# ---- block 1 ----
[config.mk]
export PLATFORM = sky130hd
export DESIGN_NAME = muldiv
export DESIGN_NICKNAME = d
export VERILOG_FILES = /design/src/rtl/mips_pkg.sv /design/src/rtl/md_arith.sv /design/src/rtl/muldiv.sv
export SDC_FILE = /design/constraint.sdc
export NUM_CORES = 2
export LEC_CHECK = 0
export ABC_AREA = 1
export CORE_MARGIN = 5
export CORE_UTILIZATION = 35
export CTS_CLUSTER_DIAMETER = 40
export DETAILED_ROUTE_END_ITERATION = 7
export PLACE_DENSITY = 0.5
export SLEW_MARGIN = 25
export SYNTH_ARGS = -nofsm -noshare
export SYNTH_HDL_FRONTEND = slang
export SYNTH_HIERARCHICAL = 1
export SYNTH_SLANG_ARGS = --single-unit
[constraint.sdc]
create_clock -name clk -period 76.4 [get_ports clk]
set_input_delay 11.46 -clock clk [delete_from_list [all_inputs] [get_ports clk]]
set_output_delay 11.46 -clock clk [all_outputs]
set_load 0.01 [all_outputs]
[src/rtl/mips_pkg.sv]
// Shared encodings and defaults for the E-stage multiply/divide path.
package mips_pkg;

   localparam logic [2:0] MD_MULT  = 3'd0;
   localparam logic [2:0] MD_MULTU = 3'd1;
   localparam logic [2:0] MD_DIV   = 3'd2;
   localparam logic [2:0] MD_DIVU  = 3'd3;

   localparam int MD_MULT_CYCLES = 5;
   localparam int MD_DIV_CYCLES  = 10;

   typedef enum logic {
      MD_IDLE = 1'b0,
      MD_RUN  = 1'b1
   } md_state_e;

endpackage

[src/rtl/md_arith.sv]
// Combinational multiply/divide core. Works on operand magnitudes and
// restores the sign afterwards, so one unsigned multiplier and one unsigned
// divider serve both the signed and unsigned forms.
module md_arith
   import mips_pkg::*;
(
   input  logic [31:0] a,
   input  logic [31:0] b,
   input  logic [2:0]  mdctr,
   output logic [31:0] res_hi,
   output logic [31:0] res_lo,
   output logic        div0
);

   logic        is_signed;
   logic        is_div;
   logic [31:0] mag_a;
   logic [31:0] mag_b;
   logic [31:0] div_b;
   logic [63:0] prod_mag;
   logic [63:0] prod;
   logic [31:0] q_mag;
   logic [31:0] r_mag;
   logic [31:0] quo;
   logic [31:0] rem;

   // Magnitude arithmetic with sign fix-up; -2^31 maps onto itself, which
   // makes 0x80000000 / -1 come out as 0x80000000 with remainder 0.
   always_comb begin
      is_signed = (mdctr == MD_MULT) || (mdctr == MD_DIV);
      is_div    = (mdctr == MD_DIV)  || (mdctr == MD_DIVU);
      mag_a     = (is_signed && a[31]) ? -a : a;
      mag_b     = (is_signed && b[31]) ? -b : b;
      div0      = is_div && (b == 32'd0);
      div_b     = (b == 32'd0) ? 32'd1 : mag_b;

      prod_mag  = {32'd0, mag_a} * {32'd0, mag_b};
      prod      = (is_signed && (a[31] ^ b[31])) ? -prod_mag : prod_mag;

      q_mag     = mag_a / div_b;
      r_mag     = mag_a % div_b;
      quo       = (is_signed && (a[31] ^ b[31])) ? -q_mag : q_mag;
      rem       = (is_signed && a[31]) ? -r_mag : r_mag;

      if (is_div) begin
         res_hi = rem;
         res_lo = quo;
      end else begin
         res_hi = prod[63:32];
         res_lo = prod[31:0];
      end
   end

endmodule

[src/rtl/muldiv.sv]
// E-stage multiply/divide unit: HI/LO registers plus a fixed-latency
// sequencer that commits a precomputed result after N busy cycles.
//
// state   | meaning
// --------+---------------------------------------------------------------
// MD_IDLE | no operation in flight; mthi/mtlo writes and start accepted
// MD_RUN  | counting down; commit pend_hi/pend_lo when cnt reaches zero
module muldiv
   import mips_pkg::*;
#(
   parameter int MULT_CYCLES = MD_MULT_CYCLES,
   parameter int DIV_CYCLES  = MD_DIV_CYCLES
)(
   input  logic        clk,
   input  logic        rst,
   input  logic        start,
   input  logic [2:0]  mdctr,
   input  logic [31:0] a,
   input  logic [31:0] b,
   input  logic        hiwrite,
   input  logic        lowrite,
   output logic        busy,
   output logic [31:0] hi,
   output logic [31:0] lo
);

   localparam logic [3:0] MULT_LOAD = 4'(MULT_CYCLES - 1);
   localparam logic [3:0] DIV_LOAD  = 4'(DIV_CYCLES - 1);

   md_state_e   state_q, state_d;
   logic [3:0]  cnt_q, cnt_d;
   logic [31:0] pend_hi_q, pend_hi_d;
   logic [31:0] pend_lo_q, pend_lo_d;
   logic [31:0] hi_q, hi_d;
   logic [31:0] lo_q, lo_d;
   logic        busy_q, busy_d;

   logic        start_ok;
   logic        accept;
   logic [31:0] res_hi;
   logic [31:0] res_lo;
   logic        div0;

   md_arith u_arith (
      .a      (a),
      .b      (b),
      .mdctr  (mdctr),
      .res_hi (res_hi),
      .res_lo (res_lo),
      .div0   (div0)
   );

   // Next-state: a new op may be accepted in IDLE or on the commit edge, so
   // back-to-back ops see no bubble. A divide by zero parks the value HI/LO
   // will hold at that edge in the pending registers, so commit is a no-op.
   always_comb begin
      state_d   = state_q;
      cnt_d     = cnt_q;
      pend_hi_d = pend_hi_q;
      pend_lo_d = pend_lo_q;
      hi_d      = hi_q;
      lo_d      = lo_q;
      busy_d    = busy_q;
      accept    = 1'b0;
      start_ok  = start && !mdctr[2];

      case (state_q)
         MD_IDLE: begin
            if (start_ok) begin
               accept = 1'b1;
            end else begin
               if (hiwrite) hi_d = a;
               if (lowrite) lo_d = a;
            end
         end
         MD_RUN: begin
            if (cnt_q == 4'd0) begin
               hi_d    = pend_hi_q;
               lo_d    = pend_lo_q;
               state_d = MD_IDLE;
               busy_d  = 1'b0;
               accept  = start_ok;
            end else begin
               cnt_d = cnt_q - 4'd1;
            end
         end
      endcase

      if (accept) begin
         pend_hi_d = div0 ? hi_d : res_hi;
         pend_lo_d = div0 ? lo_d : res_lo;
         cnt_d     = mdctr[1] ? DIV_LOAD : MULT_LOAD;
         state_d   = MD_RUN;
         busy_d    = 1'b1;
      end
   end

   // State register with synchronous reset that discards any in-flight op.
   always_ff @(posedge clk) begin
      if (rst) begin
         state_q   <= MD_IDLE;
         cnt_q     <= 4'd0;
         pend_hi_q <= 32'd0;
         pend_lo_q <= 32'd0;
         hi_q      <= 32'd0;
         lo_q      <= 32'd0;
         busy_q    <= 1'b0;
      end else begin
         state_q   <= state_d;
         cnt_q     <= cnt_d;
         pend_hi_q <= pend_hi_d;
         pend_lo_q <= pend_lo_d;
         hi_q      <= hi_d;
         lo_q      <= lo_d;
         busy_q    <= busy_d;
      end
   end

   assign busy = busy_q;
   assign hi   = hi_q;
   assign lo   = lo_q;

endmodule

Figure 1. Clock distribution (block 1).
Scale: 1 px per um.
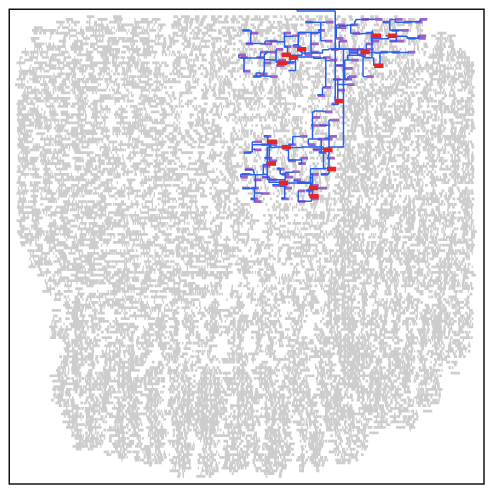
[clock wires] blue | length: 2,300 um
[clock-net drivers] red | count: 17
[flip-flops] purple | count: 134
routed clock nets	18
clk latency late pin: 0.46 ns
Setup Skew: 0.0119 ns

==> results.yml <==
# implementation run metrics
critical_path:
  path_buffers: 119
hold_path:
  hold_end: "pend_hi_q[21]"
cells_and_area:
  seq_share_pct: 2.46
  antenna_cells: 1
  nets: 15959
  regArea_um2: 2680
final_timing:
  setup_tns_ns: 0
  tightest_slew_ns: 1.20
  finalCritPeriodShare_pct: 98.5
synth:
  avgSynthCellArea_um2: 6.50
  xor_share_pct: 5.21
grt:
  antenna_found_initial: 7
run_status:
  status: "completed"
clock_network:
  cts.sinks: 134
die:
  floorplanUtilization_pct: 35.1

# ---- block 2 ----
Figure 2. Cell outlines without signal wires (block 2).
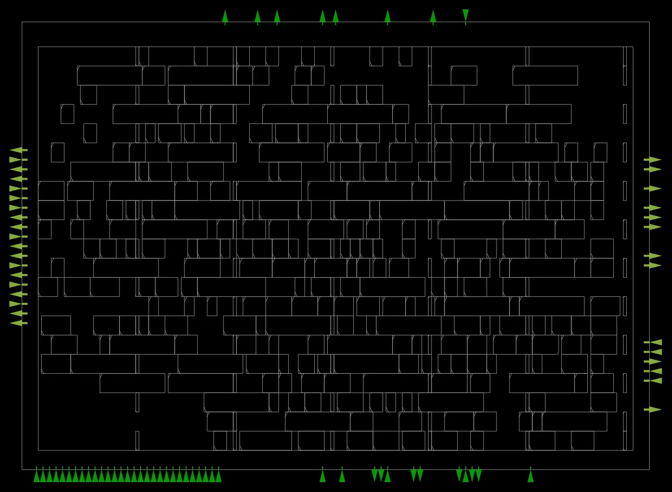
$ cat config.mk
export PLATFORM = sky130hd
export DESIGN_NAME = uart_rx_ctrl_flat
export DESIGN_NICKNAME = d
export VERILOG_FILES = /design/src/rtl/uart_rx_ctrl_pkg.sv /design/src/rtl/uart_rx_ctrl_if.sv /design/src/rtl/uart_rx_ctrl_timer.sv /design/src/rtl/uart_rx_ctrl.sv /design/src/flat_wrapper.sv
export SDC_FILE = /design/constraint.sdc
export NUM_CORES = 1
export LEC_CHECK = 0
export CAP_MARGIN = 40
export CORE_ASPECT_RATIO = 0.7
export CORE_MARGIN = 2
export CORE_UTILIZATION = 45
export CTS_CLUSTER_SIZE = 30
export DETAILED_ROUTE_END_ITERATION = 8
export GPL_TIMING_DRIVEN = 0
export PLACE_DENSITY = 0.82
export SYNTH_ARGS = -nofsm -noshare
export SYNTH_HDL_FRONTEND = slang
export SYNTH_HIERARCHICAL = 1
export SYNTH_SLANG_ARGS = --single-unit
$ cat constraint.sdc
create_clock -name clk -period 2.11 [get_ports clk]
set_input_delay 0.3165 -clock clk [delete_from_list [all_inputs] [get_ports clk]]
set_output_delay 0.3165 -clock clk [all_outputs]
set_load 0.02 [all_outputs]
$ cat src/rtl/uart_rx_ctrl_pkg.sv
// Shared constants for the UART receive controller: register map,
// CTRL/STATUS bit positions, pop FSM encoding and a STATUS packing helper.
package uart_rx_ctrl_pkg;

    // Register indices on the I/O bus
    localparam logic [1:0] REG_DATA   = 2'd0;
    localparam logic [1:0] REG_STATUS = 2'd1;
    localparam logic [1:0] REG_CTRL   = 2'd2;
    localparam logic [1:0] REG_TMO    = 2'd3;

    // CTRL bit positions
    localparam int CTRL_FSEL   = 0;
    localparam int CTRL_PACK   = 1;
    localparam int CTRL_IRQ_EN = 2;
    localparam int CTRL_FLUSH  = 3;

    // STATUS bit positions (count occupies 3 bits starting at ST_COUNT)
    localparam int ST_VALID  = 0;
    localparam int ST_COUNT  = 1;
    localparam int ST_TFLAG  = 4;
    localparam int ST_RX_RDY = 5;

    // Pop FSM encoding
    localparam logic [1:0] S_IDLE   = 2'd0;
    localparam logic [1:0] S_POP    = 2'd1;
    localparam logic [1:0] S_SETTLE = 2'd2;

    // STATUS fields, MSB first so the packed layout matches the bit positions
    typedef struct packed {
        logic       rx_rdy;
        logic       tflag;
        logic [2:0] count;
        logic       valid;
    } status_t;

    // Zero-extend the STATUS fields to a bus word
    function automatic logic [31:0] status_word(input status_t st);
        return {26'd0, st};
    endfunction

endpackage

$ cat src/rtl/uart_rx_ctrl_if.sv
// Signal bundle between the UART receive controller, the SoC I/O bus and
// the uart_rx FIFO. slave = controller side, master = bus/receiver side.
interface uart_rx_ctrl_if;
    logic        sel;
    logic        we;
    logic [1:0]  addr;
    logic [31:0] wdata;
    logic [31:0] rdata;
    logic        irq;
    logic        rx_rdy;
    logic [7:0]  rx_data;
    logic        rx_done;
    logic        rx_fsel;

    modport slave  (input  sel, we, addr, wdata, rx_rdy, rx_data,
                    output rdata, irq, rx_done, rx_fsel);
    modport master (output sel, we, addr, wdata, rx_rdy, rx_data,
                    input  rdata, irq, rx_done, rx_fsel);
endinterface

$ cat src/rtl/uart_rx_ctrl_timer.sv
// Idle timer for partial words: counts while run is high and reports a hit
// when the count equals a non-zero limit. Only instantiated when
// UART_RX_CTRL_TIMEOUT_EN is defined.
module uart_rx_ctrl_timer
    import uart_rx_ctrl_pkg::*;
#(
    parameter int TIMEOUT_W = 16
) (
    input  logic                 clk,
    input  logic                 rst,
    input  logic                 run,
    input  logic [TIMEOUT_W-1:0] limit,
    output logic                 hit
);
    localparam logic [TIMEOUT_W-1:0] ONE = {{(TIMEOUT_W-1){1'b0}}, 1'b1};

    logic [TIMEOUT_W-1:0] timer_r;

    // A zero limit disables the timeout altogether
    assign hit = run && (limit != '0) && (timer_r == limit);

    // Count idle cycles; restart whenever the run condition drops or on a hit
    always_ff @(posedge clk or negedge rst) begin
        if (!rst) begin
            timer_r <= '0;
        end else if (!run || hit) begin
            timer_r <= '0;
        end else begin
            timer_r <= timer_r + ONE;
        end
    end
endmodule

$ cat src/rtl/uart_rx_ctrl.sv
// UART receive controller: drains the uart_rx FIFO through rx_rdy/rx_done,
// packs bytes into 32-bit words (or delivers single bytes), exposes
// DATA/STATUS/CTRL/TMO registers and a level interrupt.
// Optional feature macro: UART_RX_CTRL_TIMEOUT_EN (idle timeout, TMO, tflag).
module uart_rx_ctrl
    import uart_rx_ctrl_pkg::*;
#(
    parameter int                   TIMEOUT_W   = 16,
    parameter logic [TIMEOUT_W-1:0] TIMEOUT_RST = 16'd2000
) (
    input  logic           clk,
    input  logic           rst,
    uart_rx_ctrl_if.slave  bus
);
    logic [1:0]           state_r;
    logic [1:0]           state_nxt_s;
    logic [31:0]          hold_r;
    logic [2:0]           count_r;
    logic                 valid_r;
    logic                 tflag_s;
    logic                 fsel_r;
    logic                 pack_r;
    logic                 irq_en_r;
    logic                 irq_r;
    logic                 rx_done_r;
    logic [TIMEOUT_W-1:0] tmo_s;
    logic                 tmo_hit_s;
    logic                 wr_s;
    logic                 ctrl_wr_s;
    logic                 rd_data_s;
    logic                 flush_s;
    logic                 pop_s;
    logic                 start_s;
    status_t              status_s;
    logic [31:0]          rdata_s;

    assign wr_s      = bus.sel & bus.we;
    assign ctrl_wr_s = wr_s & (bus.addr == REG_CTRL);
    assign rd_data_s = bus.sel & ~bus.we & (bus.addr == REG_DATA) & valid_r;
    assign flush_s   = ctrl_wr_s & bus.wdata[CTRL_FLUSH] & (count_r != 3'd0) & ~valid_r;
    assign pop_s     = (state_r == S_POP);
    // A completion landing this cycle sets valid on the same edge, so a new
    // pop must not start alongside it.
    assign start_s   = bus.rx_rdy & ~valid_r & ~flush_s & ~tmo_hit_s;

    // Pop sequencing: IDLE -> POP (strobe) -> SETTLE (receiver updates)
    always_comb begin
        state_nxt_s = state_r;
        case (state_r)
            S_IDLE: begin
                if (start_s) begin
                    state_nxt_s = S_POP;
                end else begin
                    state_nxt_s = S_IDLE;
                end
            end
            S_POP:    state_nxt_s = S_SETTLE;
            S_SETTLE: state_nxt_s = S_IDLE;
            default:  state_nxt_s = S_IDLE;
        endcase
    end

    // FSM state and the registered pop strobe (high exactly in S_POP)
    always_ff @(posedge clk or negedge rst) begin
        if (!rst) begin
            state_r   <= S_IDLE;
            rx_done_r <= 1'b0;
        end else begin
            state_r   <= state_nxt_s;
            rx_done_r <= (state_nxt_s == S_POP);
        end
    end

    // Word assembly and completion; a DATA read hands the word over
    always_ff @(posedge clk or negedge rst) begin
        if (!rst) begin
            hold_r  <= 32'd0;
            count_r <= 3'd0;
            valid_r <= 1'b0;
        end else if (rd_data_s) begin
            hold_r  <= 32'd0;
            count_r <= 3'd0;
            valid_r <= 1'b0;
        end else if (pop_s) begin
            hold_r[{count_r[1:0], 3'b000} +: 8] <= bus.rx_data;
            count_r <= count_r + 3'd1;
            valid_r <= ~pack_r | (count_r == 3'd3) | flush_s;
        end else if (flush_s || tmo_hit_s) begin
            valid_r <= 1'b1;
        end
    end

    // CTRL register; the flush bit is a strobe and is not stored
    always_ff @(posedge clk or negedge rst) begin
        if (!rst) begin
            fsel_r   <= 1'b0;
            pack_r   <= 1'b0;
            irq_en_r <= 1'b0;
        end else if (ctrl_wr_s) begin
            fsel_r   <= bus.wdata[CTRL_FSEL];
            pack_r   <= bus.wdata[CTRL_PACK];
            irq_en_r <= bus.wdata[CTRL_IRQ_EN];
        end
    end

    // Level interrupt, one cycle behind valid
    always_ff @(posedge clk or negedge rst) begin
        if (!rst) begin
            irq_r <= 1'b0;
        end else begin
            irq_r <= irq_en_r & valid_r;
        end
    end

`ifdef UART_RX_CTRL_TIMEOUT_EN
    logic [TIMEOUT_W-1:0] tmo_r;
    logic                 tflag_r;
    logic                 tmo_run_s;

    assign tmo_run_s = pack_r & ~valid_r & (count_r != 3'd0) & (count_r <= 3'd3)
                     & (state_r == S_IDLE);
    assign tmo_s     = tmo_r;
    assign tflag_s   = tflag_r;

    uart_rx_ctrl_timer #(.TIMEOUT_W(TIMEOUT_W)) u_timer (
        .clk   (clk),
        .rst   (rst),
        .run   (tmo_run_s),
        .limit (tmo_r),
        .hit   (tmo_hit_s)
    );

    // TMO limit register
    always_ff @(posedge clk or negedge rst) begin
        if (!rst) begin
            tmo_r <= TIMEOUT_RST;
        end else if (wr_s && (bus.addr == REG_TMO)) begin
            tmo_r <= bus.wdata[TIMEOUT_W-1:0];
        end
    end

    // Timeout flag: set by a timeout completion, cleared by read or flush
    always_ff @(posedge clk or negedge rst) begin
        if (!rst) begin
            tflag_r <= 1'b0;
        end else if (rd_data_s || flush_s) begin
            tflag_r <= 1'b0;
        end else if (tmo_hit_s) begin
            tflag_r <= 1'b1;
        end
    end
`else
    assign tmo_s     = '0;
    assign tmo_hit_s = 1'b0;
    assign tflag_s   = 1'b0;
`endif

    assign status_s = '{rx_rdy: bus.rx_rdy, tflag: tflag_s, count: count_r, valid: valid_r};

    // Read mux: combinational from addr, zero when not selected
    always_comb begin
        rdata_s = 32'd0;
        if (bus.sel) begin
            case (bus.addr)
                REG_DATA:   rdata_s = valid_r ? hold_r : 32'd0;
                REG_STATUS: rdata_s = status_word(status_s);
                REG_CTRL:   rdata_s = {29'd0, irq_en_r, pack_r, fsel_r};
                REG_TMO:    rdata_s = {{(32-TIMEOUT_W){1'b0}}, tmo_s};
                default:    rdata_s = 32'd0;
            endcase
        end else begin
            rdata_s = 32'd0;
        end
    end

    assign bus.rdata   = rdata_s;
    assign bus.irq     = irq_r;
    assign bus.rx_done = rx_done_r;
    assign bus.rx_fsel = fsel_r;

endmodule
$ cat src/flat_wrapper.sv
// flat-port wrapper written by rule: the top's interface ports become plain ports
module uart_rx_ctrl_flat import uart_rx_ctrl_pkg::*;
#(
    parameter int                   TIMEOUT_W   = 16,
    parameter logic [TIMEOUT_W-1:0] TIMEOUT_RST = 16'd2000
)
  (clk, rst, bus_sel, bus_we, bus_addr, bus_wdata, bus_rx_rdy, bus_rx_data, bus_rdata, bus_irq, bus_rx_done, bus_rx_fsel);
  uart_rx_ctrl_if bus_i ();
  input  logic clk;
  input  logic rst;
  input wire logic [$bits(bus_i.sel)-1:0] bus_sel;
  input wire logic [$bits(bus_i.we)-1:0] bus_we;
  input wire logic [$bits(bus_i.addr)-1:0] bus_addr;
  input wire logic [$bits(bus_i.wdata)-1:0] bus_wdata;
  input wire logic [$bits(bus_i.rx_rdy)-1:0] bus_rx_rdy;
  input wire logic [$bits(bus_i.rx_data)-1:0] bus_rx_data;
  output wire logic [$bits(bus_i.rdata)-1:0] bus_rdata;
  output wire logic [$bits(bus_i.irq)-1:0] bus_irq;
  output wire logic [$bits(bus_i.rx_done)-1:0] bus_rx_done;
  output wire logic [$bits(bus_i.rx_fsel)-1:0] bus_rx_fsel;
  assign bus_i.sel = bus_sel;
  assign bus_i.we = bus_we;
  assign bus_i.addr = bus_addr;
  assign bus_i.wdata = bus_wdata;
  assign bus_i.rx_rdy = bus_rx_rdy;
  assign bus_i.rx_data = bus_rx_data;
  assign bus_rdata = bus_i.rdata;
  assign bus_irq = bus_i.irq;
  assign bus_rx_done = bus_i.rx_done;
  assign bus_rx_fsel = bus_i.rx_fsel;
  uart_rx_ctrl #(.TIMEOUT_W(TIMEOUT_W), .TIMEOUT_RST(TIMEOUT_RST)) u_core (.clk(clk), .rst(rst), .bus(bus_i));
endmodule
==> results.yml <==
# implementation run metrics
run_status:
  status: "completed"
synth:
  floorplan.nets: 281
  synth_chip_area_um2: 2260
  netlist_instances: 229
  ys_sh_mux_pct: 0.939
  top_area_cell: "dfrtp_1"
  ys_types: 39
cells_and_area:
  biggestRegsByFlops: "u_core/hold_r x32, u_core/count_r x3, u_core/state_r x2"
  mi_logic_area_um2: 1040
  layout_top_cell: "dfrtp_1"
clock_network:
  clock_tree.buffer_depth: 2
  clk_pin_slew_ns: 0.07
  cts_root_buf: "clkbuf_8"
  postCtsSetupRepairBufs: 2
  worstSkewPairLatency_ns: 0.30
final_timing:
  finalCritPeriodShare_pct: 95.5
pwr:
  pg_seq_mw: 1.36
  clk-power_mw: 0.484
  powerComb_mw: 1.17
  power_switching_mw: 1.15
  switching_share_pct: 38.2
  pwr-share-clk_pct: 16.1
grt:
  grt_util_met2_pct: 30.6
  grt_max_degree: 37
critical_path:
  required_ns: 1.79
  worstSetupStartpoint: "bus_addr[0]"
routing:
  wirelength_mm: 5.86
Notes on Figure 2 above:
seq_cells: 43
Final Non-Filler Cells: 362
core box area: 4810 um2
flop share of the area: 37.0%
fillers: 429


# ---- block 3 ----
<file path="config.mk">
export PLATFORM = sky130hd
export DESIGN_NAME = spsr_frame_ctrl
export DESIGN_NICKNAME = d
export VERILOG_FILES = /design/src/rtl/spsr_frame_ctrl.sv
export SDC_FILE = /design/constraint.sdc
export NUM_CORES = 1
export LEC_CHECK = 0
export CORE_AREA = 2 2 42 44
export DETAILED_ROUTE_END_ITERATION = 10
export DIE_AREA = 0 0 44 46
export HOLD_SLACK_MARGIN = 0.05
export PLACE_DENSITY = 0.82
export SLEW_MARGIN = 40
export SYNTH_ARGS = -nofsm -noshare
export SYNTH_HDL_FRONTEND = slang
export SYNTH_SLANG_ARGS = --single-unit
</file>
<file path="constraint.sdc">
create_clock -name clk -period 2.2 [get_ports clk]
set_clock_uncertainty 0.2 [all_clocks]
set_input_delay 0.55 -clock clk [delete_from_list [all_inputs] [get_ports clk]]
set_output_delay 0.55 -clock clk [all_outputs]
set_load 0.1 [all_outputs]
</file>
<file path="src/rtl/spsr_frame_ctrl.sv">
// Serial-to-parallel frame assembler with hold/handshake, overrun flag and
// optional even-parity trailer (enable with macro SPSR_FRAME_CTRL_PARITY_EN).
module spsr_frame_ctrl #(
    parameter int FRAME_BITS = 4
) (
    input  logic                  clk,
    input  logic                  rst,
    input  logic                  start,
    input  logic                  din,
    input  logic                  din_vld,
    input  logic                  out_rdy,
    output logic [FRAME_BITS-1:0] dout,
    output logic                  dout_vld,
    output logic                  shift_en,
    output logic                  busy,
    output logic [4:0]            bit_cnt,
    output logic                  overrun,
    output logic                  par_err
);

    typedef enum logic [1:0] {
        IDLE   = 2'd0,
        SHIFT  = 2'd1,
        PARITY = 2'd2,
        HOLD   = 2'd3
    } state_t;

    // Count value present while the final data bit of a frame is being sampled
    localparam logic [4:0] LAST_CNT = 5'(FRAME_BITS - 1);

    state_t                  state_r;
    state_t                  state_nxt_s;
    logic [FRAME_BITS-1:0]   dout_r;
    logic                    dout_vld_r;
    logic                    busy_r;
    logic [4:0]              bit_cnt_r;
    logic                    overrun_r;
    logic                    shift_en_s;

`ifdef SPSR_FRAME_CTRL_PARITY_EN
    logic                    par_err_r;

    // Even parity over data plus trailer: a nonzero result flags an error
    function automatic logic even_par_err(input logic [FRAME_BITS-1:0] data, input logic par_bit);
        return (^data) ^ par_bit;
    endfunction
`endif

    // State register
    always_ff @(posedge clk) begin
        if (rst) begin
            state_r <= IDLE;
        end else begin
            state_r <= state_nxt_s;
        end
    end

    // Next-state logic
    always_comb begin
        state_nxt_s = state_r;
        case (state_r)
            IDLE: begin
                if (start) begin
                    state_nxt_s = SHIFT;
                end else begin
                    state_nxt_s = IDLE;
                end
            end
            SHIFT: begin
                if (start) begin
                    state_nxt_s = SHIFT;
                end else if (din_vld && (bit_cnt_r == LAST_CNT)) begin
`ifdef SPSR_FRAME_CTRL_PARITY_EN
                    state_nxt_s = PARITY;
`else
                    state_nxt_s = HOLD;
`endif
                end else begin
                    state_nxt_s = SHIFT;
                end
            end
`ifdef SPSR_FRAME_CTRL_PARITY_EN
            PARITY: begin
                if (start) begin
                    state_nxt_s = SHIFT;
                end else if (din_vld) begin
                    state_nxt_s = HOLD;
                end else begin
                    state_nxt_s = PARITY;
                end
            end
`endif
            HOLD: begin
                if (out_rdy && start) begin
                    state_nxt_s = SHIFT;
                end else if (out_rdy) begin
                    state_nxt_s = IDLE;
                end else begin
                    state_nxt_s = HOLD;
                end
            end
            default: begin
                state_nxt_s = IDLE;
            end
        endcase
    end

    // Output logic: shift strobe, suppressed by a restart and by reset
    always_comb begin
        shift_en_s = 1'b0;
        if ((state_r == SHIFT) && din_vld && !start && !rst) begin
            shift_en_s = 1'b1;
        end else begin
            shift_en_s = 1'b0;
        end
    end

    // Datapath: shift register, bit counter, status flags
    always_ff @(posedge clk) begin
        if (rst) begin
            dout_r     <= '0;
            dout_vld_r <= 1'b0;
            busy_r     <= 1'b0;
            bit_cnt_r  <= 5'd0;
            overrun_r  <= 1'b0;
`ifdef SPSR_FRAME_CTRL_PARITY_EN
            par_err_r  <= 1'b0;
`endif
        end else begin
            dout_vld_r <= (state_nxt_s == HOLD);
            busy_r     <= (state_nxt_s != IDLE);
            case (state_r)
                IDLE: begin
                    bit_cnt_r <= 5'd0;
                    if (start) begin
                        dout_r <= '0;
                    end
                end
                SHIFT: begin
                    if (start) begin
                        dout_r    <= '0;
                        bit_cnt_r <= 5'd0;
                    end else if (din_vld) begin
                        dout_r    <= {dout_r[FRAME_BITS-2:0], din};
                        bit_cnt_r <= bit_cnt_r + 5'd1;
                    end
                end
`ifdef SPSR_FRAME_CTRL_PARITY_EN
                PARITY: begin
                    if (start) begin
                        dout_r    <= '0;
                        bit_cnt_r <= 5'd0;
                    end else if (din_vld) begin
                        bit_cnt_r <= bit_cnt_r + 5'd1;
                        par_err_r <= even_par_err(dout_r, din);
                    end
                end
`endif
                HOLD: begin
                    if (din_vld) begin
                        overrun_r <= 1'b1;
                    end
                    if (out_rdy) begin
                        bit_cnt_r <= 5'd0;
`ifdef SPSR_FRAME_CTRL_PARITY_EN
                        par_err_r <= 1'b0;
`endif
                        if (start) begin
                            dout_r <= '0;
                        end
                    end
                end
                default: begin
                    bit_cnt_r <= 5'd0;
                end
            endcase
        end
    end

    assign dout     = dout_r;
    assign dout_vld = dout_vld_r;
    assign busy     = busy_r;
    assign bit_cnt  = bit_cnt_r;
    assign overrun  = overrun_r;
    assign shift_en = shift_en_s;
`ifdef SPSR_FRAME_CTRL_PARITY_EN
    assign par_err  = par_err_r;
`else
    assign par_err  = 1'b0;
`endif

endmodule

</file>
Figure 3. Placed cells, one color a class (block 3).
Scale: 6 px per um.
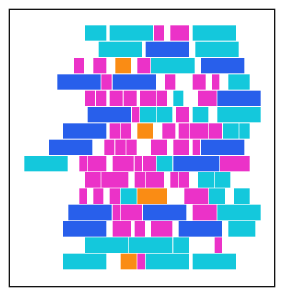
class	color	cells
clock drivers and dummy loads	orange	4
registers	blue	14
remaining logic cells	magenta	54
remaining buffers and delay cells	cyan	29
Finished Cell Area: 1070 um2
final core occ: 66.3%
core box area: 1610 um2
flop share of the area: 26.3%
Cell Rows: 15

Figure 4. I/O nets highlighted (block 3).
Scale: 10 px per um.
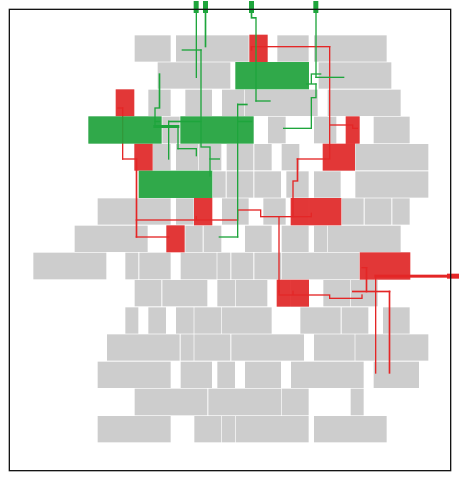
port	color	direction	edge	end cells	buffers	wire
dout	green	output	top	4	4	94.2 um
rst	red	input	right	12	2	118 um
Ports: 20
# port buffers: 18

==> results.yml <==
# implementation run metrics
synth:
  topCombFamilyByArea: "simple AND/OR/NAND/NOR gates"
  top_area_cell: "dfxtp_1"
  aoi_share_pct: 17.7
final_timing:
  setup_viol: 0
  period_needed_ns: 2.14
critical_path:
  cpPeakStageDelay_ns: 0.41
  path_delay_family: "simple AND/OR/NAND/NOR gates"
  cp_max_fo: 10
  crit_path_end_kind: "output pin"
clock_network:
  cts_tree: "done"
run_status:
  status: "completed"
routing:
  top_layer_used: "met4"
  met3_length_um: 54
  first_iter_violations: 9
  route.met2.wl_um: 802
  wl_met1_um: 720
  wl_per_cell_um: 13.8
die:
  chipArea_um2: 2020
cells_and_area:
  antenna_cells: 0
  clk_share_pct: 3.39
  fillCellCount: 116
grt:
  grt_use_met3_pct: 2.38
  grt_max_degree: 13
  use_met1_pct: 22.2
run:
  cap_viol_max_count: 0
  warnings: 26
placement:
  place_area_um2: 1010
pwr:
  pwr-share-clk_pct: 34.9
hold_path:
  min_path_cells: 2

# ---- block 4 ----
`src/rtl/uart_ddr_cmd_parser.sv`:
```
// ASCII console command parser: turns "W <addr> <data>" and "R <addr>" lines into
// single-beat DDR app requests and streams the ASCII reply back to the UART.
module uart_ddr_cmd_parser #(
    parameter int ADDR_WIDTH  = 28,
    parameter int ADDR_DIGITS = 7,
    parameter int DATA_WIDTH  = 32,
    parameter int RSP_TIMEOUT = 4096
) (
    input  logic                  ui_clk,
    input  logic                  resetn,
    input  logic                  rx_valid,
    input  logic [7:0]            rx_byte,
    output logic                  tx_valid,
    input  logic                  tx_ready,
    output logic [7:0]            tx_byte,
    output logic                  req_valid,
    input  logic                  req_ready,
    output logic                  req_write,
    output logic [ADDR_WIDTH-1:0] req_addr,
    output logic [DATA_WIDTH-1:0] req_wdata,
    input  logic                  rsp_valid,
    input  logic [DATA_WIDTH-1:0] rsp_rdata,
    output logic                  overrun
);

    localparam int TW = $clog2(RSP_TIMEOUT + 1);
    localparam logic [7:0]  CH_CR = 8'h0D;
    localparam logic [7:0]  CH_LF = 8'h0A;
    localparam logic [7:0]  CH_SP = 8'h20;
    localparam logic [79:0] RPL_E = {8'h45, 8'h0D, 8'h0A, 56'h0};
    localparam logic [79:0] RPL_K = {8'h4B, 8'h0D, 8'h0A, 56'h0};
    localparam logic [79:0] RPL_T = {8'h54, 8'h0D, 8'h0A, 56'h0};

    typedef enum logic [2:0] {
        S_CMD, S_SP, S_ADDR, S_DATA, S_SKIP, S_REQ, S_WAIT, S_TX
    } state_t;

    function automatic logic is_hex(input logic [7:0] b);
        return (b >= 8'h30 && b <= 8'h39) || (b >= 8'h41 && b <= 8'h46) ||
               (b >= 8'h61 && b <= 8'h66);
    endfunction

    // Letters A-F / a-f carry their value minus 9 in the low nibble.
    function automatic logic [3:0] hex_val(input logic [7:0] b);
        return b[6] ? (b[3:0] + 4'd9) : b[3:0];
    endfunction

    function automatic logic [7:0] nib2asc(input logic [3:0] n);
        return (n < 4'd10) ? {4'h3, n} : (8'h37 + {4'h0, n});
    endfunction

    function automatic logic [79:0] fmt_hex(input logic [DATA_WIDTH-1:0] d);
        logic [79:0] r;
        r = 80'h0;
        for (int i = 0; i < 8; i++) begin
            r[79-8*i -: 8] = nib2asc(d[DATA_WIDTH-1-4*i -: 4]);
        end
        r[15:0] = {CH_CR, CH_LF};
        return r;
    endfunction

    state_t                state_r, state_n;
    logic                  write_r, write_n;
    logic [3:0]            cnt_r, cnt_n;
    logic [ADDR_WIDTH-1:0] addr_r, addr_n;
    logic [DATA_WIDTH-1:0] data_r, data_n;
    logic [TW-1:0]         tmr_r, tmr_n;
    logic [79:0]           tx_buf_r, tx_buf_n;
    logic [3:0]            tx_len_r, tx_len_n;
    logic                  tx_valid_r, tx_valid_n;
    logic                  req_valid_r, req_valid_n;
    logic                  req_write_r, req_write_n;
    logic [ADDR_WIDTH-1:0] req_addr_r, req_addr_n;
    logic [DATA_WIDTH-1:0] req_wdata_r, req_wdata_n;
    logic                  overrun_r, overrun_n;
    logic                  err_s, rpl_s, fin_s, issue_s;
    logic [79:0]           reply_s;

    // Next-state and datapath decode for the parser, request and reply phases.
    always_comb begin
        state_n     = state_r;
        write_n     = write_r;
        cnt_n       = cnt_r;
        addr_n      = addr_r;
        data_n      = data_r;
        tmr_n       = tmr_r;
        tx_buf_n    = tx_buf_r;
        tx_len_n    = tx_len_r;
        tx_valid_n  = tx_valid_r;
        req_valid_n = req_valid_r;
        req_write_n = req_write_r;
        req_addr_n  = req_addr_r;
        req_wdata_n = req_wdata_r;
        overrun_n   = overrun_r;
        err_s       = 1'b0;
        rpl_s       = 1'b0;
        fin_s       = 1'b0;
        reply_s     = 80'h0;
        case (state_r)
            S_CMD: begin
                if (rx_valid) begin
                    if (rx_byte == 8'h57 || rx_byte == 8'h77) begin
                        write_n = 1'b1;
                        state_n = S_SP;
                    end else if (rx_byte == 8'h52 || rx_byte == 8'h72) begin
                        write_n = 1'b0;
                        state_n = S_SP;
                    end else if (rx_byte == CH_CR || rx_byte == CH_LF) begin
                        state_n = S_CMD;
                    end else begin
                        state_n = S_SKIP;
                    end
                end else begin
                    state_n = S_CMD;
                end
            end
            S_SP: begin
                if (rx_valid) begin
                    if (rx_byte == CH_SP) begin
                        addr_n  = {ADDR_WIDTH{1'b0}};
                        cnt_n   = 4'd0;
                        state_n = S_ADDR;
                    end else if (rx_byte == CH_CR) begin
                        err_s = 1'b1;
                    end else begin
                        state_n = S_SKIP;
                    end
                end else begin
                    state_n = S_SP;
                end
            end
            S_ADDR: begin
                if (rx_valid) begin
                    if (is_hex(rx_byte)) begin
                        if (cnt_r < 4'(ADDR_DIGITS)) begin
                            addr_n = {addr_r[ADDR_WIDTH-5:0], hex_val(rx_byte)};
                            cnt_n  = cnt_r + 4'd1;
                        end else begin
                            state_n = S_SKIP;
                        end
                    end else if (rx_byte == CH_SP) begin
                        if (write_r && cnt_r != 4'd0) begin
                            data_n  = {DATA_WIDTH{1'b0}};
                            cnt_n   = 4'd0;
                            state_n = S_DATA;
                        end else begin
                            state_n = S_SKIP;
                        end
                    end else if (rx_byte == CH_CR) begin
                        fin_s = !write_r && cnt_r != 4'd0;
                        err_s = write_r || cnt_r == 4'd0;
                    end else begin
                        state_n = S_SKIP;
                    end
                end else begin
                    state_n = S_ADDR;
                end
            end
            S_DATA: begin
                if (rx_valid) begin
                    if (is_hex(rx_byte)) begin
                        if (cnt_r < 4'd8) begin
                            data_n = {data_r[DATA_WIDTH-5:0], hex_val(rx_byte)};
                            cnt_n  = cnt_r + 4'd1;
                        end else begin
                            state_n = S_SKIP;
                        end
                    end else if (rx_byte == CH_CR) begin
                        fin_s = cnt_r != 4'd0;
                        err_s = cnt_r == 4'd0;
                    end else begin
                        state_n = S_SKIP;
                    end
                end else begin
                    state_n = S_DATA;
                end
            end
            S_SKIP: begin
                err_s = rx_valid && rx_byte == CH_CR;
            end
            S_REQ: begin
                if (req_ready) begin
                    req_valid_n = 1'b0;
                    if (req_write_r) begin
                        rpl_s   = 1'b1;
                        reply_s = RPL_K;
                    end else begin
                        tmr_n   = {TW{1'b0}};
                        state_n = S_WAIT;
                    end
                end else begin
                    state_n = S_REQ;
                end
            end
            S_WAIT: begin
                // A response arriving on the expiry cycle still wins over the timeout.
                if (rsp_valid) begin
                    rpl_s   = 1'b1;
                    reply_s = fmt_hex(rsp_rdata);
                end else if (tmr_r == TW'(RSP_TIMEOUT - 1)) begin
                    rpl_s   = 1'b1;
                    reply_s = RPL_T;
                end else begin
                    tmr_n = tmr_r + TW'(1);
                end
            end
            S_TX: begin
                if (tx_ready) begin
                    tx_buf_n = {tx_buf_r[71:0], 8'h00};
                    if (tx_len_r == 4'd1) begin
                        tx_len_n   = 4'd0;
                        tx_valid_n = 1'b0;
                        state_n    = S_CMD;
                    end else begin
                        tx_len_n = tx_len_r - 4'd1;
                    end
                end else begin
                    state_n = S_TX;
                end
            end
            default: state_n = S_CMD;
        endcase

        // A complete line only becomes a request when the address is 8-byte aligned.
        issue_s = fin_s && addr_r[2:0] == 3'b000;
        err_s   = err_s || (fin_s && addr_r[2:0] != 3'b000);

        req_valid_n = issue_s ? 1'b1 : req_valid_n;
        req_write_n = issue_s ? write_r : req_write_n;
        req_addr_n  = issue_s ? addr_r : req_addr_n;
        req_wdata_n = issue_s ? (write_r ? data_r : {DATA_WIDTH{1'b0}}) : req_wdata_n;

        tx_buf_n   = err_s ? RPL_E : (rpl_s ? reply_s : tx_buf_n);
        tx_len_n   = err_s ? 4'd3 : (rpl_s ? (rsp_valid && state_r == S_WAIT ? 4'd10 : 4'd3) : tx_len_n);
        tx_valid_n = (err_s || rpl_s) ? 1'b1 : tx_valid_n;
        state_n    = (err_s || rpl_s) ? S_TX : (issue_s ? S_REQ : state_n);

        overrun_n = overrun_r ||
                    (rx_valid && (state_r == S_REQ || state_r == S_WAIT || state_r == S_TX));
    end

    // State and output registers; reset discards any partial command or reply.
    always_ff @(posedge ui_clk or negedge resetn) begin
        if (!resetn) begin
            state_r     <= S_CMD;
            write_r     <= 1'b0;
            cnt_r       <= 4'd0;
            addr_r      <= {ADDR_WIDTH{1'b0}};
            data_r      <= {DATA_WIDTH{1'b0}};
            tmr_r       <= {TW{1'b0}};
            tx_buf_r    <= 80'h0;
            tx_len_r    <= 4'd0;
            tx_valid_r  <= 1'b0;
            req_valid_r <= 1'b0;
            req_write_r <= 1'b0;
            req_addr_r  <= {ADDR_WIDTH{1'b0}};
            req_wdata_r <= {DATA_WIDTH{1'b0}};
            overrun_r   <= 1'b0;
        end else begin
            state_r     <= state_n;
            write_r     <= write_n;
            cnt_r       <= cnt_n;
            addr_r      <= addr_n;
            data_r      <= data_n;
            tmr_r       <= tmr_n;
            tx_buf_r    <= tx_buf_n;
            tx_len_r    <= tx_len_n;
            tx_valid_r  <= tx_valid_n;
            req_valid_r <= req_valid_n;
            req_write_r <= req_write_n;
            req_addr_r  <= req_addr_n;
            req_wdata_r <= req_wdata_n;
            overrun_r   <= overrun_n;
        end
    end

    assign tx_valid  = tx_valid_r;
    assign tx_byte   = tx_buf_r[79:72];
    assign req_valid = req_valid_r;
    assign req_write = req_write_r;
    assign req_addr  = req_addr_r;
    assign req_wdata = req_wdata_r;
    assign overrun   = overrun_r;

endmodule
```
`config.mk`:
```
export PLATFORM = sky130hd
export DESIGN_NAME = uart_ddr_cmd_parser
export DESIGN_NICKNAME = d
export VERILOG_FILES = /design/src/rtl/uart_ddr_cmd_parser.sv
export SDC_FILE = /design/constraint.sdc
export NUM_CORES = 1
export LEC_CHECK = 0
export ABC_AREA = 0
export CELL_PAD_IN_SITES_DETAIL_PLACEMENT = 1
export CELL_PAD_IN_SITES_GLOBAL_PLACEMENT = 2
export CORE_MARGIN = 2
export CORE_UTILIZATION = 38
export CTS_CLUSTER_DIAMETER = 120
export DETAILED_ROUTE_END_ITERATION = 6
export GPL_ROUTABILITY_DRIVEN = 0
export GPL_TIMING_DRIVEN = 0
export PLACE_DENSITY_LB_ADDON = 0.1
export SLEW_MARGIN = 20
export SYNTH_ARGS = -nofsm -noshare
export SYNTH_HDL_FRONTEND = slang
export SYNTH_SLANG_ARGS = --single-unit
```
`constraint.sdc`:
```
create_clock -name ui_clk -period 6.2 [get_ports ui_clk]
set_input_delay 1.24 -clock ui_clk [delete_from_list [all_inputs] [get_ports ui_clk]]
set_output_delay 1.24 -clock ui_clk [all_outputs]
set_load 0.02 [all_outputs]
```
Figure 5. Placed cells, one color a class (block 4).
Scale: 1.5 px per um.
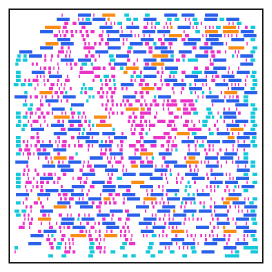
class	color	cells
registers	blue	208
remaining buffers and delay cells	cyan	188
clock drivers and dummy loads	orange	46
remaining logic cells	magenta	809

Figure 6. Sequential cells grouped by signal name (block 4).
Scale: 1.5 px per um. Other sequential cells in the stronger gray, the rest of the logic in the fainter gray.
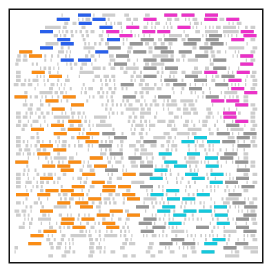
name in the netlist	color	placed flops
data_r	cyan	32
tx_buf_r	orange	59
req_addr	magenta	28
tmr_r	blue	13

==> results.yml <==
# implementation run metrics
cells_and_area:
  comb_share_pct: 34.7
  seq_share_pct: 40.6
  layout_top_cells: "285 x nand2_1, 208 x dfrtp_1, 113 x clkdlybuf4s50_1, 61 x o21ai_0, 58 x nor2_1"
grt:
  busiest_layer: "met2"
synth:
  synth_area_um2: 10200
  yosysSeqAreaShare_pct: 50.9
  edf_count: 0
  yosys-top-cells-count: "285 x nand2_1, 208 x dfrtp_1, 61 x o21ai_0"
  top_cell: "nand2_1"
final_timing:
  drv_slew: 0
  fin_skew_ns: 0.0157
  finalCritPeriodShare_pct: 53.3
critical_path:
  endpoint: "tx_buf_r[37]"
  worstSetupStartpoint: "req_ready"
  path_cells: "clkdlybuf4s50_1 -> and4b_1 -> o311ai_2 -> nand3_1 -> buf_4 -> o21a_1"
  path_delay_family: "AND-OR/OR-AND gates"
run_status:
  status: "completed"
placement:
  post-dp-hpwl_mm: 20.9
pwr:
  power_mw: 4.65
die:
  rows: 60
routing:
  met3_length_um: 999

# ---- block 5 ----
**src/rtl/cache_fill_fsm_pkg.sv**
```systemverilog
// Shared definitions for the cache miss fill controller.
// Holds the fill state enum and the block geometry constants.
package cache_fill_fsm_pkg;

  localparam int unsigned BLOCK_BYTES     = 16;
  localparam int unsigned WORDS_PER_BLOCK = 8;
  localparam int unsigned OFFSET_BITS     = 4;
  localparam int unsigned CNT_W           = 3;
  localparam int unsigned WORD_W          = 16;

  typedef enum logic {
    IDLE = 1'b0,
    FILL = 1'b1
  } fill_state_e;

endpackage

```
**src/rtl/cache_fill_fsm_word_counter.sv**
```systemverilog
// Small up-counter used to track issued and received words of a fill.
// Ports:
//   clk, rst_n : clock, asynchronous active-low reset
//   clr        : synchronous clear (wins over en)
//   en         : increment by one
//   count      : current value
//   tc         : terminal count, high when count is all ones
module cache_fill_fsm_word_counter #(
  parameter int unsigned W = 3
) (
  input  logic         clk,
  input  logic         rst_n,
  input  logic         clr,
  input  logic         en,
  output logic [W-1:0] count,
  output logic         tc
);

  always_ff @(posedge clk or negedge rst_n) begin
    if (!rst_n) begin
      count <= '0;
    end else if (clr) begin
      count <= '0;
    end else if (en) begin
      count <= count + W'(1);
    end
  end

  assign tc = &count;

endmodule

```
**src/rtl/cache_fill_fsm.sv**
```systemverilog
// Cache miss fill controller: on a miss, latches the block base, issues
// the eight word reads of the block on consecutive cycles, streams the
// returned words into the data array and writes the tag on the last word.
// Ports:
//   clk, rst_n                    : clock, asynchronous active-low reset
//   miss_detected, miss_address   : miss request from the cache lookup
//   fsm_busy                      : fill in progress (stalls requester)
//   mem_rd_en, memory_address     : read request to main memory
//   memory_data_valid, memory_data: returned word from memory
//   write_data_array, cache_word_addr, cache_word_data : data array write
//   write_tag_array               : tag/valid write for the block
//   fill_done                     : pulse on the final word
module cache_fill_fsm
  import cache_fill_fsm_pkg::*;
#(
  parameter int unsigned ADDR_W      = 16,
  parameter int unsigned BLOCK_WORDS = 8,
  parameter int unsigned MEM_LAT     = 4
) (
  input  logic              clk,
  input  logic              rst_n,
  input  logic              miss_detected,
  input  logic [ADDR_W-1:0] miss_address,
  output logic              fsm_busy,
  output logic              mem_rd_en,
  output logic [ADDR_W-1:0] memory_address,
  input  logic              memory_data_valid,
  input  logic [WORD_W-1:0] memory_data,
  output logic              write_data_array,
  output logic [ADDR_W-1:0] cache_word_addr,
  output logic [WORD_W-1:0] cache_word_data,
  output logic              write_tag_array,
  output logic              fill_done
);

  localparam int unsigned BASE_W = ADDR_W - OFFSET_BITS;

  // Guard against parameterisations the fixed 3-bit counters cannot serve.
  if (BLOCK_WORDS != WORDS_PER_BLOCK) begin : g_bad_block_words
    $error("cache_fill_fsm: BLOCK_WORDS must equal WORDS_PER_BLOCK");
  end
  if (MEM_LAT == 0) begin : g_bad_mem_lat
    $error("cache_fill_fsm: MEM_LAT must be at least 1");
  end

  fill_state_e       state_q, state_d;
  logic [BASE_W-1:0] base_hi_q;
  logic              issue_done_q, issue_done_d;
  logic              load_base;

  logic              issue_clr, issue_en, issue_tc;
  logic              recv_clr, recv_en, recv_tc;
  logic [CNT_W-1:0]  issue_cnt, recv_cnt;

  cache_fill_fsm_word_counter #(.W(CNT_W)) u_issue_cnt (
    .clk   (clk),
    .rst_n (rst_n),
    .clr   (issue_clr),
    .en    (issue_en),
    .count (issue_cnt),
    .tc    (issue_tc)
  );

  cache_fill_fsm_word_counter #(.W(CNT_W)) u_recv_cnt (
    .clk   (clk),
    .rst_n (rst_n),
    .clr   (recv_clr),
    .en    (recv_en),
    .count (recv_cnt),
    .tc    (recv_tc)
  );

  // State, block base and issue-complete flag.
  always_ff @(posedge clk or negedge rst_n) begin
    if (!rst_n) begin
      state_q      <= IDLE;
      base_hi_q    <= '0;
      issue_done_q <= 1'b0;
    end else begin
      state_q      <= state_d;
      issue_done_q <= issue_done_d;
      if (load_base) begin
        base_hi_q <= miss_address[ADDR_W-1:OFFSET_BITS];
      end
    end
  end

  // Next state and outputs. The base is block aligned, so base + 2*cnt is
  // a plain concatenation: the word offset can never carry into the tag.
  always_comb begin
    state_d          = state_q;
    issue_done_d     = issue_done_q;
    load_base        = 1'b0;
    issue_clr        = 1'b0;
    issue_en         = 1'b0;
    recv_clr         = 1'b0;
    recv_en          = 1'b0;
    fsm_busy         = 1'b0;
    mem_rd_en        = 1'b0;
    memory_address   = '0;
    write_data_array = 1'b0;
    cache_word_addr  = '0;
    write_tag_array  = 1'b0;
    fill_done        = 1'b0;

    unique case (state_q)
      IDLE: begin
        if (miss_detected) begin
          load_base    = 1'b1;
          issue_clr    = 1'b1;
          recv_clr     = 1'b1;
          issue_done_d = 1'b0;
          state_d      = FILL;
        end
      end

      FILL: begin
        fsm_busy = 1'b1;

        // Issue side: counter saturates on the last word, flag stops issue.
        if (!issue_done_q) begin
          mem_rd_en      = 1'b1;
          memory_address = {base_hi_q, issue_cnt, 1'b0};
          issue_en       = !issue_tc;
          issue_done_d   = issue_tc;
        end

        // Receive side: advances only on a returned word.
        if (memory_data_valid) begin
          write_data_array = 1'b1;
          cache_word_addr  = {base_hi_q, recv_cnt, 1'b0};
          recv_en          = 1'b1;
          if (recv_tc) begin
            write_tag_array = 1'b1;
            fill_done       = 1'b1;
            state_d         = IDLE;
          end
        end
      end

      default: state_d = IDLE;
    endcase
  end

  assign cache_word_data = memory_data;

endmodule

```
**config.mk**
```make
export PLATFORM = sky130hd
export DESIGN_NAME = cache_fill_fsm
export DESIGN_NICKNAME = d
export VERILOG_FILES = /design/src/rtl/cache_fill_fsm_pkg.sv /design/src/rtl/cache_fill_fsm_word_counter.sv /design/src/rtl/cache_fill_fsm.sv
export SDC_FILE = /design/constraint.sdc
export NUM_CORES = 1
export LEC_CHECK = 0
export CELL_PAD_IN_SITES_DETAIL_PLACEMENT = 1
export CELL_PAD_IN_SITES_GLOBAL_PLACEMENT = 1
export CORE_MARGIN = 2
export CORE_UTILIZATION = 23
export CTS_CLUSTER_DIAMETER = 150
export CTS_CLUSTER_SIZE = 28
export DETAILED_ROUTE_END_ITERATION = 12
export PLACE_DENSITY_LB_ADDON = 0.1
export RECOVER_POWER = 25
export SLEW_MARGIN = 20
export SYNTH_ARGS = -nofsm -noshare
export SYNTH_HDL_FRONTEND = slang
export SYNTH_SLANG_ARGS = --single-unit
```
**constraint.sdc**
```tcl
create_clock -name clk -period 1.45 [get_ports clk]
set_clock_uncertainty 0.1 [all_clocks]
set_input_delay 0.2175 -clock clk [delete_from_list [all_inputs] [get_ports clk]]
set_output_delay 0.2175 -clock clk [all_outputs]
set_load 0.01 [all_outputs]
```
Figure 7. Placed cells, one color a class (block 5).
Scale: 3 px per um.
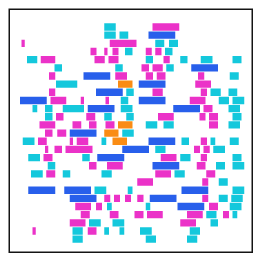
class	color	cells
registers	blue	20
clock drivers and dummy loads	orange	4
remaining buffers and delay cells	cyan	76
remaining logic cells	magenta	78
Finished Cell Area: 2080 um2
final core occ: 37.4%
Cell Rows: 27
core box area: 5570 um2
flop share of the area: 24.0%

==> results.yml <==
# implementation run metrics
run_status:
  status: "finished, violations left"
  violations: "negative setup slack"
cells_and_area:
  regArea_um2: 500
  clk_share_pct: 2.64
  nets: 219
  n_clock_buffer: 4
clock_network:
  cts_buffers: 3
  cts_tree: "done"
  postCtsSetupRepairBufs: 5
critical_path:
  r2r_setup_slack_ns: -0.16
synth:
  edf_count: 0
  ys_cells: 124
grt:
  grt_pass1_vias: 1126
  grt_usage_pct: 12.0
pwr:
  pg_seq_mw: 1.04
  internal_power_mw: 2.31
  power_top_consumer: "combinational logic"
  p_leak_nw: 1.05
final_timing:
  setup_ws_ns: -0.163
  setup_viol: 48
routing:
  route.met2.wl_mm: 1.83
  wl_met1_mm: 1.72
  drtPass1Iterations: 2
Figure 8. Clock distribution (block 5).
Scale: 3 px per um.
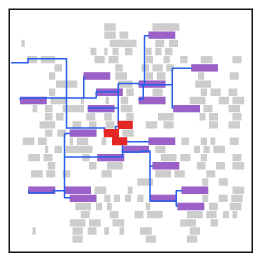
[flip-flops] purple | count: 20
[clock-net drivers] red | count: 3
[clock wires] blue | length: 312 um
routed clock nets	4


# ---- block 6 ----
--- src/rtl/branch_redirect_ctrl_pkg.sv ---
// rtl/branch_redirect_ctrl_pkg.sv - shared FSM states, counter encodings and update helper
package branch_redirect_ctrl_pkg;

  typedef enum logic {
    ST_IDLE     = 1'b0,
    ST_REDIRECT = 1'b1
  } state_t;

  typedef enum logic [1:0] {
    CTR_SNT = 2'b00,
    CTR_WNT = 2'b01,
    CTR_WT  = 2'b10,
    CTR_ST  = 2'b11
  } ctr_t;

  localparam logic [1:0] BHT_INIT = CTR_WNT;

  function automatic logic [1:0] ctr_update(input logic [1:0] ctr, input logic taken);
    if (taken) begin
      return (ctr == CTR_ST) ? ctr : ctr + 2'd1;
    end
    return (ctr == CTR_SNT) ? ctr : ctr - 2'd1;
  endfunction

endpackage

--- src/rtl/branch_redirect_ctrl_if.sv ---
// rtl/branch_redirect_ctrl_if.sv - EX resolution, fetch lookup/redirect and counter signals
interface branch_redirect_ctrl_if #(
  parameter int XLEN  = 32,
  parameter int CNT_W = 32
);
  logic            ex_valid;
  logic            ex_branch;
  logic            ex_jump;
  logic            ex_cnd;
  logic [XLEN-1:0] ex_pc;
  logic [XLEN-1:0] ex_target;
  logic            ex_pred_taken;
  logic [XLEN-1:0] if_pc;
  logic            pred_taken;
  logic            redirect_valid;
  logic [XLEN-1:0] redirect_pc;
  logic            redirect_ready;
  logic            flush;
  logic            ex_stall;
  logic [CNT_W-1:0] branch_cnt;
  logic [CNT_W-1:0] mispredict_cnt;

  modport master (
    output ex_valid, ex_branch, ex_jump, ex_cnd, ex_pc, ex_target, ex_pred_taken,
    output if_pc, redirect_ready,
    input  pred_taken, redirect_valid, redirect_pc, flush, ex_stall,
    input  branch_cnt, mispredict_cnt
  );

  modport slave (
    input  ex_valid, ex_branch, ex_jump, ex_cnd, ex_pc, ex_target, ex_pred_taken,
    input  if_pc, redirect_ready,
    output pred_taken, redirect_valid, redirect_pc, flush, ex_stall,
    output branch_cnt, mispredict_cnt
  );
endinterface

--- src/rtl/branch_redirect_ctrl_bht_2bit.sv ---
// rtl/branch_redirect_ctrl_bht_2bit.sv - bimodal table of 2-bit saturating counters
module bht_2bit
  import branch_redirect_ctrl_pkg::*;
#(
  parameter int BHT_BITS = 4
) (
  input  logic                clk,
  input  logic                rst,
  input  logic [BHT_BITS-1:0] rd_idx_i,
  output logic                rd_taken_o,
  input  logic                wr_en_i,
  input  logic [BHT_BITS-1:0] wr_idx_i,
  input  logic                wr_taken_i
);
  localparam int ENTRIES = 1 << BHT_BITS;

  logic [1:0] table_q [ENTRIES];
  logic [1:0] wr_ctr_d;

  // Read port sees the pre-update value on a same-index write.
  assign rd_taken_o = table_q[rd_idx_i][1];
  assign wr_ctr_d   = ctr_update(table_q[wr_idx_i], wr_taken_i);

  always_ff @(posedge clk or posedge rst) begin
    if (rst) begin
      for (int i = 0; i < ENTRIES; i++) begin
        table_q[i] <= BHT_INIT;
      end
    end else if (wr_en_i) begin
      table_q[wr_idx_i] <= wr_ctr_d;
    end
  end
endmodule

--- src/rtl/branch_redirect_ctrl.sv ---
// rtl/branch_redirect_ctrl.sv - branch resolution, mispredict recovery FSM and perf counters
module branch_redirect_ctrl
  import branch_redirect_ctrl_pkg::*;
#(
  parameter int XLEN     = 32,
  parameter int BHT_BITS = 4,
  parameter int CNT_W    = 32
) (
  input logic                  clk,
  input logic                  rst,
  branch_redirect_ctrl_if.slave bus
);
  state_t           state_q, state_d;
  logic [XLEN-1:0]  redirect_pc_q, redirect_pc_d;
  logic [CNT_W-1:0] branch_cnt_q, branch_cnt_d;
  logic [CNT_W-1:0] mispredict_cnt_q, mispredict_cnt_d;

  logic            taken;
  logic            accept;
  logic            mispredict;
  logic            bht_wr_en;
  logic [XLEN-1:0] next_pc;
  logic            redirect_active;
  logic            unused_if_pc;

  assign taken      = bus.ex_jump | (bus.ex_branch & bus.ex_cnd);
  assign next_pc    = taken ? bus.ex_target : bus.ex_pc + XLEN'(4);
  assign accept     = (state_q == ST_IDLE) & bus.ex_valid & (bus.ex_branch | bus.ex_jump);
  assign mispredict = accept & (taken != bus.ex_pred_taken);
  // Jumps never train the table, even when the branch flag is also set.
  assign bht_wr_en  = accept & bus.ex_branch & ~bus.ex_jump;

  assign unused_if_pc = ^{bus.if_pc[XLEN-1:BHT_BITS+2], bus.if_pc[1:0]};

  bht_2bit #(.BHT_BITS(BHT_BITS)) u_bht (
    .clk        (clk),
    .rst        (rst),
    .rd_idx_i   (bus.if_pc[BHT_BITS+1:2]),
    .rd_taken_o (bus.pred_taken),
    .wr_en_i    (bht_wr_en),
    .wr_idx_i   (bus.ex_pc[BHT_BITS+1:2]),
    .wr_taken_i (taken)
  );

  always_comb begin
    state_d          = state_q;
    redirect_pc_d    = redirect_pc_q;
    branch_cnt_d     = branch_cnt_q;
    mispredict_cnt_d = mispredict_cnt_q;
    redirect_active  = 1'b0;
    case (state_q)
      ST_IDLE: begin
        if (accept) begin
          branch_cnt_d = branch_cnt_q + CNT_W'(1);
        end
        if (mispredict) begin
          mispredict_cnt_d = mispredict_cnt_q + CNT_W'(1);
          redirect_pc_d    = next_pc;
          state_d          = ST_REDIRECT;
        end
      end
      ST_REDIRECT: begin
        redirect_active = 1'b1;
        if (bus.redirect_ready) begin
          state_d = ST_IDLE;
        end
      end
      default: state_d = ST_IDLE;
    endcase
  end

  always_ff @(posedge clk or posedge rst) begin
    if (rst) begin
      state_q          <= ST_IDLE;
      redirect_pc_q    <= '0;
      branch_cnt_q     <= '0;
      mispredict_cnt_q <= '0;
    end else begin
      state_q          <= state_d;
      redirect_pc_q    <= redirect_pc_d;
      branch_cnt_q     <= branch_cnt_d;
      mispredict_cnt_q <= mispredict_cnt_d;
    end
  end

  assign bus.redirect_valid = redirect_active;
  assign bus.flush          = redirect_active;
  assign bus.ex_stall       = redirect_active;
  assign bus.redirect_pc    = redirect_pc_q;
  assign bus.branch_cnt     = branch_cnt_q;
  assign bus.mispredict_cnt = mispredict_cnt_q;
endmodule
--- src/flat_wrapper.sv ---
// flat-port wrapper written by rule: the top's interface ports become plain ports
module branch_redirect_ctrl_flat import branch_redirect_ctrl_pkg::*;
#(
  parameter int XLEN     = 32,
  parameter int BHT_BITS = 4,
  parameter int CNT_W    = 32
)
  (clk, rst, bus_ex_valid, bus_ex_branch, bus_ex_jump, bus_ex_cnd, bus_ex_pc, bus_ex_target, bus_ex_pred_taken, bus_if_pc, bus_redirect_ready, bus_pred_taken, bus_redirect_valid, bus_redirect_pc, bus_flush, bus_ex_stall, bus_branch_cnt, bus_mispredict_cnt);
  branch_redirect_ctrl_if #(.XLEN(XLEN), .CNT_W(CNT_W)) bus_i ();
  input logic clk;
  input logic rst;
  input wire logic [$bits(bus_i.ex_valid)-1:0] bus_ex_valid;
  input wire logic [$bits(bus_i.ex_branch)-1:0] bus_ex_branch;
  input wire logic [$bits(bus_i.ex_jump)-1:0] bus_ex_jump;
  input wire logic [$bits(bus_i.ex_cnd)-1:0] bus_ex_cnd;
  input wire logic [$bits(bus_i.ex_pc)-1:0] bus_ex_pc;
  input wire logic [$bits(bus_i.ex_target)-1:0] bus_ex_target;
  input wire logic [$bits(bus_i.ex_pred_taken)-1:0] bus_ex_pred_taken;
  input wire logic [$bits(bus_i.if_pc)-1:0] bus_if_pc;
  input wire logic [$bits(bus_i.redirect_ready)-1:0] bus_redirect_ready;
  output wire logic [$bits(bus_i.pred_taken)-1:0] bus_pred_taken;
  output wire logic [$bits(bus_i.redirect_valid)-1:0] bus_redirect_valid;
  output wire logic [$bits(bus_i.redirect_pc)-1:0] bus_redirect_pc;
  output wire logic [$bits(bus_i.flush)-1:0] bus_flush;
  output wire logic [$bits(bus_i.ex_stall)-1:0] bus_ex_stall;
  output wire logic [$bits(bus_i.branch_cnt)-1:0] bus_branch_cnt;
  output wire logic [$bits(bus_i.mispredict_cnt)-1:0] bus_mispredict_cnt;
  assign bus_i.ex_valid = bus_ex_valid;
  assign bus_i.ex_branch = bus_ex_branch;
  assign bus_i.ex_jump = bus_ex_jump;
  assign bus_i.ex_cnd = bus_ex_cnd;
  assign bus_i.ex_pc = bus_ex_pc;
  assign bus_i.ex_target = bus_ex_target;
  assign bus_i.ex_pred_taken = bus_ex_pred_taken;
  assign bus_i.if_pc = bus_if_pc;
  assign bus_i.redirect_ready = bus_redirect_ready;
  assign bus_pred_taken = bus_i.pred_taken;
  assign bus_redirect_valid = bus_i.redirect_valid;
  assign bus_redirect_pc = bus_i.redirect_pc;
  assign bus_flush = bus_i.flush;
  assign bus_ex_stall = bus_i.ex_stall;
  assign bus_branch_cnt = bus_i.branch_cnt;
  assign bus_mispredict_cnt = bus_i.mispredict_cnt;
  branch_redirect_ctrl #(.XLEN(XLEN), .BHT_BITS(BHT_BITS), .CNT_W(CNT_W)) u_core (.clk(clk), .rst(rst), .bus(bus_i));
endmodule
--- config.mk ---
export PLATFORM = sky130hd
export DESIGN_NAME = branch_redirect_ctrl_flat
export DESIGN_NICKNAME = d
export VERILOG_FILES = /design/src/rtl/branch_redirect_ctrl_pkg.sv /design/src/rtl/branch_redirect_ctrl_if.sv /design/src/rtl/branch_redirect_ctrl_bht_2bit.sv /design/src/rtl/branch_redirect_ctrl.sv /design/src/flat_wrapper.sv
export SDC_FILE = /design/constraint.sdc
export NUM_CORES = 1
export LEC_CHECK = 0
export CAP_MARGIN = 15
export CORE_MARGIN = 1.5
export CORE_UTILIZATION = 47
export CTS_CLUSTER_DIAMETER = 40
export CTS_CLUSTER_SIZE = 12
export DETAILED_ROUTE_END_ITERATION = 7
export GPL_ROUTABILITY_DRIVEN = 0
export GPL_TIMING_DRIVEN = 0
export PLACE_DENSITY = 0.8
export SYNTH_ARGS = -nofsm -noshare
export SYNTH_HDL_FRONTEND = slang
export SYNTH_SLANG_ARGS = --single-unit
--- constraint.sdc ---
create_clock -name clk -period 6.11 [get_ports clk]
set_input_delay 1.222 -clock clk [delete_from_list [all_inputs] [get_ports clk]]
set_output_delay 1.222 -clock clk [all_outputs]
set_load 0.005 [all_outputs]
Figure 9. Clock distribution (block 6).
Scale: 2 px per um.
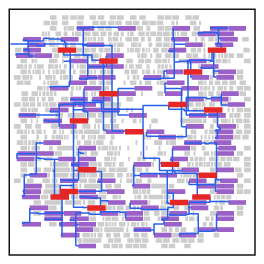
[flip-flops] purple | count: 129
[clock wires] blue | length: 1,610 um
[clock-net drivers] red | count: 17
routed clock nets	18
clk latency late pin: 0.41 ns
P_clk: 0.963 mW

==> results.yml <==
# implementation run metrics
grt:
  grt_pass1_vias: 5486
  grt_overflow: 0
  grt_max_degree: 73
  grt_util_met2_pct: 39.9
synth:
  synth_area_um2: 6660
  area_leaders: "dfrtp_1 42%, xnor2_1 7.8%, dfstp_2 6.3%"
  xor_share_pct: 11.6
  synth-main-ff-cell: "dfrtp_1"
pwr:
  power_switching_mw: 0.656
cells_and_area:
  flop-count: 129
  antenna_cells: 0
  comb_share_pct: 35.2
  seq_share_pct: 35.2
clock_network:
  clock_tree.buffer_depth: 2
  cts_hold_buf: 0
final_timing:
  period_needed_ns: 4.57
  rsz0062_at_grt: "false"
  setup_tns_ns: 0
critical_path:
  cp_max_fo: 4
routing:
  wl_per_cell_um: 17.3
  first_iter_violations: 319
run_status:
  status: "completed"
hold_path:
  min_path_cells: 1

# ---- block 7 ----
Figure 10. Clock distribution (block 7).
Scale: 3 px per um.
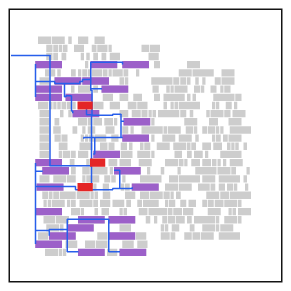
Figure 11. Placed cells, one color a class (block 7).
Scale: 3 px per um.
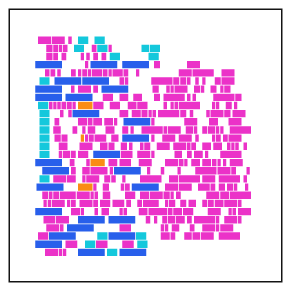
## config.mk

```make
export PLATFORM = sky130hd
export DESIGN_NAME = moddiv29_flat
export DESIGN_NICKNAME = d
export VERILOG_FILES = /design/src/rtl/moddiv29_pkg.sv /design/src/rtl/moddiv29_if.sv /design/src/rtl/moddiv29_gf29_mul.sv /design/src/rtl/moddiv29.sv /design/src/flat_wrapper.sv
export SDC_FILE = /design/constraint.sdc
export NUM_CORES = 1
export LEC_CHECK = 0
export CORE_MARGIN = 8
export CORE_UTILIZATION = 55
export CTS_CLUSTER_SIZE = 25
export DETAILED_ROUTE_END_ITERATION = 8
export PLACE_DENSITY = 0.75
export SYNTH_ARGS = -nofsm -noshare
export SYNTH_HDL_FRONTEND = slang
export SYNTH_HIERARCHICAL = 1
export SYNTH_SLANG_ARGS = --single-unit
export TNS_END_PERCENT = 30
```

## constraint.sdc

```tcl
create_clock -name clk -period 13.76 [get_ports clk]
set_clock_uncertainty 0.05 [all_clocks]
set_input_delay 2.064 -clock clk [delete_from_list [all_inputs] [get_ports clk]]
set_output_delay 2.064 -clock clk [all_outputs]
set_load 0.02 [all_outputs]
```

## src/rtl/moddiv29_pkg.sv

```systemverilog
// Shared constants and types for the GF(29) divider: modulus, Fermat exponent,
// FSM states and the fixed square/multiply schedule.
package moddiv29_pkg;

    localparam logic [4:0] MOD = 5'd29;
    localparam logic [4:0] EXP = 5'd27;

    // Bits 3..0 of EXP as S,M,S,S,M,S,M (step 0 at bit 0); 1 = multiply by br, 0 = square.
    localparam logic [6:0] SCHED = 7'b1010010;
    localparam logic [2:0] LAST_STEP = 3'd6;

    typedef enum logic [1:0] {
        StIdle,
        StExp,
        StFin,
        StDone
    } state_e;

    function automatic logic [4:0] reduce5(input logic [4:0] v);
        return (v >= MOD) ? v - MOD : v;
    endfunction

endpackage

```

## src/rtl/moddiv29_if.sv

```systemverilog
// Operand/result handshake bundle for moddiv29.
interface moddiv29_if;

    logic       in_valid;
    logic       in_ready;
    logic [4:0] a;
    logic [4:0] b;
    logic       out_valid;
    logic       out_ready;
    logic [4:0] q;
    logic       err;

    modport master (
        output in_valid, a, b, out_ready,
        input  in_ready, out_valid, q, err
    );

    modport slave (
        input  in_valid, a, b, out_ready,
        output in_ready, out_valid, q, err
    );

endinterface

```

## src/rtl/moddiv29_gf29_mul.sv

```systemverilog
// Combinational x*y mod 29 for operands already in 0..28.
module gf29_mul
    import moddiv29_pkg::*;
(
    input  logic [4:0] x,
    input  logic [4:0] y,
    output logic [4:0] z
);

    logic [9:0] w_p;
    logic [6:0] w_f1;
    logic [5:0] w_f2;

    // 32 = 3 mod 29: fold the bits above 2^5 back in twice (max 40), then one subtract.
    assign w_p  = {5'b0, x} * {5'b0, y};
    assign w_f1 = {2'b0, w_p[9:5]} * 7'd3 + {2'b0, w_p[4:0]};
    assign w_f2 = {4'b0, w_f1[6:5]} * 6'd3 + {1'b0, w_f1[4:0]};

    always_comb begin
        z = w_f2[4:0];
        if (w_f2 >= {1'b0, MOD}) begin
            z = w_f2[4:0] - MOD;
        end
    end

endmodule

```

## src/rtl/moddiv29.sv

```systemverilog
// Constant-time GF(29) divider: q = a * b^27 mod 29 using one shared multiplier,
// 8 cycles from accept to out_valid for every operand pair.
module moddiv29
(
    input  logic      clk,
    input  logic      reset,
    moddiv29_if.slave bus
);

    import moddiv29_pkg::*;

    state_e     r_state;
    state_e     w_state_nxt;
    logic [4:0] r_ar;
    logic [4:0] r_br;
    logic [4:0] r_r;
    logic [4:0] r_q;
    logic [2:0] r_step;
    logic       r_err;
    logic       r_out_valid;

    logic [4:0] w_a_red;
    logic [4:0] w_b_red;
    logic [4:0] w_x;
    logic [4:0] w_y;
    logic [4:0] w_z;
    logic       w_accept;
    logic       w_release;

    assign w_a_red   = reduce5(bus.a);
    assign w_b_red   = reduce5(bus.b);
    assign w_accept  = bus.in_valid && (r_state == StIdle);
    assign w_release = r_out_valid && bus.out_ready;

    assign bus.in_ready  = (r_state == StIdle);
    assign bus.out_valid = r_out_valid;
    assign bus.q         = r_q;
    assign bus.err       = r_err;

    gf29_mul u_mul (
        .x (w_x),
        .y (w_y),
        .z (w_z)
    );

    always_comb begin
        w_state_nxt = r_state;
        w_x         = r_r;
        w_y         = r_r;
        unique case (r_state)
            StIdle: if (w_accept) w_state_nxt = StExp;
            StExp: begin
                if (SCHED[r_step]) w_y = r_br;
                if (r_step == LAST_STEP) w_state_nxt = StFin;
            end
            StFin: begin
                w_y         = r_ar;
                w_state_nxt = StDone;
            end
            StDone: if (w_release) w_state_nxt = StIdle;
            default: w_state_nxt = StIdle;
        endcase
    end

    always_ff @(posedge clk or negedge reset) begin
        if (!reset) begin
            r_state <= StIdle;
        end else begin
            r_state <= w_state_nxt;
        end
    end

    always_ff @(posedge clk or negedge reset) begin
        if (!reset) begin
            r_ar        <= '0;
            r_br        <= '0;
            r_r         <= '0;
            r_q         <= '0;
            r_step      <= '0;
            r_err       <= 1'b0;
            r_out_valid <= 1'b0;
        end else begin
            unique case (r_state)
                StIdle: begin
                    if (w_accept) begin
                        r_ar   <= w_a_red;
                        r_br   <= w_b_red;
                        // Exponent MSB is consumed here, leaving bits 3..0 for the schedule.
                        r_r    <= EXP[4] ? w_b_red : 5'd1;
                        r_step <= '0;
                    end
                end
                StExp: begin
                    r_r    <= w_z;
                    r_step <= r_step + 3'd1;
                end
                StFin: begin
                    r_q         <= w_z;
                    r_err       <= (r_br == 5'd0);
                    r_out_valid <= 1'b1;
                end
                StDone: if (w_release) r_out_valid <= 1'b0;
                default: ;
            endcase
        end
    end

endmodule

```

## src/flat_wrapper.sv

```systemverilog
// flat-port wrapper written by rule: the top's interface ports become plain ports
module moddiv29_flat import moddiv29_pkg::*;
  (clk, reset, bus_in_valid, bus_a, bus_b, bus_out_ready, bus_in_ready, bus_out_valid, bus_q, bus_err);
  moddiv29_if bus_i ();
  input  logic clk;
  input  logic reset;
  input wire logic [$bits(bus_i.in_valid)-1:0] bus_in_valid;
  input wire logic [$bits(bus_i.a)-1:0] bus_a;
  input wire logic [$bits(bus_i.b)-1:0] bus_b;
  input wire logic [$bits(bus_i.out_ready)-1:0] bus_out_ready;
  output wire logic [$bits(bus_i.in_ready)-1:0] bus_in_ready;
  output wire logic [$bits(bus_i.out_valid)-1:0] bus_out_valid;
  output wire logic [$bits(bus_i.q)-1:0] bus_q;
  output wire logic [$bits(bus_i.err)-1:0] bus_err;
  assign bus_i.in_valid = bus_in_valid;
  assign bus_i.a = bus_a;
  assign bus_i.b = bus_b;
  assign bus_i.out_ready = bus_out_ready;
  assign bus_in_ready = bus_i.in_ready;
  assign bus_out_valid = bus_i.out_valid;
  assign bus_q = bus_i.q;
  assign bus_err = bus_i.err;
  moddiv29 u_core (.clk(clk), .reset(reset), .bus(bus_i));
endmodule
```

==> results.yml <==
# implementation run metrics
die:
  dieHeight_um: 90.3
  die_w_um: 90.3
final_timing:
  setup_tns_ns: 0
  rsz0062_at_grt: "false"
synth:
  ys_types: 51
  yosys.area.top_type_share_pct: 22.2
routing:
  route.met2.wl_mm: 3.13
run_status:
  status: "completed"
critical_path:
  cpPeakStageDelay_ns: 0.69
  path_delay_family: "adder cells"
cells_and_area:
  layout_top_cell: "inv_1"
  antenna_cells: 0
run:
  cap_viol_max_count: 0
clock_network:
  clock_tree.buffer_depth: 2
  htree_num_levels: 1
Notes on Figure 10 above:
[clock-net drivers] red | count: 3
[flip-flops] purple | count: 27
[clock wires] blue | length: 347 um
routed clock nets	4

Notes on Figure 11 above:
class	color	cells
remaining logic cells	magenta	307
registers	blue	27
clock drivers and dummy loads	orange	4
remaining buffers and delay cells	cyan	22
Cell Rows: 27
final core occ: 62.0%


# ---- block 8 ----
Figure 12. Placed cells, one color a class (block 8).
Scale: 4 px per um.
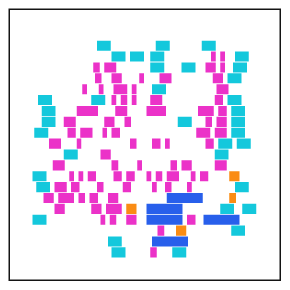
Figure 13. Clock distribution (block 8).
Scale: 4 px per um.
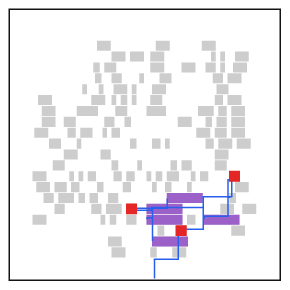
[src/rtl/mips_multicycle_ctrl.sv]
// Multicycle MIPS control FSM: sequences fetch, decode and execute
// micro-steps over a shared memory, one ALU and the IR/A/B/ALUOut registers.
module mips_multicycle_ctrl #(
  parameter int ALU_W = 4,
  parameter int ST_W  = 4
) (
  input  logic             clk,
  input  logic             reset_n,
  input  logic [5:0]       opcode,
  input  logic [5:0]       funct,
  input  logic             zero,
  input  logic             mem_ready,
  output logic             pcen,
  output logic             iord,
  output logic             irwrite,
  output logic             memwrite,
  output logic             regdst,
  output logic             memtoreg,
  output logic             regwrite,
  output logic             alusrca,
  output logic [1:0]       alusrcb,
  output logic [1:0]       pcsrc,
  output logic [ALU_W-1:0] alucontrol,
  output logic             illegal_op,
  output logic [ST_W-1:0]  state
);

  localparam logic [3:0] S_FETCH   = 4'd0;
  localparam logic [3:0] S_DECODE  = 4'd1;
  localparam logic [3:0] S_MEMADR  = 4'd2;
  localparam logic [3:0] S_MEMRD   = 4'd3;
  localparam logic [3:0] S_MEMWB   = 4'd4;
  localparam logic [3:0] S_MEMWR   = 4'd5;
  localparam logic [3:0] S_RTYPEEX = 4'd6;
  localparam logic [3:0] S_RTYPEWB = 4'd7;
  localparam logic [3:0] S_BEQEX   = 4'd8;
  localparam logic [3:0] S_ADDIEX  = 4'd9;
  localparam logic [3:0] S_ADDIWB  = 4'd10;
  localparam logic [3:0] S_JEX     = 4'd11;
  localparam logic [3:0] S_BNEEX   = 4'd12;

  localparam logic [5:0] OP_RTYPE = 6'b000000;
  localparam logic [5:0] OP_LW    = 6'b100011;
  localparam logic [5:0] OP_SW    = 6'b101011;
  localparam logic [5:0] OP_BEQ   = 6'b000100;
  localparam logic [5:0] OP_BNE   = 6'b000101;
  localparam logic [5:0] OP_ADDI  = 6'b001000;
  localparam logic [5:0] OP_J     = 6'b000010;

  localparam logic [3:0] ALU_ADD = 4'b0010;
  localparam logic [3:0] ALU_SUB = 4'b0110;
  localparam logic [3:0] ALU_AND = 4'b0000;
  localparam logic [3:0] ALU_OR  = 4'b0001;
  localparam logic [3:0] ALU_SLT = 4'b0111;
  localparam logic [3:0] ALU_NOR = 4'b1100;

  logic [3:0] state_q, state_d;
  logic       ill_q, ill_d;
  logic [3:0] fn_alu;
  logic       fn_ok;
  logic [3:0] alu_c;

  // funct decode for R-type ALU operations
  always_comb begin
    fn_alu = ALU_ADD;
    fn_ok  = 1'b1;
    case (funct)
      6'b100000: fn_alu = ALU_ADD;
      6'b100010: fn_alu = ALU_SUB;
      6'b100100: fn_alu = ALU_AND;
      6'b100101: fn_alu = ALU_OR;
      6'b101010: fn_alu = ALU_SLT;
      6'b100111: fn_alu = ALU_NOR;
      default:   fn_ok  = 1'b0;
    endcase
  end

  // next-state and illegal-encoding detection
  always_comb begin
    state_d = S_FETCH;
    ill_d   = 1'b0;
    case (state_q)
      S_FETCH:   state_d = mem_ready ? S_DECODE : S_FETCH;
      S_DECODE: begin
        case (opcode)
          OP_LW, OP_SW: state_d = S_MEMADR;
          OP_RTYPE:     state_d = S_RTYPEEX;
          OP_BEQ:       state_d = S_BEQEX;
          OP_BNE:       state_d = S_BNEEX;
          OP_ADDI:      state_d = S_ADDIEX;
          OP_J:         state_d = S_JEX;
          default: begin
            state_d = S_FETCH;
            ill_d   = 1'b1;
          end
        endcase
      end
      S_MEMADR:  state_d = (opcode == OP_SW) ? S_MEMWR : S_MEMRD;
      S_MEMRD:   state_d = mem_ready ? S_MEMWB : S_MEMRD;
      S_MEMWR:   state_d = mem_ready ? S_FETCH : S_MEMWR;
      S_RTYPEEX: begin
        state_d = fn_ok ? S_RTYPEWB : S_FETCH;
        ill_d   = ~fn_ok;
      end
      S_ADDIEX:  state_d = S_ADDIWB;
      default:   state_d = S_FETCH;
    endcase
  end

  // state and illegal pulse registers
  always_ff @(posedge clk or negedge reset_n) begin
    if (!reset_n) begin
      state_q <= S_FETCH;
      ill_q   <= 1'b0;
    end else begin
      state_q <= state_d;
      ill_q   <= ill_d;
    end
  end

  // Moore datapath controls; pcen/irwrite also gate on ready/zero
  always_comb begin
    pcen     = 1'b0;
    iord     = 1'b0;
    irwrite  = 1'b0;
    memwrite = 1'b0;
    regdst   = 1'b0;
    memtoreg = 1'b0;
    regwrite = 1'b0;
    alusrca  = 1'b0;
    alusrcb  = 2'b00;
    pcsrc    = 2'b00;
    alu_c    = ALU_ADD;
    case (state_q)
      S_FETCH: begin
        alusrcb = 2'b01;
        irwrite = mem_ready;
        pcen    = mem_ready;
      end
      S_DECODE:  alusrcb = 2'b11;
      S_MEMADR: begin
        alusrca = 1'b1;
        alusrcb = 2'b10;
      end
      S_MEMRD:   iord = 1'b1;
      S_MEMWB: begin
        memtoreg = 1'b1;
        regwrite = 1'b1;
      end
      S_MEMWR: begin
        iord     = 1'b1;
        memwrite = 1'b1;
      end
      S_RTYPEEX: begin
        alusrca = 1'b1;
        alu_c   = fn_alu;
      end
      S_RTYPEWB: begin
        regdst   = 1'b1;
        regwrite = 1'b1;
      end
      S_BEQEX, S_BNEEX: begin
        alusrca = 1'b1;
        alu_c   = ALU_SUB;
        pcsrc   = 2'b01;
        pcen    = (state_q == S_BEQEX) ? zero : ~zero;
      end
      S_ADDIEX: begin
        alusrca = 1'b1;
        alusrcb = 2'b10;
      end
      S_ADDIWB:  regwrite = 1'b1;
      S_JEX: begin
        pcsrc = 2'b10;
        pcen  = 1'b1;
      end
      default: ;
    endcase
  end

  assign alucontrol = ALU_W'(alu_c);
  assign illegal_op = ill_q;
  assign state      = ST_W'(state_q);

endmodule

[config.mk]
export PLATFORM = sky130hd
export DESIGN_NAME = mips_multicycle_ctrl
export DESIGN_NICKNAME = d
export VERILOG_FILES = /design/src/rtl/mips_multicycle_ctrl.sv
export SDC_FILE = /design/constraint.sdc
export NUM_CORES = 1
export LEC_CHECK = 0
export ABC_AREA = 0
export ABC_CLOCK_PERIOD_IN_PS = 3850
export CELL_PAD_IN_SITES_DETAIL_PLACEMENT = 1
export CELL_PAD_IN_SITES_GLOBAL_PLACEMENT = 2
export CORE_MARGIN = 5
export CORE_UTILIZATION = 21
export DETAILED_ROUTE_END_ITERATION = 10
export PLACE_DENSITY_LB_ADDON = 0.1
export SLEW_MARGIN = 20
export SYNTH_ARGS = -nofsm -noshare
export SYNTH_HDL_FRONTEND = slang
export SYNTH_SLANG_ARGS = --single-unit
[constraint.sdc]
create_clock -name clk -period 3.85 [get_ports clk]
set_input_delay 0.77 -clock clk [delete_from_list [all_inputs] [get_ports clk]]
set_output_delay 0.77 -clock clk [all_outputs]
set_load 0.005 [all_outputs]
==> results.yml <==
# implementation run metrics
run_status:
  status: "completed"
pwr:
  power_switching_mw: 0.185
  switching_share_pct: 41.6
  pg_seq_mw: 0.112
  pwr-share-clk_pct: 14.4
final_timing:
  fin_skew_ns: 0.00142
  period_needed_ns: 3.10
critical_path:
  crit_path_end_kind: "output pin"
die:
  num_io_pins: 37
hold_path:
  holdCritStartpoint: "state[3]"
synth:
  yosys-top-cells-count: "12 x nor2_1, 7 x nor3_1, 5 x dfrtp_1, 5 x nand2_1, 5 x nand2b_1"
  ys_async_sr_fraction_pct: 100
  edf_count: 0
  ys_warn_count: 0
placement:
  post-dp-hpwl_mm: 2.02
cells_and_area:
  drive_gt1_share_pct: 7.14
  flop-count: 5
routing:
  wirelength_mm: 2.44
run:
  warnings: 26
Notes on Figure 12 above:
class	color	cells
clock drivers and dummy loads	orange	4
registers	blue	5
remaining logic cells	magenta	81
remaining buffers and delay cells	cyan	36
core box area: 3100 um2
Finished Cell Area: 1090 um2
flop share of the area: 11.5%
Cell Rows: 20
final core occ: 35.2%

Notes on Figure 13 above:
[flip-flops] purple | count: 5
[clock-net drivers] red | count: 3
[clock wires] blue | length: 101 um
flops lie	bottom middle
routed clock nets	4


# ---- block 9 ----
Figure 14. Clock distribution (block 9).
Scale: 4 px per um.
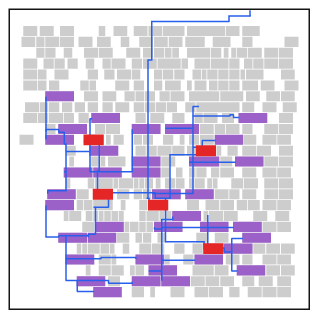
Figure 15. I/O nets highlighted (block 9).
Scale: 6 px per um.
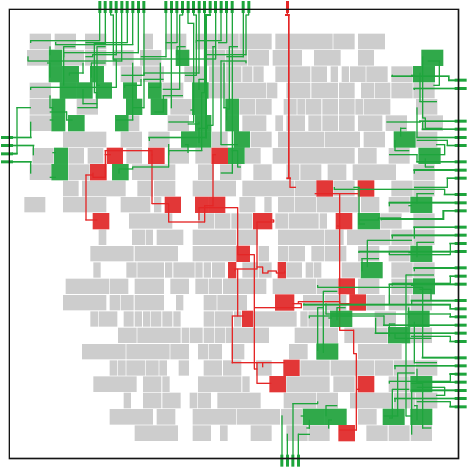
[config.mk]
export PLATFORM = sky130hd
export DESIGN_NAME = uart_cmd_arbiter_flat
export DESIGN_NICKNAME = d
export VERILOG_FILES = /design/src/rtl/uart_cmd_arbiter_if.sv /design/src/rtl/uart_cmd_arbiter.sv /design/src/flat_wrapper.sv
export SDC_FILE = /design/constraint.sdc
export NUM_CORES = 1
export LEC_CHECK = 0
export CORE_MARGIN = 2
export CORE_UTILIZATION = 41
export DETAILED_ROUTE_END_ITERATION = 8
export HOLD_SLACK_MARGIN = 0.03
export PLACE_DENSITY = 0.8
export SETUP_SLACK_MARGIN = 0.15
export SLEW_MARGIN = 20
export SYNTH_ARGS = -nofsm -noshare
export SYNTH_HDL_FRONTEND = slang
export SYNTH_SLANG_ARGS = --single-unit
export TNS_END_PERCENT = 100
[constraint.sdc]
create_clock -name clk -period 2 [get_ports clk]
set_input_delay 0.2 -clock clk [delete_from_list [all_inputs] [get_ports clk]]
set_output_delay 0.2 -clock clk [all_outputs]
set_load 0.01 [all_outputs]
[src/rtl/uart_cmd_arbiter_if.sv]
// uart_cmd_arbiter_if: handshake bundle between requesters, the arbiter and the UART command port.
interface uart_cmd_arbiter_if #(
  parameter int NUM_REQ = 4,
  parameter int CMD_PKT_LEN = 16
);
  localparam int ID_W = (NUM_REQ > 1) ? $clog2(NUM_REQ) : 1;
  logic [NUM_REQ-1:0] req_valid;
  logic [NUM_REQ-1:0] req_ready;
  logic [NUM_REQ*CMD_PKT_LEN-1:0] req_cmd;
  logic uart_valid;
  logic uart_ready;
  logic [CMD_PKT_LEN-1:0] cmd;
  logic [ID_W-1:0] grant_id;
  logic busy;
  logic timeout_err;
  modport master (
    input req_valid, req_cmd, uart_ready,
    output req_ready, uart_valid, cmd, grant_id, busy, timeout_err
  );
  modport slave (
    output req_valid, req_cmd, uart_ready,
    input req_ready, uart_valid, cmd, grant_id, busy, timeout_err
  );
endinterface

[src/rtl/uart_cmd_arbiter.sv]
// uart_cmd_arbiter: round-robin sharing of one UART command port among NUM_REQ requesters; UART_ARB_STATS_EN adds per-requester grant counters.
module uart_cmd_arbiter #(
  parameter int NUM_REQ = 4,
  parameter int CMD_PKT_LEN = 16,
  parameter int TIMEOUT_CYCLES = 65535
) (
  input logic clk,
  input logic rst,
`ifdef UART_ARB_STATS_EN
  input logic stats_clr,
  output logic [NUM_REQ*16-1:0] grant_cnt,
`endif
  uart_cmd_arbiter_if.master bus
);
  localparam int ID_W = (NUM_REQ > 1) ? $clog2(NUM_REQ) : 1;
  localparam int WD_W = (TIMEOUT_CYCLES > 1) ? $clog2(TIMEOUT_CYCLES) : 1;
  typedef enum logic [1:0] {IDLE, ISSUE, WAIT_LO, WAIT_HI} state_t;
  state_t st, nxt;
  logic [ID_W-1:0] ptr, win, idx;
  logic any, grant, tmo, terr_q;
  logic [WD_W-1:0] wd;
  logic [CMD_PKT_LEN-1:0] cmd_q;
  logic [CMD_PKT_LEN-1:0] pkt [NUM_REQ];
  for (genvar g = 0; g < NUM_REQ; g++) begin : g_pkt
    assign pkt[g] = bus.req_cmd[g*CMD_PKT_LEN +: CMD_PKT_LEN];
  end
  // descending scan so the closest requester after ptr is the last to write win
  always_comb begin
    win = ptr;
    any = 1'b0;
    idx = '0;
    for (int k = NUM_REQ; k >= 1; k--) begin
      idx = ID_W'((int'(ptr) + k) % NUM_REQ);
      if (bus.req_valid[idx]) begin
        win = idx;
        any = 1'b1;
      end
    end
  end
  assign grant = st == IDLE && any;
  assign tmo = TIMEOUT_CYCLES != 0 && (st == WAIT_LO || st == WAIT_HI) && wd == WD_W'(TIMEOUT_CYCLES - 1);
  always_ff @(posedge clk)
    st <= rst ? IDLE : nxt;
  always_comb begin
    nxt = st;
    case (st)
      IDLE:    nxt = any ? ISSUE : IDLE;
      ISSUE:   nxt = bus.uart_ready ? WAIT_LO : ISSUE;
      WAIT_LO: nxt = tmo ? IDLE : bus.uart_ready ? WAIT_LO : WAIT_HI;
      WAIT_HI: nxt = (tmo || bus.uart_ready) ? IDLE : WAIT_HI;
      default: nxt = IDLE;
    endcase
  end
  always_comb begin
    bus.req_ready = '0;
    bus.req_ready[win] = grant;
    bus.uart_valid = st == ISSUE;
    bus.busy = st != IDLE;
    bus.cmd = cmd_q;
    bus.grant_id = ptr;
    bus.timeout_err = terr_q;
  end
  always_ff @(posedge clk) begin
    if (rst) begin
      ptr <= ID_W'(NUM_REQ - 1);
      cmd_q <= '0;
      wd <= '0;
      terr_q <= 1'b0;
    end else begin
      terr_q <= tmo;
      wd <= (st == WAIT_LO || st == WAIT_HI) ? wd + 1'b1 : '0;
      if (grant) begin
        ptr <= win;
        cmd_q <= pkt[win];
      end
    end
  end
`ifdef UART_ARB_STATS_EN
  logic [15:0] cnt [NUM_REQ];
  always_ff @(posedge clk)
    for (int i = 0; i < NUM_REQ; i++)
      if (rst || stats_clr) cnt[i] <= '0;
      else if (grant && win == ID_W'(i) && cnt[i] != 16'hFFFF) cnt[i] <= cnt[i] + 1'b1;
  for (genvar g = 0; g < NUM_REQ; g++) begin : g_cnt
    assign grant_cnt[g*16 +: 16] = cnt[g];
  end
`endif
endmodule

[src/flat_wrapper.sv]
// flat-port wrapper written by rule: the top's interface ports become plain ports
module uart_cmd_arbiter_flat 
#(
  parameter int NUM_REQ = 4,
  parameter int CMD_PKT_LEN = 16,
  parameter int TIMEOUT_CYCLES = 65535
)
  (clk, rst, bus_req_valid, bus_req_cmd, bus_uart_ready, bus_req_ready, bus_uart_valid, bus_cmd, bus_grant_id, bus_busy, bus_timeout_err);
  uart_cmd_arbiter_if #(.NUM_REQ(NUM_REQ), .CMD_PKT_LEN(CMD_PKT_LEN)) bus_i ();
  input logic clk;
  input logic rst;
  input wire logic [$bits(bus_i.req_valid)-1:0] bus_req_valid;
  input wire logic [$bits(bus_i.req_cmd)-1:0] bus_req_cmd;
  input wire logic [$bits(bus_i.uart_ready)-1:0] bus_uart_ready;
  output wire logic [$bits(bus_i.req_ready)-1:0] bus_req_ready;
  output wire logic [$bits(bus_i.uart_valid)-1:0] bus_uart_valid;
  output wire logic [$bits(bus_i.cmd)-1:0] bus_cmd;
  output wire logic [$bits(bus_i.grant_id)-1:0] bus_grant_id;
  output wire logic [$bits(bus_i.busy)-1:0] bus_busy;
  output wire logic [$bits(bus_i.timeout_err)-1:0] bus_timeout_err;
  assign bus_i.req_valid = bus_req_valid;
  assign bus_i.req_cmd = bus_req_cmd;
  assign bus_i.uart_ready = bus_uart_ready;
  assign bus_req_ready = bus_i.req_ready;
  assign bus_uart_valid = bus_i.uart_valid;
  assign bus_cmd = bus_i.cmd;
  assign bus_grant_id = bus_i.grant_id;
  assign bus_busy = bus_i.busy;
  assign bus_timeout_err = bus_i.timeout_err;
  uart_cmd_arbiter #(.NUM_REQ(NUM_REQ), .CMD_PKT_LEN(CMD_PKT_LEN), .TIMEOUT_CYCLES(TIMEOUT_CYCLES)) u_core (.clk(clk), .rst(rst), .bus(bus_i));
endmodule
==> results.yml <==
# implementation run metrics
cells_and_area:
  clk_share_pct: 3.42
  syn_to_final_growth_pct: 66.5
  fillCellCount: 368
  mi_logic_area_um2: 1280
  nets: 416
  num-nonclk-buffers: 122
critical_path:
  required_ns: 1.80
  r2r_start: "u_core.bus.grant_id[0]"
synth:
  floorplan.nets: 300
  top_area_cell: "dfxtp_1"
  ys_types: 43
pwr:
  comb_power_share_pct: 39.0
  power_top_consumer: "combinational logic"
  internal_power_mw: 1.76
  power_mw: 2.51
  p_seq_share_pct: 34.7
routing:
  route.met2.wl_mm: 3.07
  wl_per_cell_um: 15.7
clock_network:
  worstSkewPairLatency_ns: 0.28
  clock_tree.buffer_depth: 2
run_status:
  status: "completed"
run:
  warnings: 29
grt:
  use_met1_pct: 24.6
  grt_max_degree: 27
final_timing:
  setup_tns_ns: 0
  finalCritPeriodShare_pct: 89.2
die:
  floorplanUtilization_pct: 43.0
Notes on Figure 14 above:
[flip-flops] purple | count: 37
[clock wires] blue | length: 475 um
[clock-net drivers] red | count: 5
routed clock nets	6

Notes on Figure 15 above:
port	color	direction	edge	end cells	buffers	wire
rst	red	input	top	23	3	257 um
bus_req_cmd	green	input	32 right, 24 top, 4 bottom, 4 left	46	64	1,290 um
Ports: 96
# port buffers: 95


# ---- block 10 ----
## src/rtl/seq_multiplier.sv

```systemverilog
// ============================================================================
// seq_multiplier
// ----------------------------------------------------------------------------
// Sequential 8x8 shift-add multiplier with accumulate:
//     product = multiplicand * multiplier + addend      (all unsigned)
//
// One operation takes 10 edges:
//     E0     accept (IDLE, start=1): operands are captured.
//     E1-E8  eight shift-add iterations (ITER).
//     E9     the addend is folded in, product is loaded and done pulses (ADD).
//
// This is the inverse datapath of the restoring divider. Feeding it the
// divider's quotient, divisor and remainder gives back the dividend.
//
// Ports
//     clk           in   1   single clock, rising edge
//     rstn          in   1   asynchronous active-low reset
//     start         in   1   request an operation; sampled only in IDLE
//     multiplicand  in   8   operand M, captured on the accepting edge
//     multiplier    in   8   operand Q, captured on the accepting edge
//     addend        in   8   value added to M*Q, captured on the accepting edge
//     busy          out  1   high while state != IDLE
//     done          out  1   one-cycle pulse; product is valid from this cycle
//     product       out  16  result; held until the next completion
// ============================================================================
module seq_multiplier (
    input  logic        clk,
    input  logic        rstn,
    input  logic        start,
    input  logic [7:0]  multiplicand,
    input  logic [7:0]  multiplier,
    input  logic [7:0]  addend,
    output logic        busy,
    output logic        done,
    output logic [15:0] product
);

    typedef enum logic [1:0] {
        IDLE = 2'b00,
        ITER = 2'b01,
        ADD  = 2'b10
    } state_t;

    state_t      state;
    logic [7:0]  m_reg;
    logic [7:0]  add_reg;
    logic        c;
    logic [7:0]  a_reg;
    logic [7:0]  q_reg;
    logic [2:0]  count;

    logic        count_full;
    logic [7:0]  partial;
    logic [8:0]  iter_sum;

    assign count_full = (count == 3'd7);

    // busy comes from the registered state only, so start never reaches it
    // combinationally.
    assign busy = (state != IDLE);

    // One shift-add step: add M into the accumulator when the current
    // multiplier bit is set. The stored carry is always zero between steps
    // (it is shifted into a_reg every iteration); it sits in the MSB of the
    // 9-bit add so the datapath reads as the classic {C,A,Q} register.
    always_comb begin
        // NOTE: every signal written here gets a value on every path first,
        // otherwise synthesis would infer a latch to hold the old value.
        partial  = 8'd0;
        if (q_reg[0]) begin
            partial = m_reg;
        end
        iter_sum = {c, a_reg} + {1'b0, partial};
    end

    // NOTE: all state is updated with non-blocking assignments so every
    // register samples the pre-edge values, independent of statement order.
    always_ff @(posedge clk or negedge rstn) begin
        if (!rstn) begin
            state   <= IDLE;
            m_reg   <= 8'd0;
            add_reg <= 8'd0;
            c       <= 1'b0;
            a_reg   <= 8'd0;
            q_reg   <= 8'd0;
            count   <= 3'd0;
            product <= 16'h0000;
            done    <= 1'b0;
        end else begin
            // done is a single-cycle pulse; only the ADD edge re-asserts it.
            done <= 1'b0;

            case (state)
                IDLE: begin
                    if (start) begin
                        m_reg   <= multiplicand;
                        add_reg <= addend;
                        q_reg   <= multiplier;
                        a_reg   <= 8'd0;
                        c       <= 1'b0;
                        count   <= 3'd0;
                        state   <= ITER;
                    end
                end

                ITER: begin
                    // Shift {carry, sum, q} right by one: the carry enters
                    // the top of a_reg and the sum's LSB becomes a new low
                    // product bit at the top of q_reg.
                    c     <= 1'b0;
                    a_reg <= iter_sum[8:1];
                    q_reg <= {iter_sum[0], q_reg[7:1]};
                    count <= count + 3'd1;
                    if (count_full) begin
                        state <= ADD;
                    end
                end

                ADD: begin
                    // 255*255 + 255 = 65280 fits in 16 bits; no overflow.
                    product <= {a_reg, q_reg} + {8'd0, add_reg};
                    done    <= 1'b1;
                    state   <= IDLE;
                end

                default: begin
                    // Unused encoding 2'b11 recovers to IDLE.
                    state <= IDLE;
                end
            endcase
        end
    end

endmodule

```

## config.mk

```make
export PLATFORM = sky130hd
export DESIGN_NAME = seq_multiplier
export DESIGN_NICKNAME = d
export VERILOG_FILES = /design/src/rtl/seq_multiplier.sv
export SDC_FILE = /design/constraint.sdc
export NUM_CORES = 1
export LEC_CHECK = 0
export CAP_MARGIN = 20
export CORE_MARGIN = 1
export CORE_UTILIZATION = 45
export CTS_CLUSTER_SIZE = 28
export DETAILED_ROUTE_END_ITERATION = 12
export PLACE_DENSITY = 0.75
export REMOVE_ABC_BUFFERS = 1
export SLEW_MARGIN = 20
export SYNTH_ARGS = -nofsm -noshare
export SYNTH_HDL_FRONTEND = slang
export SYNTH_SLANG_ARGS = --single-unit
```

## constraint.sdc

```tcl
create_clock -name clk -period 1.95 [get_ports clk]
set_clock_uncertainty 0.15 [all_clocks]
set_input_delay 0.39 -clock clk [delete_from_list [all_inputs] [get_ports clk]]
set_output_delay 0.39 -clock clk [all_outputs]
set_load 0.01 [all_outputs]
```

==> results.yml <==
# implementation run metrics
final_timing:
  setup_ws_ns: -0.175
  setup_viol: 15
placement:
  post-dp-hpwl_mm: 4.82
  numPlacedInstances: 442
synth:
  ys_sh_mux_pct: 7.20
  synthAdderAreaFrac_pct: 8.98
  synth_area_um2: 2950
  synth-main-ff-cell: "dfrtp_1"
  top_cell: "dfrtp_1"
  xor_share_pct: 3.56
  synthSimpleGateAreaFrac_pct: 16.2
  area_leaders: "dfrtp_1 46%, ha_1 7.6%, mux2_1 6.9%"
  aoi_share_pct: 15.8
hold_path:
  hold_path.class: "reg -> reg"
routing:
  drc: 2
  route.met2.wl_mm: 3.86
  met3_length_um: 248
pwr:
  p_seq_share_pct: 26.9
  powerComb_mw: 5.01
cells_and_area:
  buf_share_pct: 19.7
  nets: 428
  inv_count: 7
critical_path:
  endpoint: "a_reg[5]"
  critPathLaunchType: "register"
run_status:
  status: "finished, violations left"
  violations: "design-rule violations, negative setup slack"
die:
  die_w_um: 83.0
Figure 16. Cell outlines without signal wires (block 10).
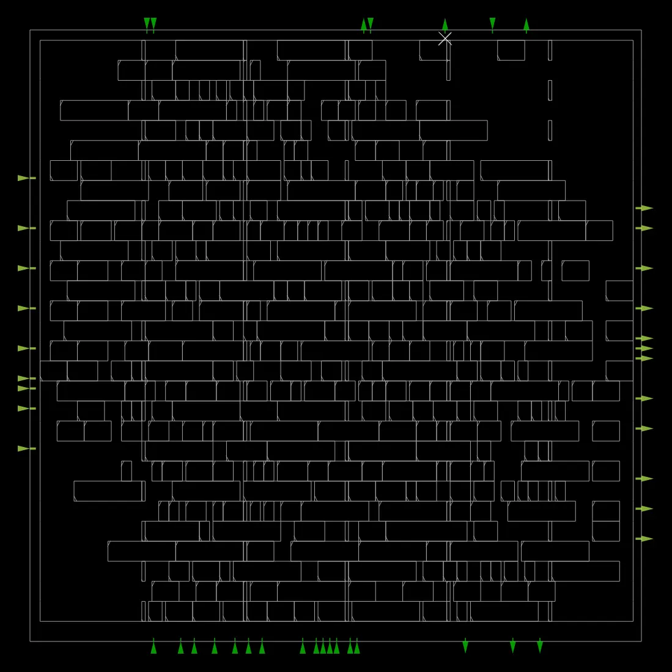
final core occ: 66.1%
Cell Rows: 29
tapcell count: 77

Figure 17. I/O nets highlighted (block 10).
Scale: 6 px per um.
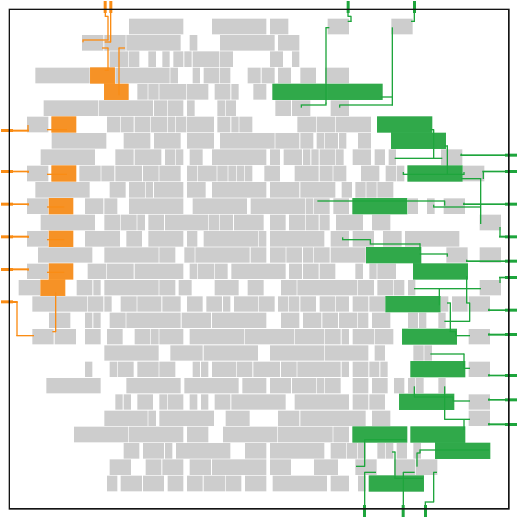
port	color	direction	edge	end cells	buffers	wire
product	green	output	11 right, 3 bottom, 2 top	16	16	304 um
multiplicand	orange	input	6 left, 2 top	8	8	74.1 um

Figure 18. Clock distribution (block 10).
Scale: 3 px per um.
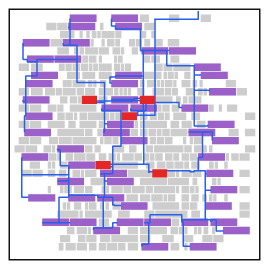
[flip-flops] purple | count: 54
[clock wires] blue | length: 662 um
[clock-net drivers] red | count: 5
flops lie	widely spread
routed clock nets	6


# ---- block 11 ----
Figure 19. Cell outlines without signal wires (block 11).
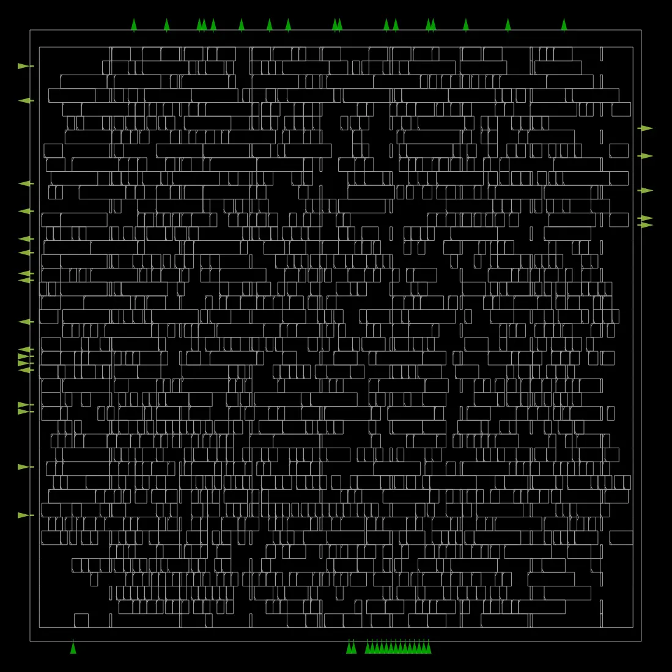
Figure 20. Clock distribution (block 11).
Scale: 2 px per um.
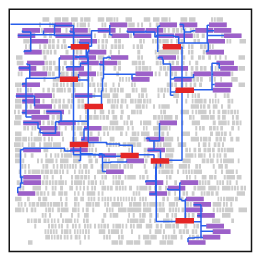
Figure 21. Sequential cells grouped by signal name (block 11).
Scale: 2 px per um. Other sequential cells in the stronger gray, the rest of the logic in the fainter gray.
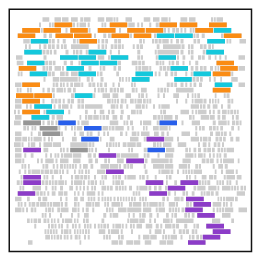
[src/rtl/nbcac_encoder_29_if.sv]
// Handshake bundle between a data source/sink and the 29-wire NBCAC encoder.
interface nbcac_encoder_29_if;
  logic [19:0] datain;
  logic        in_valid;
  logic        in_ready;
  logic [29:1] codeout;
  logic        out_valid;
  logic        out_ready;
  logic        busy;

  modport master (
    output datain, in_valid, out_ready,
    input  in_ready, codeout, out_valid, busy
  );

  modport slave (
    input  datain, in_valid, out_ready,
    output in_ready, codeout, out_valid, busy
  );
endinterface

[src/rtl/nbcac_encoder_29.sv]
// Iterative Fibonacci-numeral crosstalk-avoidance encoder, 20-bit data -> 29 wires, MSB wire first.
// Define NBCAC_ENC_DUALSTEP_EN to resolve two wires per cycle (15-cycle latency instead of 29).
module nbcac_encoder_29 (
  input logic clock,
  input logic rst_n,
  nbcac_encoder_29_if.slave bus
);
  typedef enum logic [1:0] {IDLE, RUN, DONE} state_t;

  state_t      state;
  logic [19:0] r;
  logic [4:0]  k;
  logic        dprev;
  logic [29:1] work, work_nxt, codeout_q;
  logic        out_valid_q, busy_q;
  logic [19:0] r_nxt;
  logic [4:0]  k_nxt;
  logic        d_nxt;
  logic [20:0] s1;
`ifdef NBCAC_ENC_DUALSTEP_EN
  logic [20:0] s2;
`endif
  logic        load;

  function automatic logic [19:0] w_rom(input logic [4:0] idx);
    case (idx)
      5'd1:  return 20'd1;
      5'd2:  return 20'd1;
      5'd3:  return 20'd2;
      5'd4:  return 20'd3;
      5'd5:  return 20'd5;
      5'd6:  return 20'd8;
      5'd7:  return 20'd13;
      5'd8:  return 20'd21;
      5'd9:  return 20'd34;
      5'd10: return 20'd55;
      5'd11: return 20'd89;
      5'd12: return 20'd144;
      5'd13: return 20'd233;
      5'd14: return 20'd377;
      5'd15: return 20'd610;
      5'd16: return 20'd987;
      5'd17: return 20'd1597;
      5'd18: return 20'd2584;
      5'd19: return 20'd4181;
      5'd20: return 20'd6765;
      5'd21: return 20'd10946;
      5'd22: return 20'd17711;
      5'd23: return 20'd28657;
      5'd24: return 20'd46368;
      5'd25: return 20'd75025;
      5'd26: return 20'd121393;
      5'd27: return 20'd196418;
      5'd28: return 20'd317811;
      5'd29: return 20'd514229;
      5'd30: return 20'd832040;
      default: return 20'd0;
    endcase
  endfunction

  // One wire decision: returns {d_k, remainder after subtracting d_k*w_k}.
  // The middle band copies the previous wire, which is what keeps 010/101 off the bus.
  function automatic logic [20:0] step(input logic [19:0] rem, input logic [4:0] idx,
                                       input logic dp);
    logic [19:0] wk, wk1;
    logic        d;
    wk  = w_rom(idx);
    wk1 = w_rom(idx + 5'd1);
    if (rem >= wk1)    d = 1'b1;
    else if (rem < wk) d = 1'b0;
    else               d = dp;
    return {d, d ? rem - wk : rem};
  endfunction

  always_comb begin
    s1             = step(r, k, dprev);
    work_nxt       = work;
    work_nxt[k]    = s1[20];
    r_nxt          = s1[19:0];
    d_nxt          = s1[20];
    k_nxt          = k - 5'd1;
`ifdef NBCAC_ENC_DUALSTEP_EN
    s2 = step(s1[19:0], k - 5'd1, s1[20]);
    if (k >= 5'd2) begin
      work_nxt[k - 5'd1] = s2[20];
      r_nxt              = s2[19:0];
      d_nxt              = s2[20];
      k_nxt              = k - 5'd2;
    end
`endif
  end

  assign bus.in_ready  = (state == IDLE) || ((state == DONE) && bus.out_ready);
  assign bus.codeout   = codeout_q;
  assign bus.out_valid = out_valid_q;
  assign bus.busy      = busy_q;
  assign load          = bus.in_valid && bus.in_ready;

  always_ff @(posedge clock or negedge rst_n) begin
    if (!rst_n) begin
      state       <= IDLE;
      r           <= '0;
      k           <= '0;
      dprev       <= 1'b0;
      work        <= '0;
      codeout_q   <= '0;
      out_valid_q <= 1'b0;
      busy_q      <= 1'b0;
    end else if (load) begin
      // Covers both a fresh word from IDLE and a back-to-back word out of DONE.
      state       <= RUN;
      r           <= bus.datain;
      k           <= 5'd29;
      dprev       <= 1'b0;
      work        <= '0;
      out_valid_q <= 1'b0;
      busy_q      <= 1'b1;
    end else begin
      case (state)
        RUN: begin
          r     <= r_nxt;
          k     <= k_nxt;
          dprev <= d_nxt;
          work  <= work_nxt;
          if (k == 5'd1) begin
            codeout_q   <= work_nxt;
            out_valid_q <= 1'b1;
            busy_q      <= 1'b0;
            state       <= DONE;
          end
        end
        DONE: begin
          if (bus.out_ready) begin
            out_valid_q <= 1'b0;
            state       <= IDLE;
          end
        end
        default: ;
      endcase
    end
  end
endmodule

[src/flat_wrapper.sv]
// flat-port wrapper written by rule: the top's interface ports become plain ports
module nbcac_encoder_29_flat 
  (clock, rst_n, bus_datain, bus_in_valid, bus_out_ready, bus_in_ready, bus_codeout, bus_out_valid, bus_busy);
  nbcac_encoder_29_if bus_i ();
  input logic clock;
  input logic rst_n;
  input wire logic [$bits(bus_i.datain)-1:0] bus_datain;
  input wire logic [$bits(bus_i.in_valid)-1:0] bus_in_valid;
  input wire logic [$bits(bus_i.out_ready)-1:0] bus_out_ready;
  output wire logic [$bits(bus_i.in_ready)-1:0] bus_in_ready;
  output wire logic [$bits(bus_i.codeout)-1:0] bus_codeout;
  output wire logic [$bits(bus_i.out_valid)-1:0] bus_out_valid;
  output wire logic [$bits(bus_i.busy)-1:0] bus_busy;
  assign bus_i.datain = bus_datain;
  assign bus_i.in_valid = bus_in_valid;
  assign bus_i.out_ready = bus_out_ready;
  assign bus_in_ready = bus_i.in_ready;
  assign bus_codeout = bus_i.codeout;
  assign bus_out_valid = bus_i.out_valid;
  assign bus_busy = bus_i.busy;
  nbcac_encoder_29 u_core (.clock(clock), .rst_n(rst_n), .bus(bus_i));
endmodule
[config.mk]
export PLATFORM = sky130hd
export DESIGN_NAME = nbcac_encoder_29_flat
export DESIGN_NICKNAME = d
export VERILOG_FILES = /design/src/rtl/nbcac_encoder_29_if.sv /design/src/rtl/nbcac_encoder_29.sv /design/src/flat_wrapper.sv
export SDC_FILE = /design/constraint.sdc
export NUM_CORES = 1
export LEC_CHECK = 0
export ABC_AREA = 1
export CAP_MARGIN = 20
export CORE_MARGIN = 1.5
export CORE_UTILIZATION = 54
export CTS_CLUSTER_SIZE = 20
export DETAILED_ROUTE_END_ITERATION = 10
export GPL_TIMING_DRIVEN = 1
export PLACE_DENSITY = 0.77
export SYNTH_ARGS = -nofsm -noshare
export SYNTH_HDL_FRONTEND = slang
export SYNTH_SLANG_ARGS = --single-unit
[constraint.sdc]
create_clock -name clock -period 8.36 [get_ports clock]
set_input_delay 1.672 -clock clock [delete_from_list [all_inputs] [get_ports clock]]
set_output_delay 1.672 -clock clock [all_outputs]
set_load 0.05 [all_outputs]
==> results.yml <==
# implementation run metrics
routing:
  top_layer_used: "met4"
  drtPass1Iterations: 5
synth:
  ys_warn_count: 0
  ys_sh_mux_pct: 0
  netlist_instances: 1124
  yosys-top-cells-count: "318 x nand2_1, 152 x nand3_1, 126 x inv_1"
cells_and_area:
  syn_to_final_growth_pct: 11.9
  dominant-cell-class: "multi-input combinational cells"
  comb_share_pct: 54.5
run_status:
  status: "completed"
grt:
  grt_use_met3_pct: 4.34
  grt_usage_pct: 31.2
clock_network:
  clock_tree.buffer_depth: 2
critical_path:
  path_delay_family: "simple AND/OR/NAND/NOR gates"
final_timing:
  max_slew_margin_pct: 32.0
Notes on Figure 19 above:
tapcell count: 176
flop share of the area: 25.9%
fillers: 1,302
Final Non-Filler Cells: 1,330
core box area: 13,300 um2

Notes on Figure 20 above:
[flip-flops] purple | count: 86
[clock-net drivers] red | count: 9
[clock wires] blue | length: 1,180 um
routed clock nets	10
flops lie	widely spread

Notes on Figure 21 above:
name in the netlist	color	placed flops
u_core.r	purple	20
u_core.work	cyan	28
u_core.bus.codeout	orange	29
u_core.k	blue	5
final core occ: 62.4%
Register Area: 2150 um2


# ---- block 12 ----
<file path="config.mk">
export PLATFORM = sky130hd
export DESIGN_NAME = alu_multicycle
export DESIGN_NICKNAME = d
export VERILOG_FILES = /design/src/rtl/alu_multicycle.sv
export SDC_FILE = /design/constraint.sdc
export NUM_CORES = 1
export LEC_CHECK = 0
export CAP_MARGIN = 5
export CELL_PAD_IN_SITES_DETAIL_PLACEMENT = 0
export CELL_PAD_IN_SITES_GLOBAL_PLACEMENT = 2
export CORE_ASPECT_RATIO = 1.1
export CORE_UTILIZATION = 39
export CTS_BUF_LIST = sky130_fd_sc_hd__clkbuf_8
export CTS_CLUSTER_SIZE = 14
export DETAILED_ROUTE_END_ITERATION = 8
export PLACE_DENSITY = 0.87
export SKIP_LAST_GASP = 1
export SLEW_MARGIN = 20
export SYNTH_ARGS = -nofsm -noshare
export SYNTH_HDL_FRONTEND = slang
export SYNTH_SLANG_ARGS = --single-unit
</file>
<file path="constraint.sdc">
create_clock -name clk -period 10.07 [get_ports clk]
set_clock_uncertainty 0.2 [all_clocks]
set_input_delay 2.014 -clock clk [delete_from_list [all_inputs] [get_ports clk]]
set_output_delay 2.014 -clock clk [all_outputs]
set_load 0.05 [all_outputs]
</file>
<file path="src/rtl/alu_multicycle.sv">
// alu_multicycle: execute-stage ALU with a start/done handshake.
//   Single-cycle ops (add, sub, logic, shifts, slt) finish one edge after start.
//   Signed mul (shift-add) and signed div (restoring) iterate for WIDTH cycles
//   on operand magnitudes, then apply sign correction on the last iteration.
// Ports:
//   clk, reset       clock, synchronous active-high reset
//   start            request, sampled only while idle
//   func[3:0]        operation select (captured with start)
//   inA, inB         signed operands (captured with start)
//   busy             iterative operation in progress
//   done             one-cycle pulse; result outputs update on this cycle
//   result           sum / low product word / quotient / ...
//   result_hi        high product word or remainder, else 0
//   overflow         signed overflow or divide exception
//   zero             result == 0
module alu_multicycle #(
  parameter int unsigned WIDTH = 32
) (
  input  logic             clk,
  input  logic             reset,
  input  logic             start,
  input  logic [3:0]       func,
  input  logic [WIDTH-1:0] inA,
  input  logic [WIDTH-1:0] inB,
  output logic             busy,
  output logic             done,
  output logic [WIDTH-1:0] result,
  output logic [WIDTH-1:0] result_hi,
  output logic             overflow,
  output logic             zero
);

  localparam int unsigned SHW = $clog2(WIDTH);
  localparam int unsigned CW  = SHW + 1;

  localparam logic [3:0] FnAdd = 4'h0;
  localparam logic [3:0] FnSub = 4'h1;
  localparam logic [3:0] FnMul = 4'h2;
  localparam logic [3:0] FnDiv = 4'h3;
  localparam logic [3:0] FnAnd = 4'h4;
  localparam logic [3:0] FnOr  = 4'h5;
  localparam logic [3:0] FnXor = 4'h6;
  localparam logic [3:0] FnSlt = 4'h7;
  localparam logic [3:0] FnSll = 4'h8;
  localparam logic [3:0] FnSrl = 4'h9;
  localparam logic [3:0] FnSra = 4'ha;

  typedef enum logic [1:0] {StIdle, StMul, StDiv} state_e;

  state_e           state_q;
  logic [CW-1:0]    cnt_q;
  // Shared datapath: mul uses {acc_hi_q, acc_lo_q} as product/multiplier,
  // div uses acc_hi_q as partial remainder and acc_lo_q as dividend/quotient.
  logic [WIDTH-1:0] acc_hi_q;
  logic [WIDTH-1:0] acc_lo_q;
  logic [WIDTH-1:0] opb_q;      // multiplicand or divisor magnitude
  logic             neg_q;      // product / quotient sign
  logic             neg_rem_q;  // remainder sign (dividend sign)
  logic             dovf_q;     // MIN / -1

  // Single-cycle results
  logic [WIDTH-1:0] sc_res;
  logic [WIDTH-1:0] sc_hi;
  logic             sc_ov;
  logic [WIDTH-1:0] sum;
  logic [WIDTH-1:0] diff;
  logic [SHW-1:0]   sh;

  logic             a_neg;
  logic             b_neg;
  logic [WIDTH-1:0] abs_a;
  logic [WIDTH-1:0] abs_b;

  always_comb begin
    sh     = inB[SHW-1:0];
    sum    = inA + inB;
    diff   = inA - inB;
    a_neg  = inA[WIDTH-1];
    b_neg  = inB[WIDTH-1];
    abs_a  = a_neg ? (~inA + 1'b1) : inA;
    abs_b  = b_neg ? (~inB + 1'b1) : inB;
    sc_res = '0;
    sc_hi  = '0;
    sc_ov  = 1'b0;
    case (func)
      FnAdd: begin
        sc_res = sum;
        sc_ov  = (inA[WIDTH-1] == inB[WIDTH-1]) && (sum[WIDTH-1] != inA[WIDTH-1]);
      end
      FnSub: begin
        sc_res = diff;
        sc_ov  = (inA[WIDTH-1] != inB[WIDTH-1]) && (diff[WIDTH-1] != inA[WIDTH-1]);
      end
      // Only reaches here for a zero divisor: short-circuit exception.
      FnDiv: begin
        sc_hi = inA;
        sc_ov = 1'b1;
      end
      FnAnd: sc_res = inA & inB;
      FnOr:  sc_res = inA | inB;
      FnXor: sc_res = inA ^ inB;
      FnSlt: sc_res = {{(WIDTH-1){1'b0}}, ($signed(inA) < $signed(inB))};
      FnSll: sc_res = inA << sh;
      FnSrl: sc_res = inA >> sh;
      FnSra: sc_res = $unsigned($signed(inA) >>> sh);
      default: ;
    endcase
  end

  // Iteration step logic
  logic [WIDTH:0]     mul_sum;
  logic [2*WIDTH-1:0] mul_next;
  logic [2*WIDTH-1:0] prod;
  logic [WIDTH:0]     div_shift;
  logic [WIDTH:0]     div_trial;
  logic               div_ge;
  logic [WIDTH-1:0]   rem_next;
  logic [WIDTH-1:0]   quo_next;
  logic [WIDTH-1:0]   quo_fix;
  logic [WIDTH-1:0]   rem_fix;
  logic               last_iter;

  always_comb begin
    mul_sum   = {1'b0, acc_hi_q} + {1'b0, (acc_lo_q[0] ? opb_q : {WIDTH{1'b0}})};
    mul_next  = {mul_sum, acc_lo_q[WIDTH-1:1]};
    prod      = neg_q ? (~mul_next + 1'b1) : mul_next;
    div_shift = {acc_hi_q, acc_lo_q[WIDTH-1]};
    div_trial = div_shift - {1'b0, opb_q};
    div_ge    = (div_shift >= {1'b0, opb_q});
    rem_next  = div_ge ? div_trial[WIDTH-1:0] : div_shift[WIDTH-1:0];
    quo_next  = {acc_lo_q[WIDTH-2:0], div_ge};
    quo_fix   = neg_q ? (~quo_next + 1'b1) : quo_next;
    rem_fix   = neg_rem_q ? (~rem_next + 1'b1) : rem_next;
    last_iter = (cnt_q == CW'(1));
  end

  always_ff @(posedge clk) begin
    if (reset) begin
      state_q   <= StIdle;
      cnt_q     <= '0;
      acc_hi_q  <= '0;
      acc_lo_q  <= '0;
      opb_q     <= '0;
      neg_q     <= 1'b0;
      neg_rem_q <= 1'b0;
      dovf_q    <= 1'b0;
      busy      <= 1'b0;
      done      <= 1'b0;
      result    <= '0;
      result_hi <= '0;
      overflow  <= 1'b0;
      zero      <= 1'b1;
    end else begin
      done <= 1'b0;
      case (state_q)
        StIdle: begin
          if (start) begin
            if (func == FnMul) begin
              acc_hi_q <= '0;
              acc_lo_q <= abs_b;
              opb_q    <= abs_a;
              neg_q    <= a_neg ^ b_neg;
              cnt_q    <= CW'(WIDTH);
              busy     <= 1'b1;
              state_q  <= StMul;
            end else if ((func == FnDiv) && (inB != '0)) begin
              acc_hi_q  <= '0;
              acc_lo_q  <= abs_a;
              opb_q     <= abs_b;
              neg_q     <= a_neg ^ b_neg;
              neg_rem_q <= a_neg;
              dovf_q    <= (inA == {1'b1, {(WIDTH-1){1'b0}}}) && (inB == '1);
              cnt_q     <= CW'(WIDTH);
              busy      <= 1'b1;
              state_q   <= StDiv;
            end else begin
              result    <= sc_res;
              result_hi <= sc_hi;
              overflow  <= sc_ov;
              zero      <= (sc_res == '0);
              done      <= 1'b1;
            end
          end
        end
        StMul: begin
          acc_hi_q <= mul_next[2*WIDTH-1:WIDTH];
          acc_lo_q <= mul_next[WIDTH-1:0];
          cnt_q    <= cnt_q - CW'(1);
          if (last_iter) begin
            result    <= prod[WIDTH-1:0];
            result_hi <= prod[2*WIDTH-1:WIDTH];
            overflow  <= (prod[2*WIDTH-1:WIDTH] != {WIDTH{prod[WIDTH-1]}});
            zero      <= (prod[WIDTH-1:0] == '0);
            done      <= 1'b1;
            busy      <= 1'b0;
            state_q   <= StIdle;
          end
        end
        StDiv: begin
          acc_hi_q <= rem_next;
          acc_lo_q <= quo_next;
          cnt_q    <= cnt_q - CW'(1);
          if (last_iter) begin
            // MIN / -1 yields MIN naturally from the magnitude path; only flag it.
            result    <= quo_fix;
            result_hi <= rem_fix;
            overflow  <= dovf_q;
            zero      <= (quo_fix == '0);
            done      <= 1'b1;
            busy      <= 1'b0;
            state_q   <= StIdle;
          end
        end
        default: state_q <= StIdle;
      endcase
    end
  end

endmodule

</file>
==> results.yml <==
# implementation run metrics
critical_path:
  cp.depth: 16
  worstSetupStartpoint: "inA[13]"
  crit_top_cell: "or4_1"
  path_cells: "clkdlybuf4s50_1 -> inv_1 -> ha_1 -> or4_1 -> nor2_1 -> nand2_1 -> or3_1 -> o221ai_1 -> a21oi_1 -> a221o_1 -> a21oi_1 -> and3_1 -> or4b_2 -> or4_1 -> or4_1 -> o21ai_1"
final_timing:
  finalHoldViolCount: 0
  setup_viol: 0
cells_and_area:
  flop-count: 175
  n_clock_buffer: 17
  mi_logic_area_um2: 21800
pwr:
  power_mw: 3.04
  internal_power_mw: 1.49
  clk-power_mw: 0.556
  p_leak_nw: 11.0
  switching_share_pct: 51.0
die:
  dieHeight_um: 279
  fp.coreArea_um2: 69000
  floorplanUtilization_pct: 39.4
clock_network:
  cts.sinks: 175
  cts_buffers: 17
  ctsResizeCount: 0
run_status:
  status: "completed"
synth:
  ys_sh_mux_pct: 8.37
  synth_area_um2: 27200
  synth-main-ff-cell: "dfxtp_1"
routing:
  wl_met1_mm: 55.0
  drtPass1Iterations: 9
  ant_nets: 0
placement:
  post-dp-hpwl_mm: 106
Figure 22. Cell outlines without signal wires (block 12).
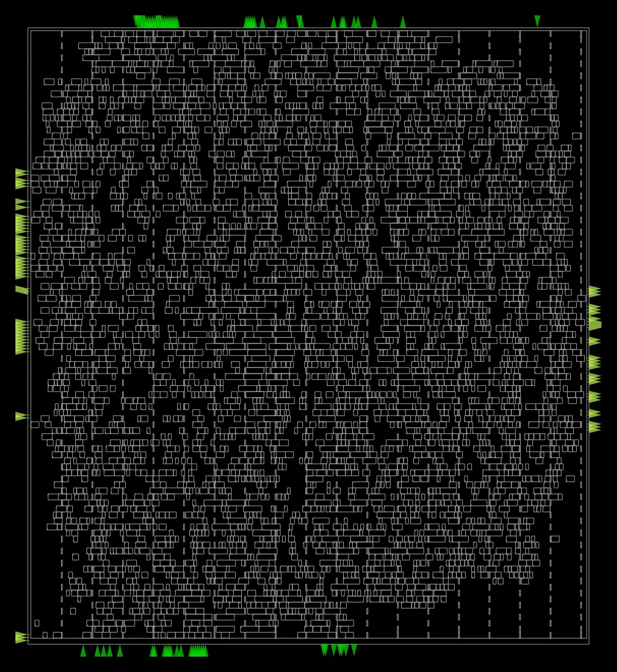
Cell Rows: 101
tapcell count: 927
fillers: 7,386
final core occ: 42.7%

Figure 23. Met2 routing (block 12).
Scale: 1.5 px per um.
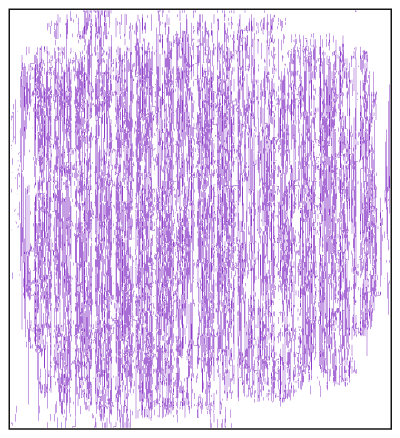
longest straight run	165 um
share of all routed wire	45%
wire length on this layer	61.4 mm



==> gallery <==
I/O nets highlighted.
panel A
Scale: 4 px per um.
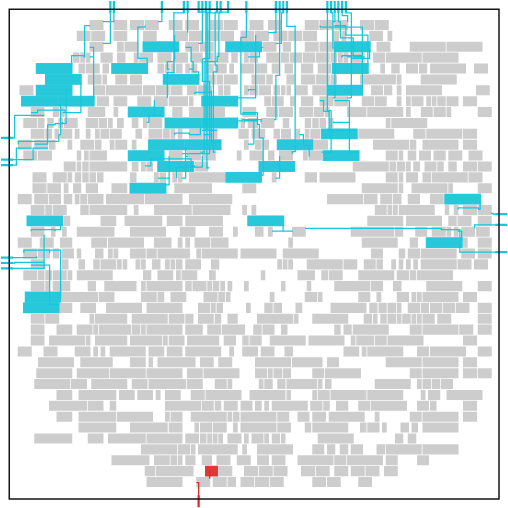
panel B
Scale: 1.5 px per um.
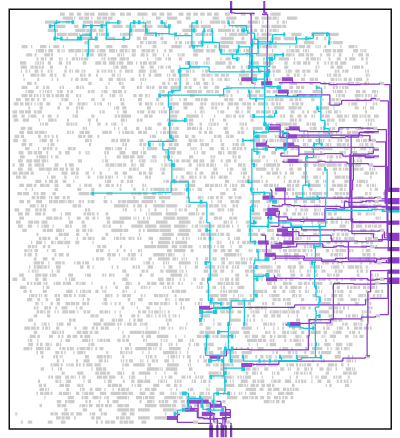
panel C
Scale: 1 px per um.
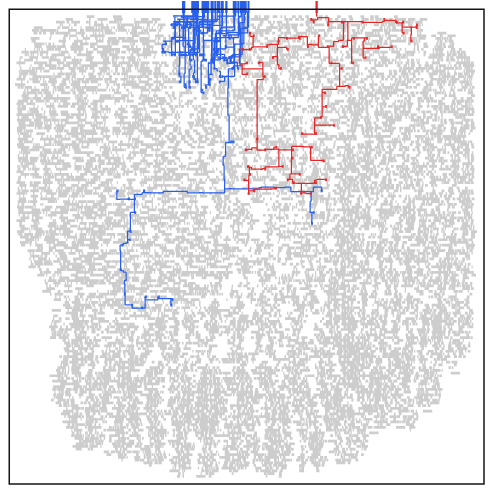
panel D
Scale: 8 px per um.
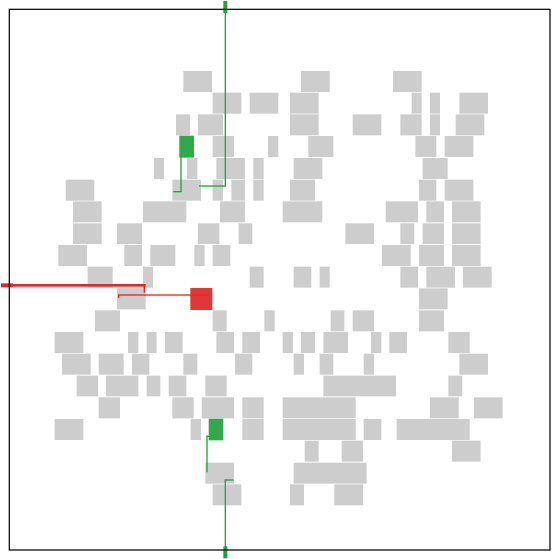
panel E
Scale: 4 px per um.
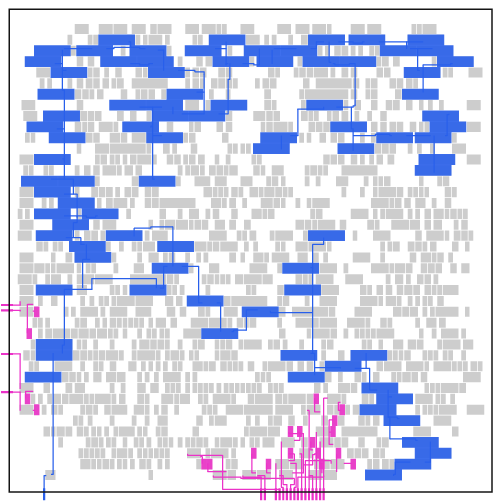
panel F
Scale: 4 px per um.
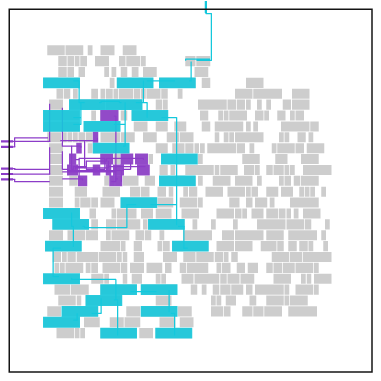
- panel D = block 8
- panel F = block 7
- panel E = block 11
- panel A = block 6
- panel B = block 12
- panel C = block 1
The one with the largest die is panel C.

Key to panel F:
port	color	direction	edge	end cells	buffers	wire
reset	cyan	input	top	27	2	222 um
bus_b	purple	input	left	15	5	227 um


==> screenshots <==
Clock distribution.
image #1
Scale: 1.5 px per um.
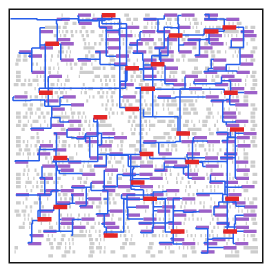
image #2
Scale: 3 px per um.
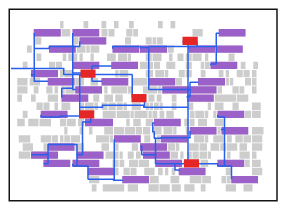
image #3
Scale: 1 px per um.
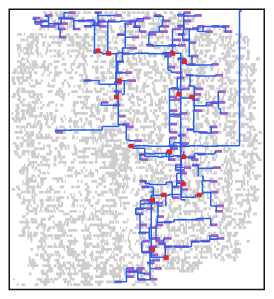
image #4
Scale: 6 px per um.
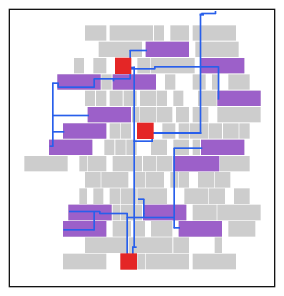
- image #3 = block 12
- image #4 = block 3
- image #1 = block 4
- image #2 = block 2
Of these, fewest sequential cells: image #4
Of these, largest die: image #3

Power figures rest on the tool's default switching activity, not on a simulated workload.
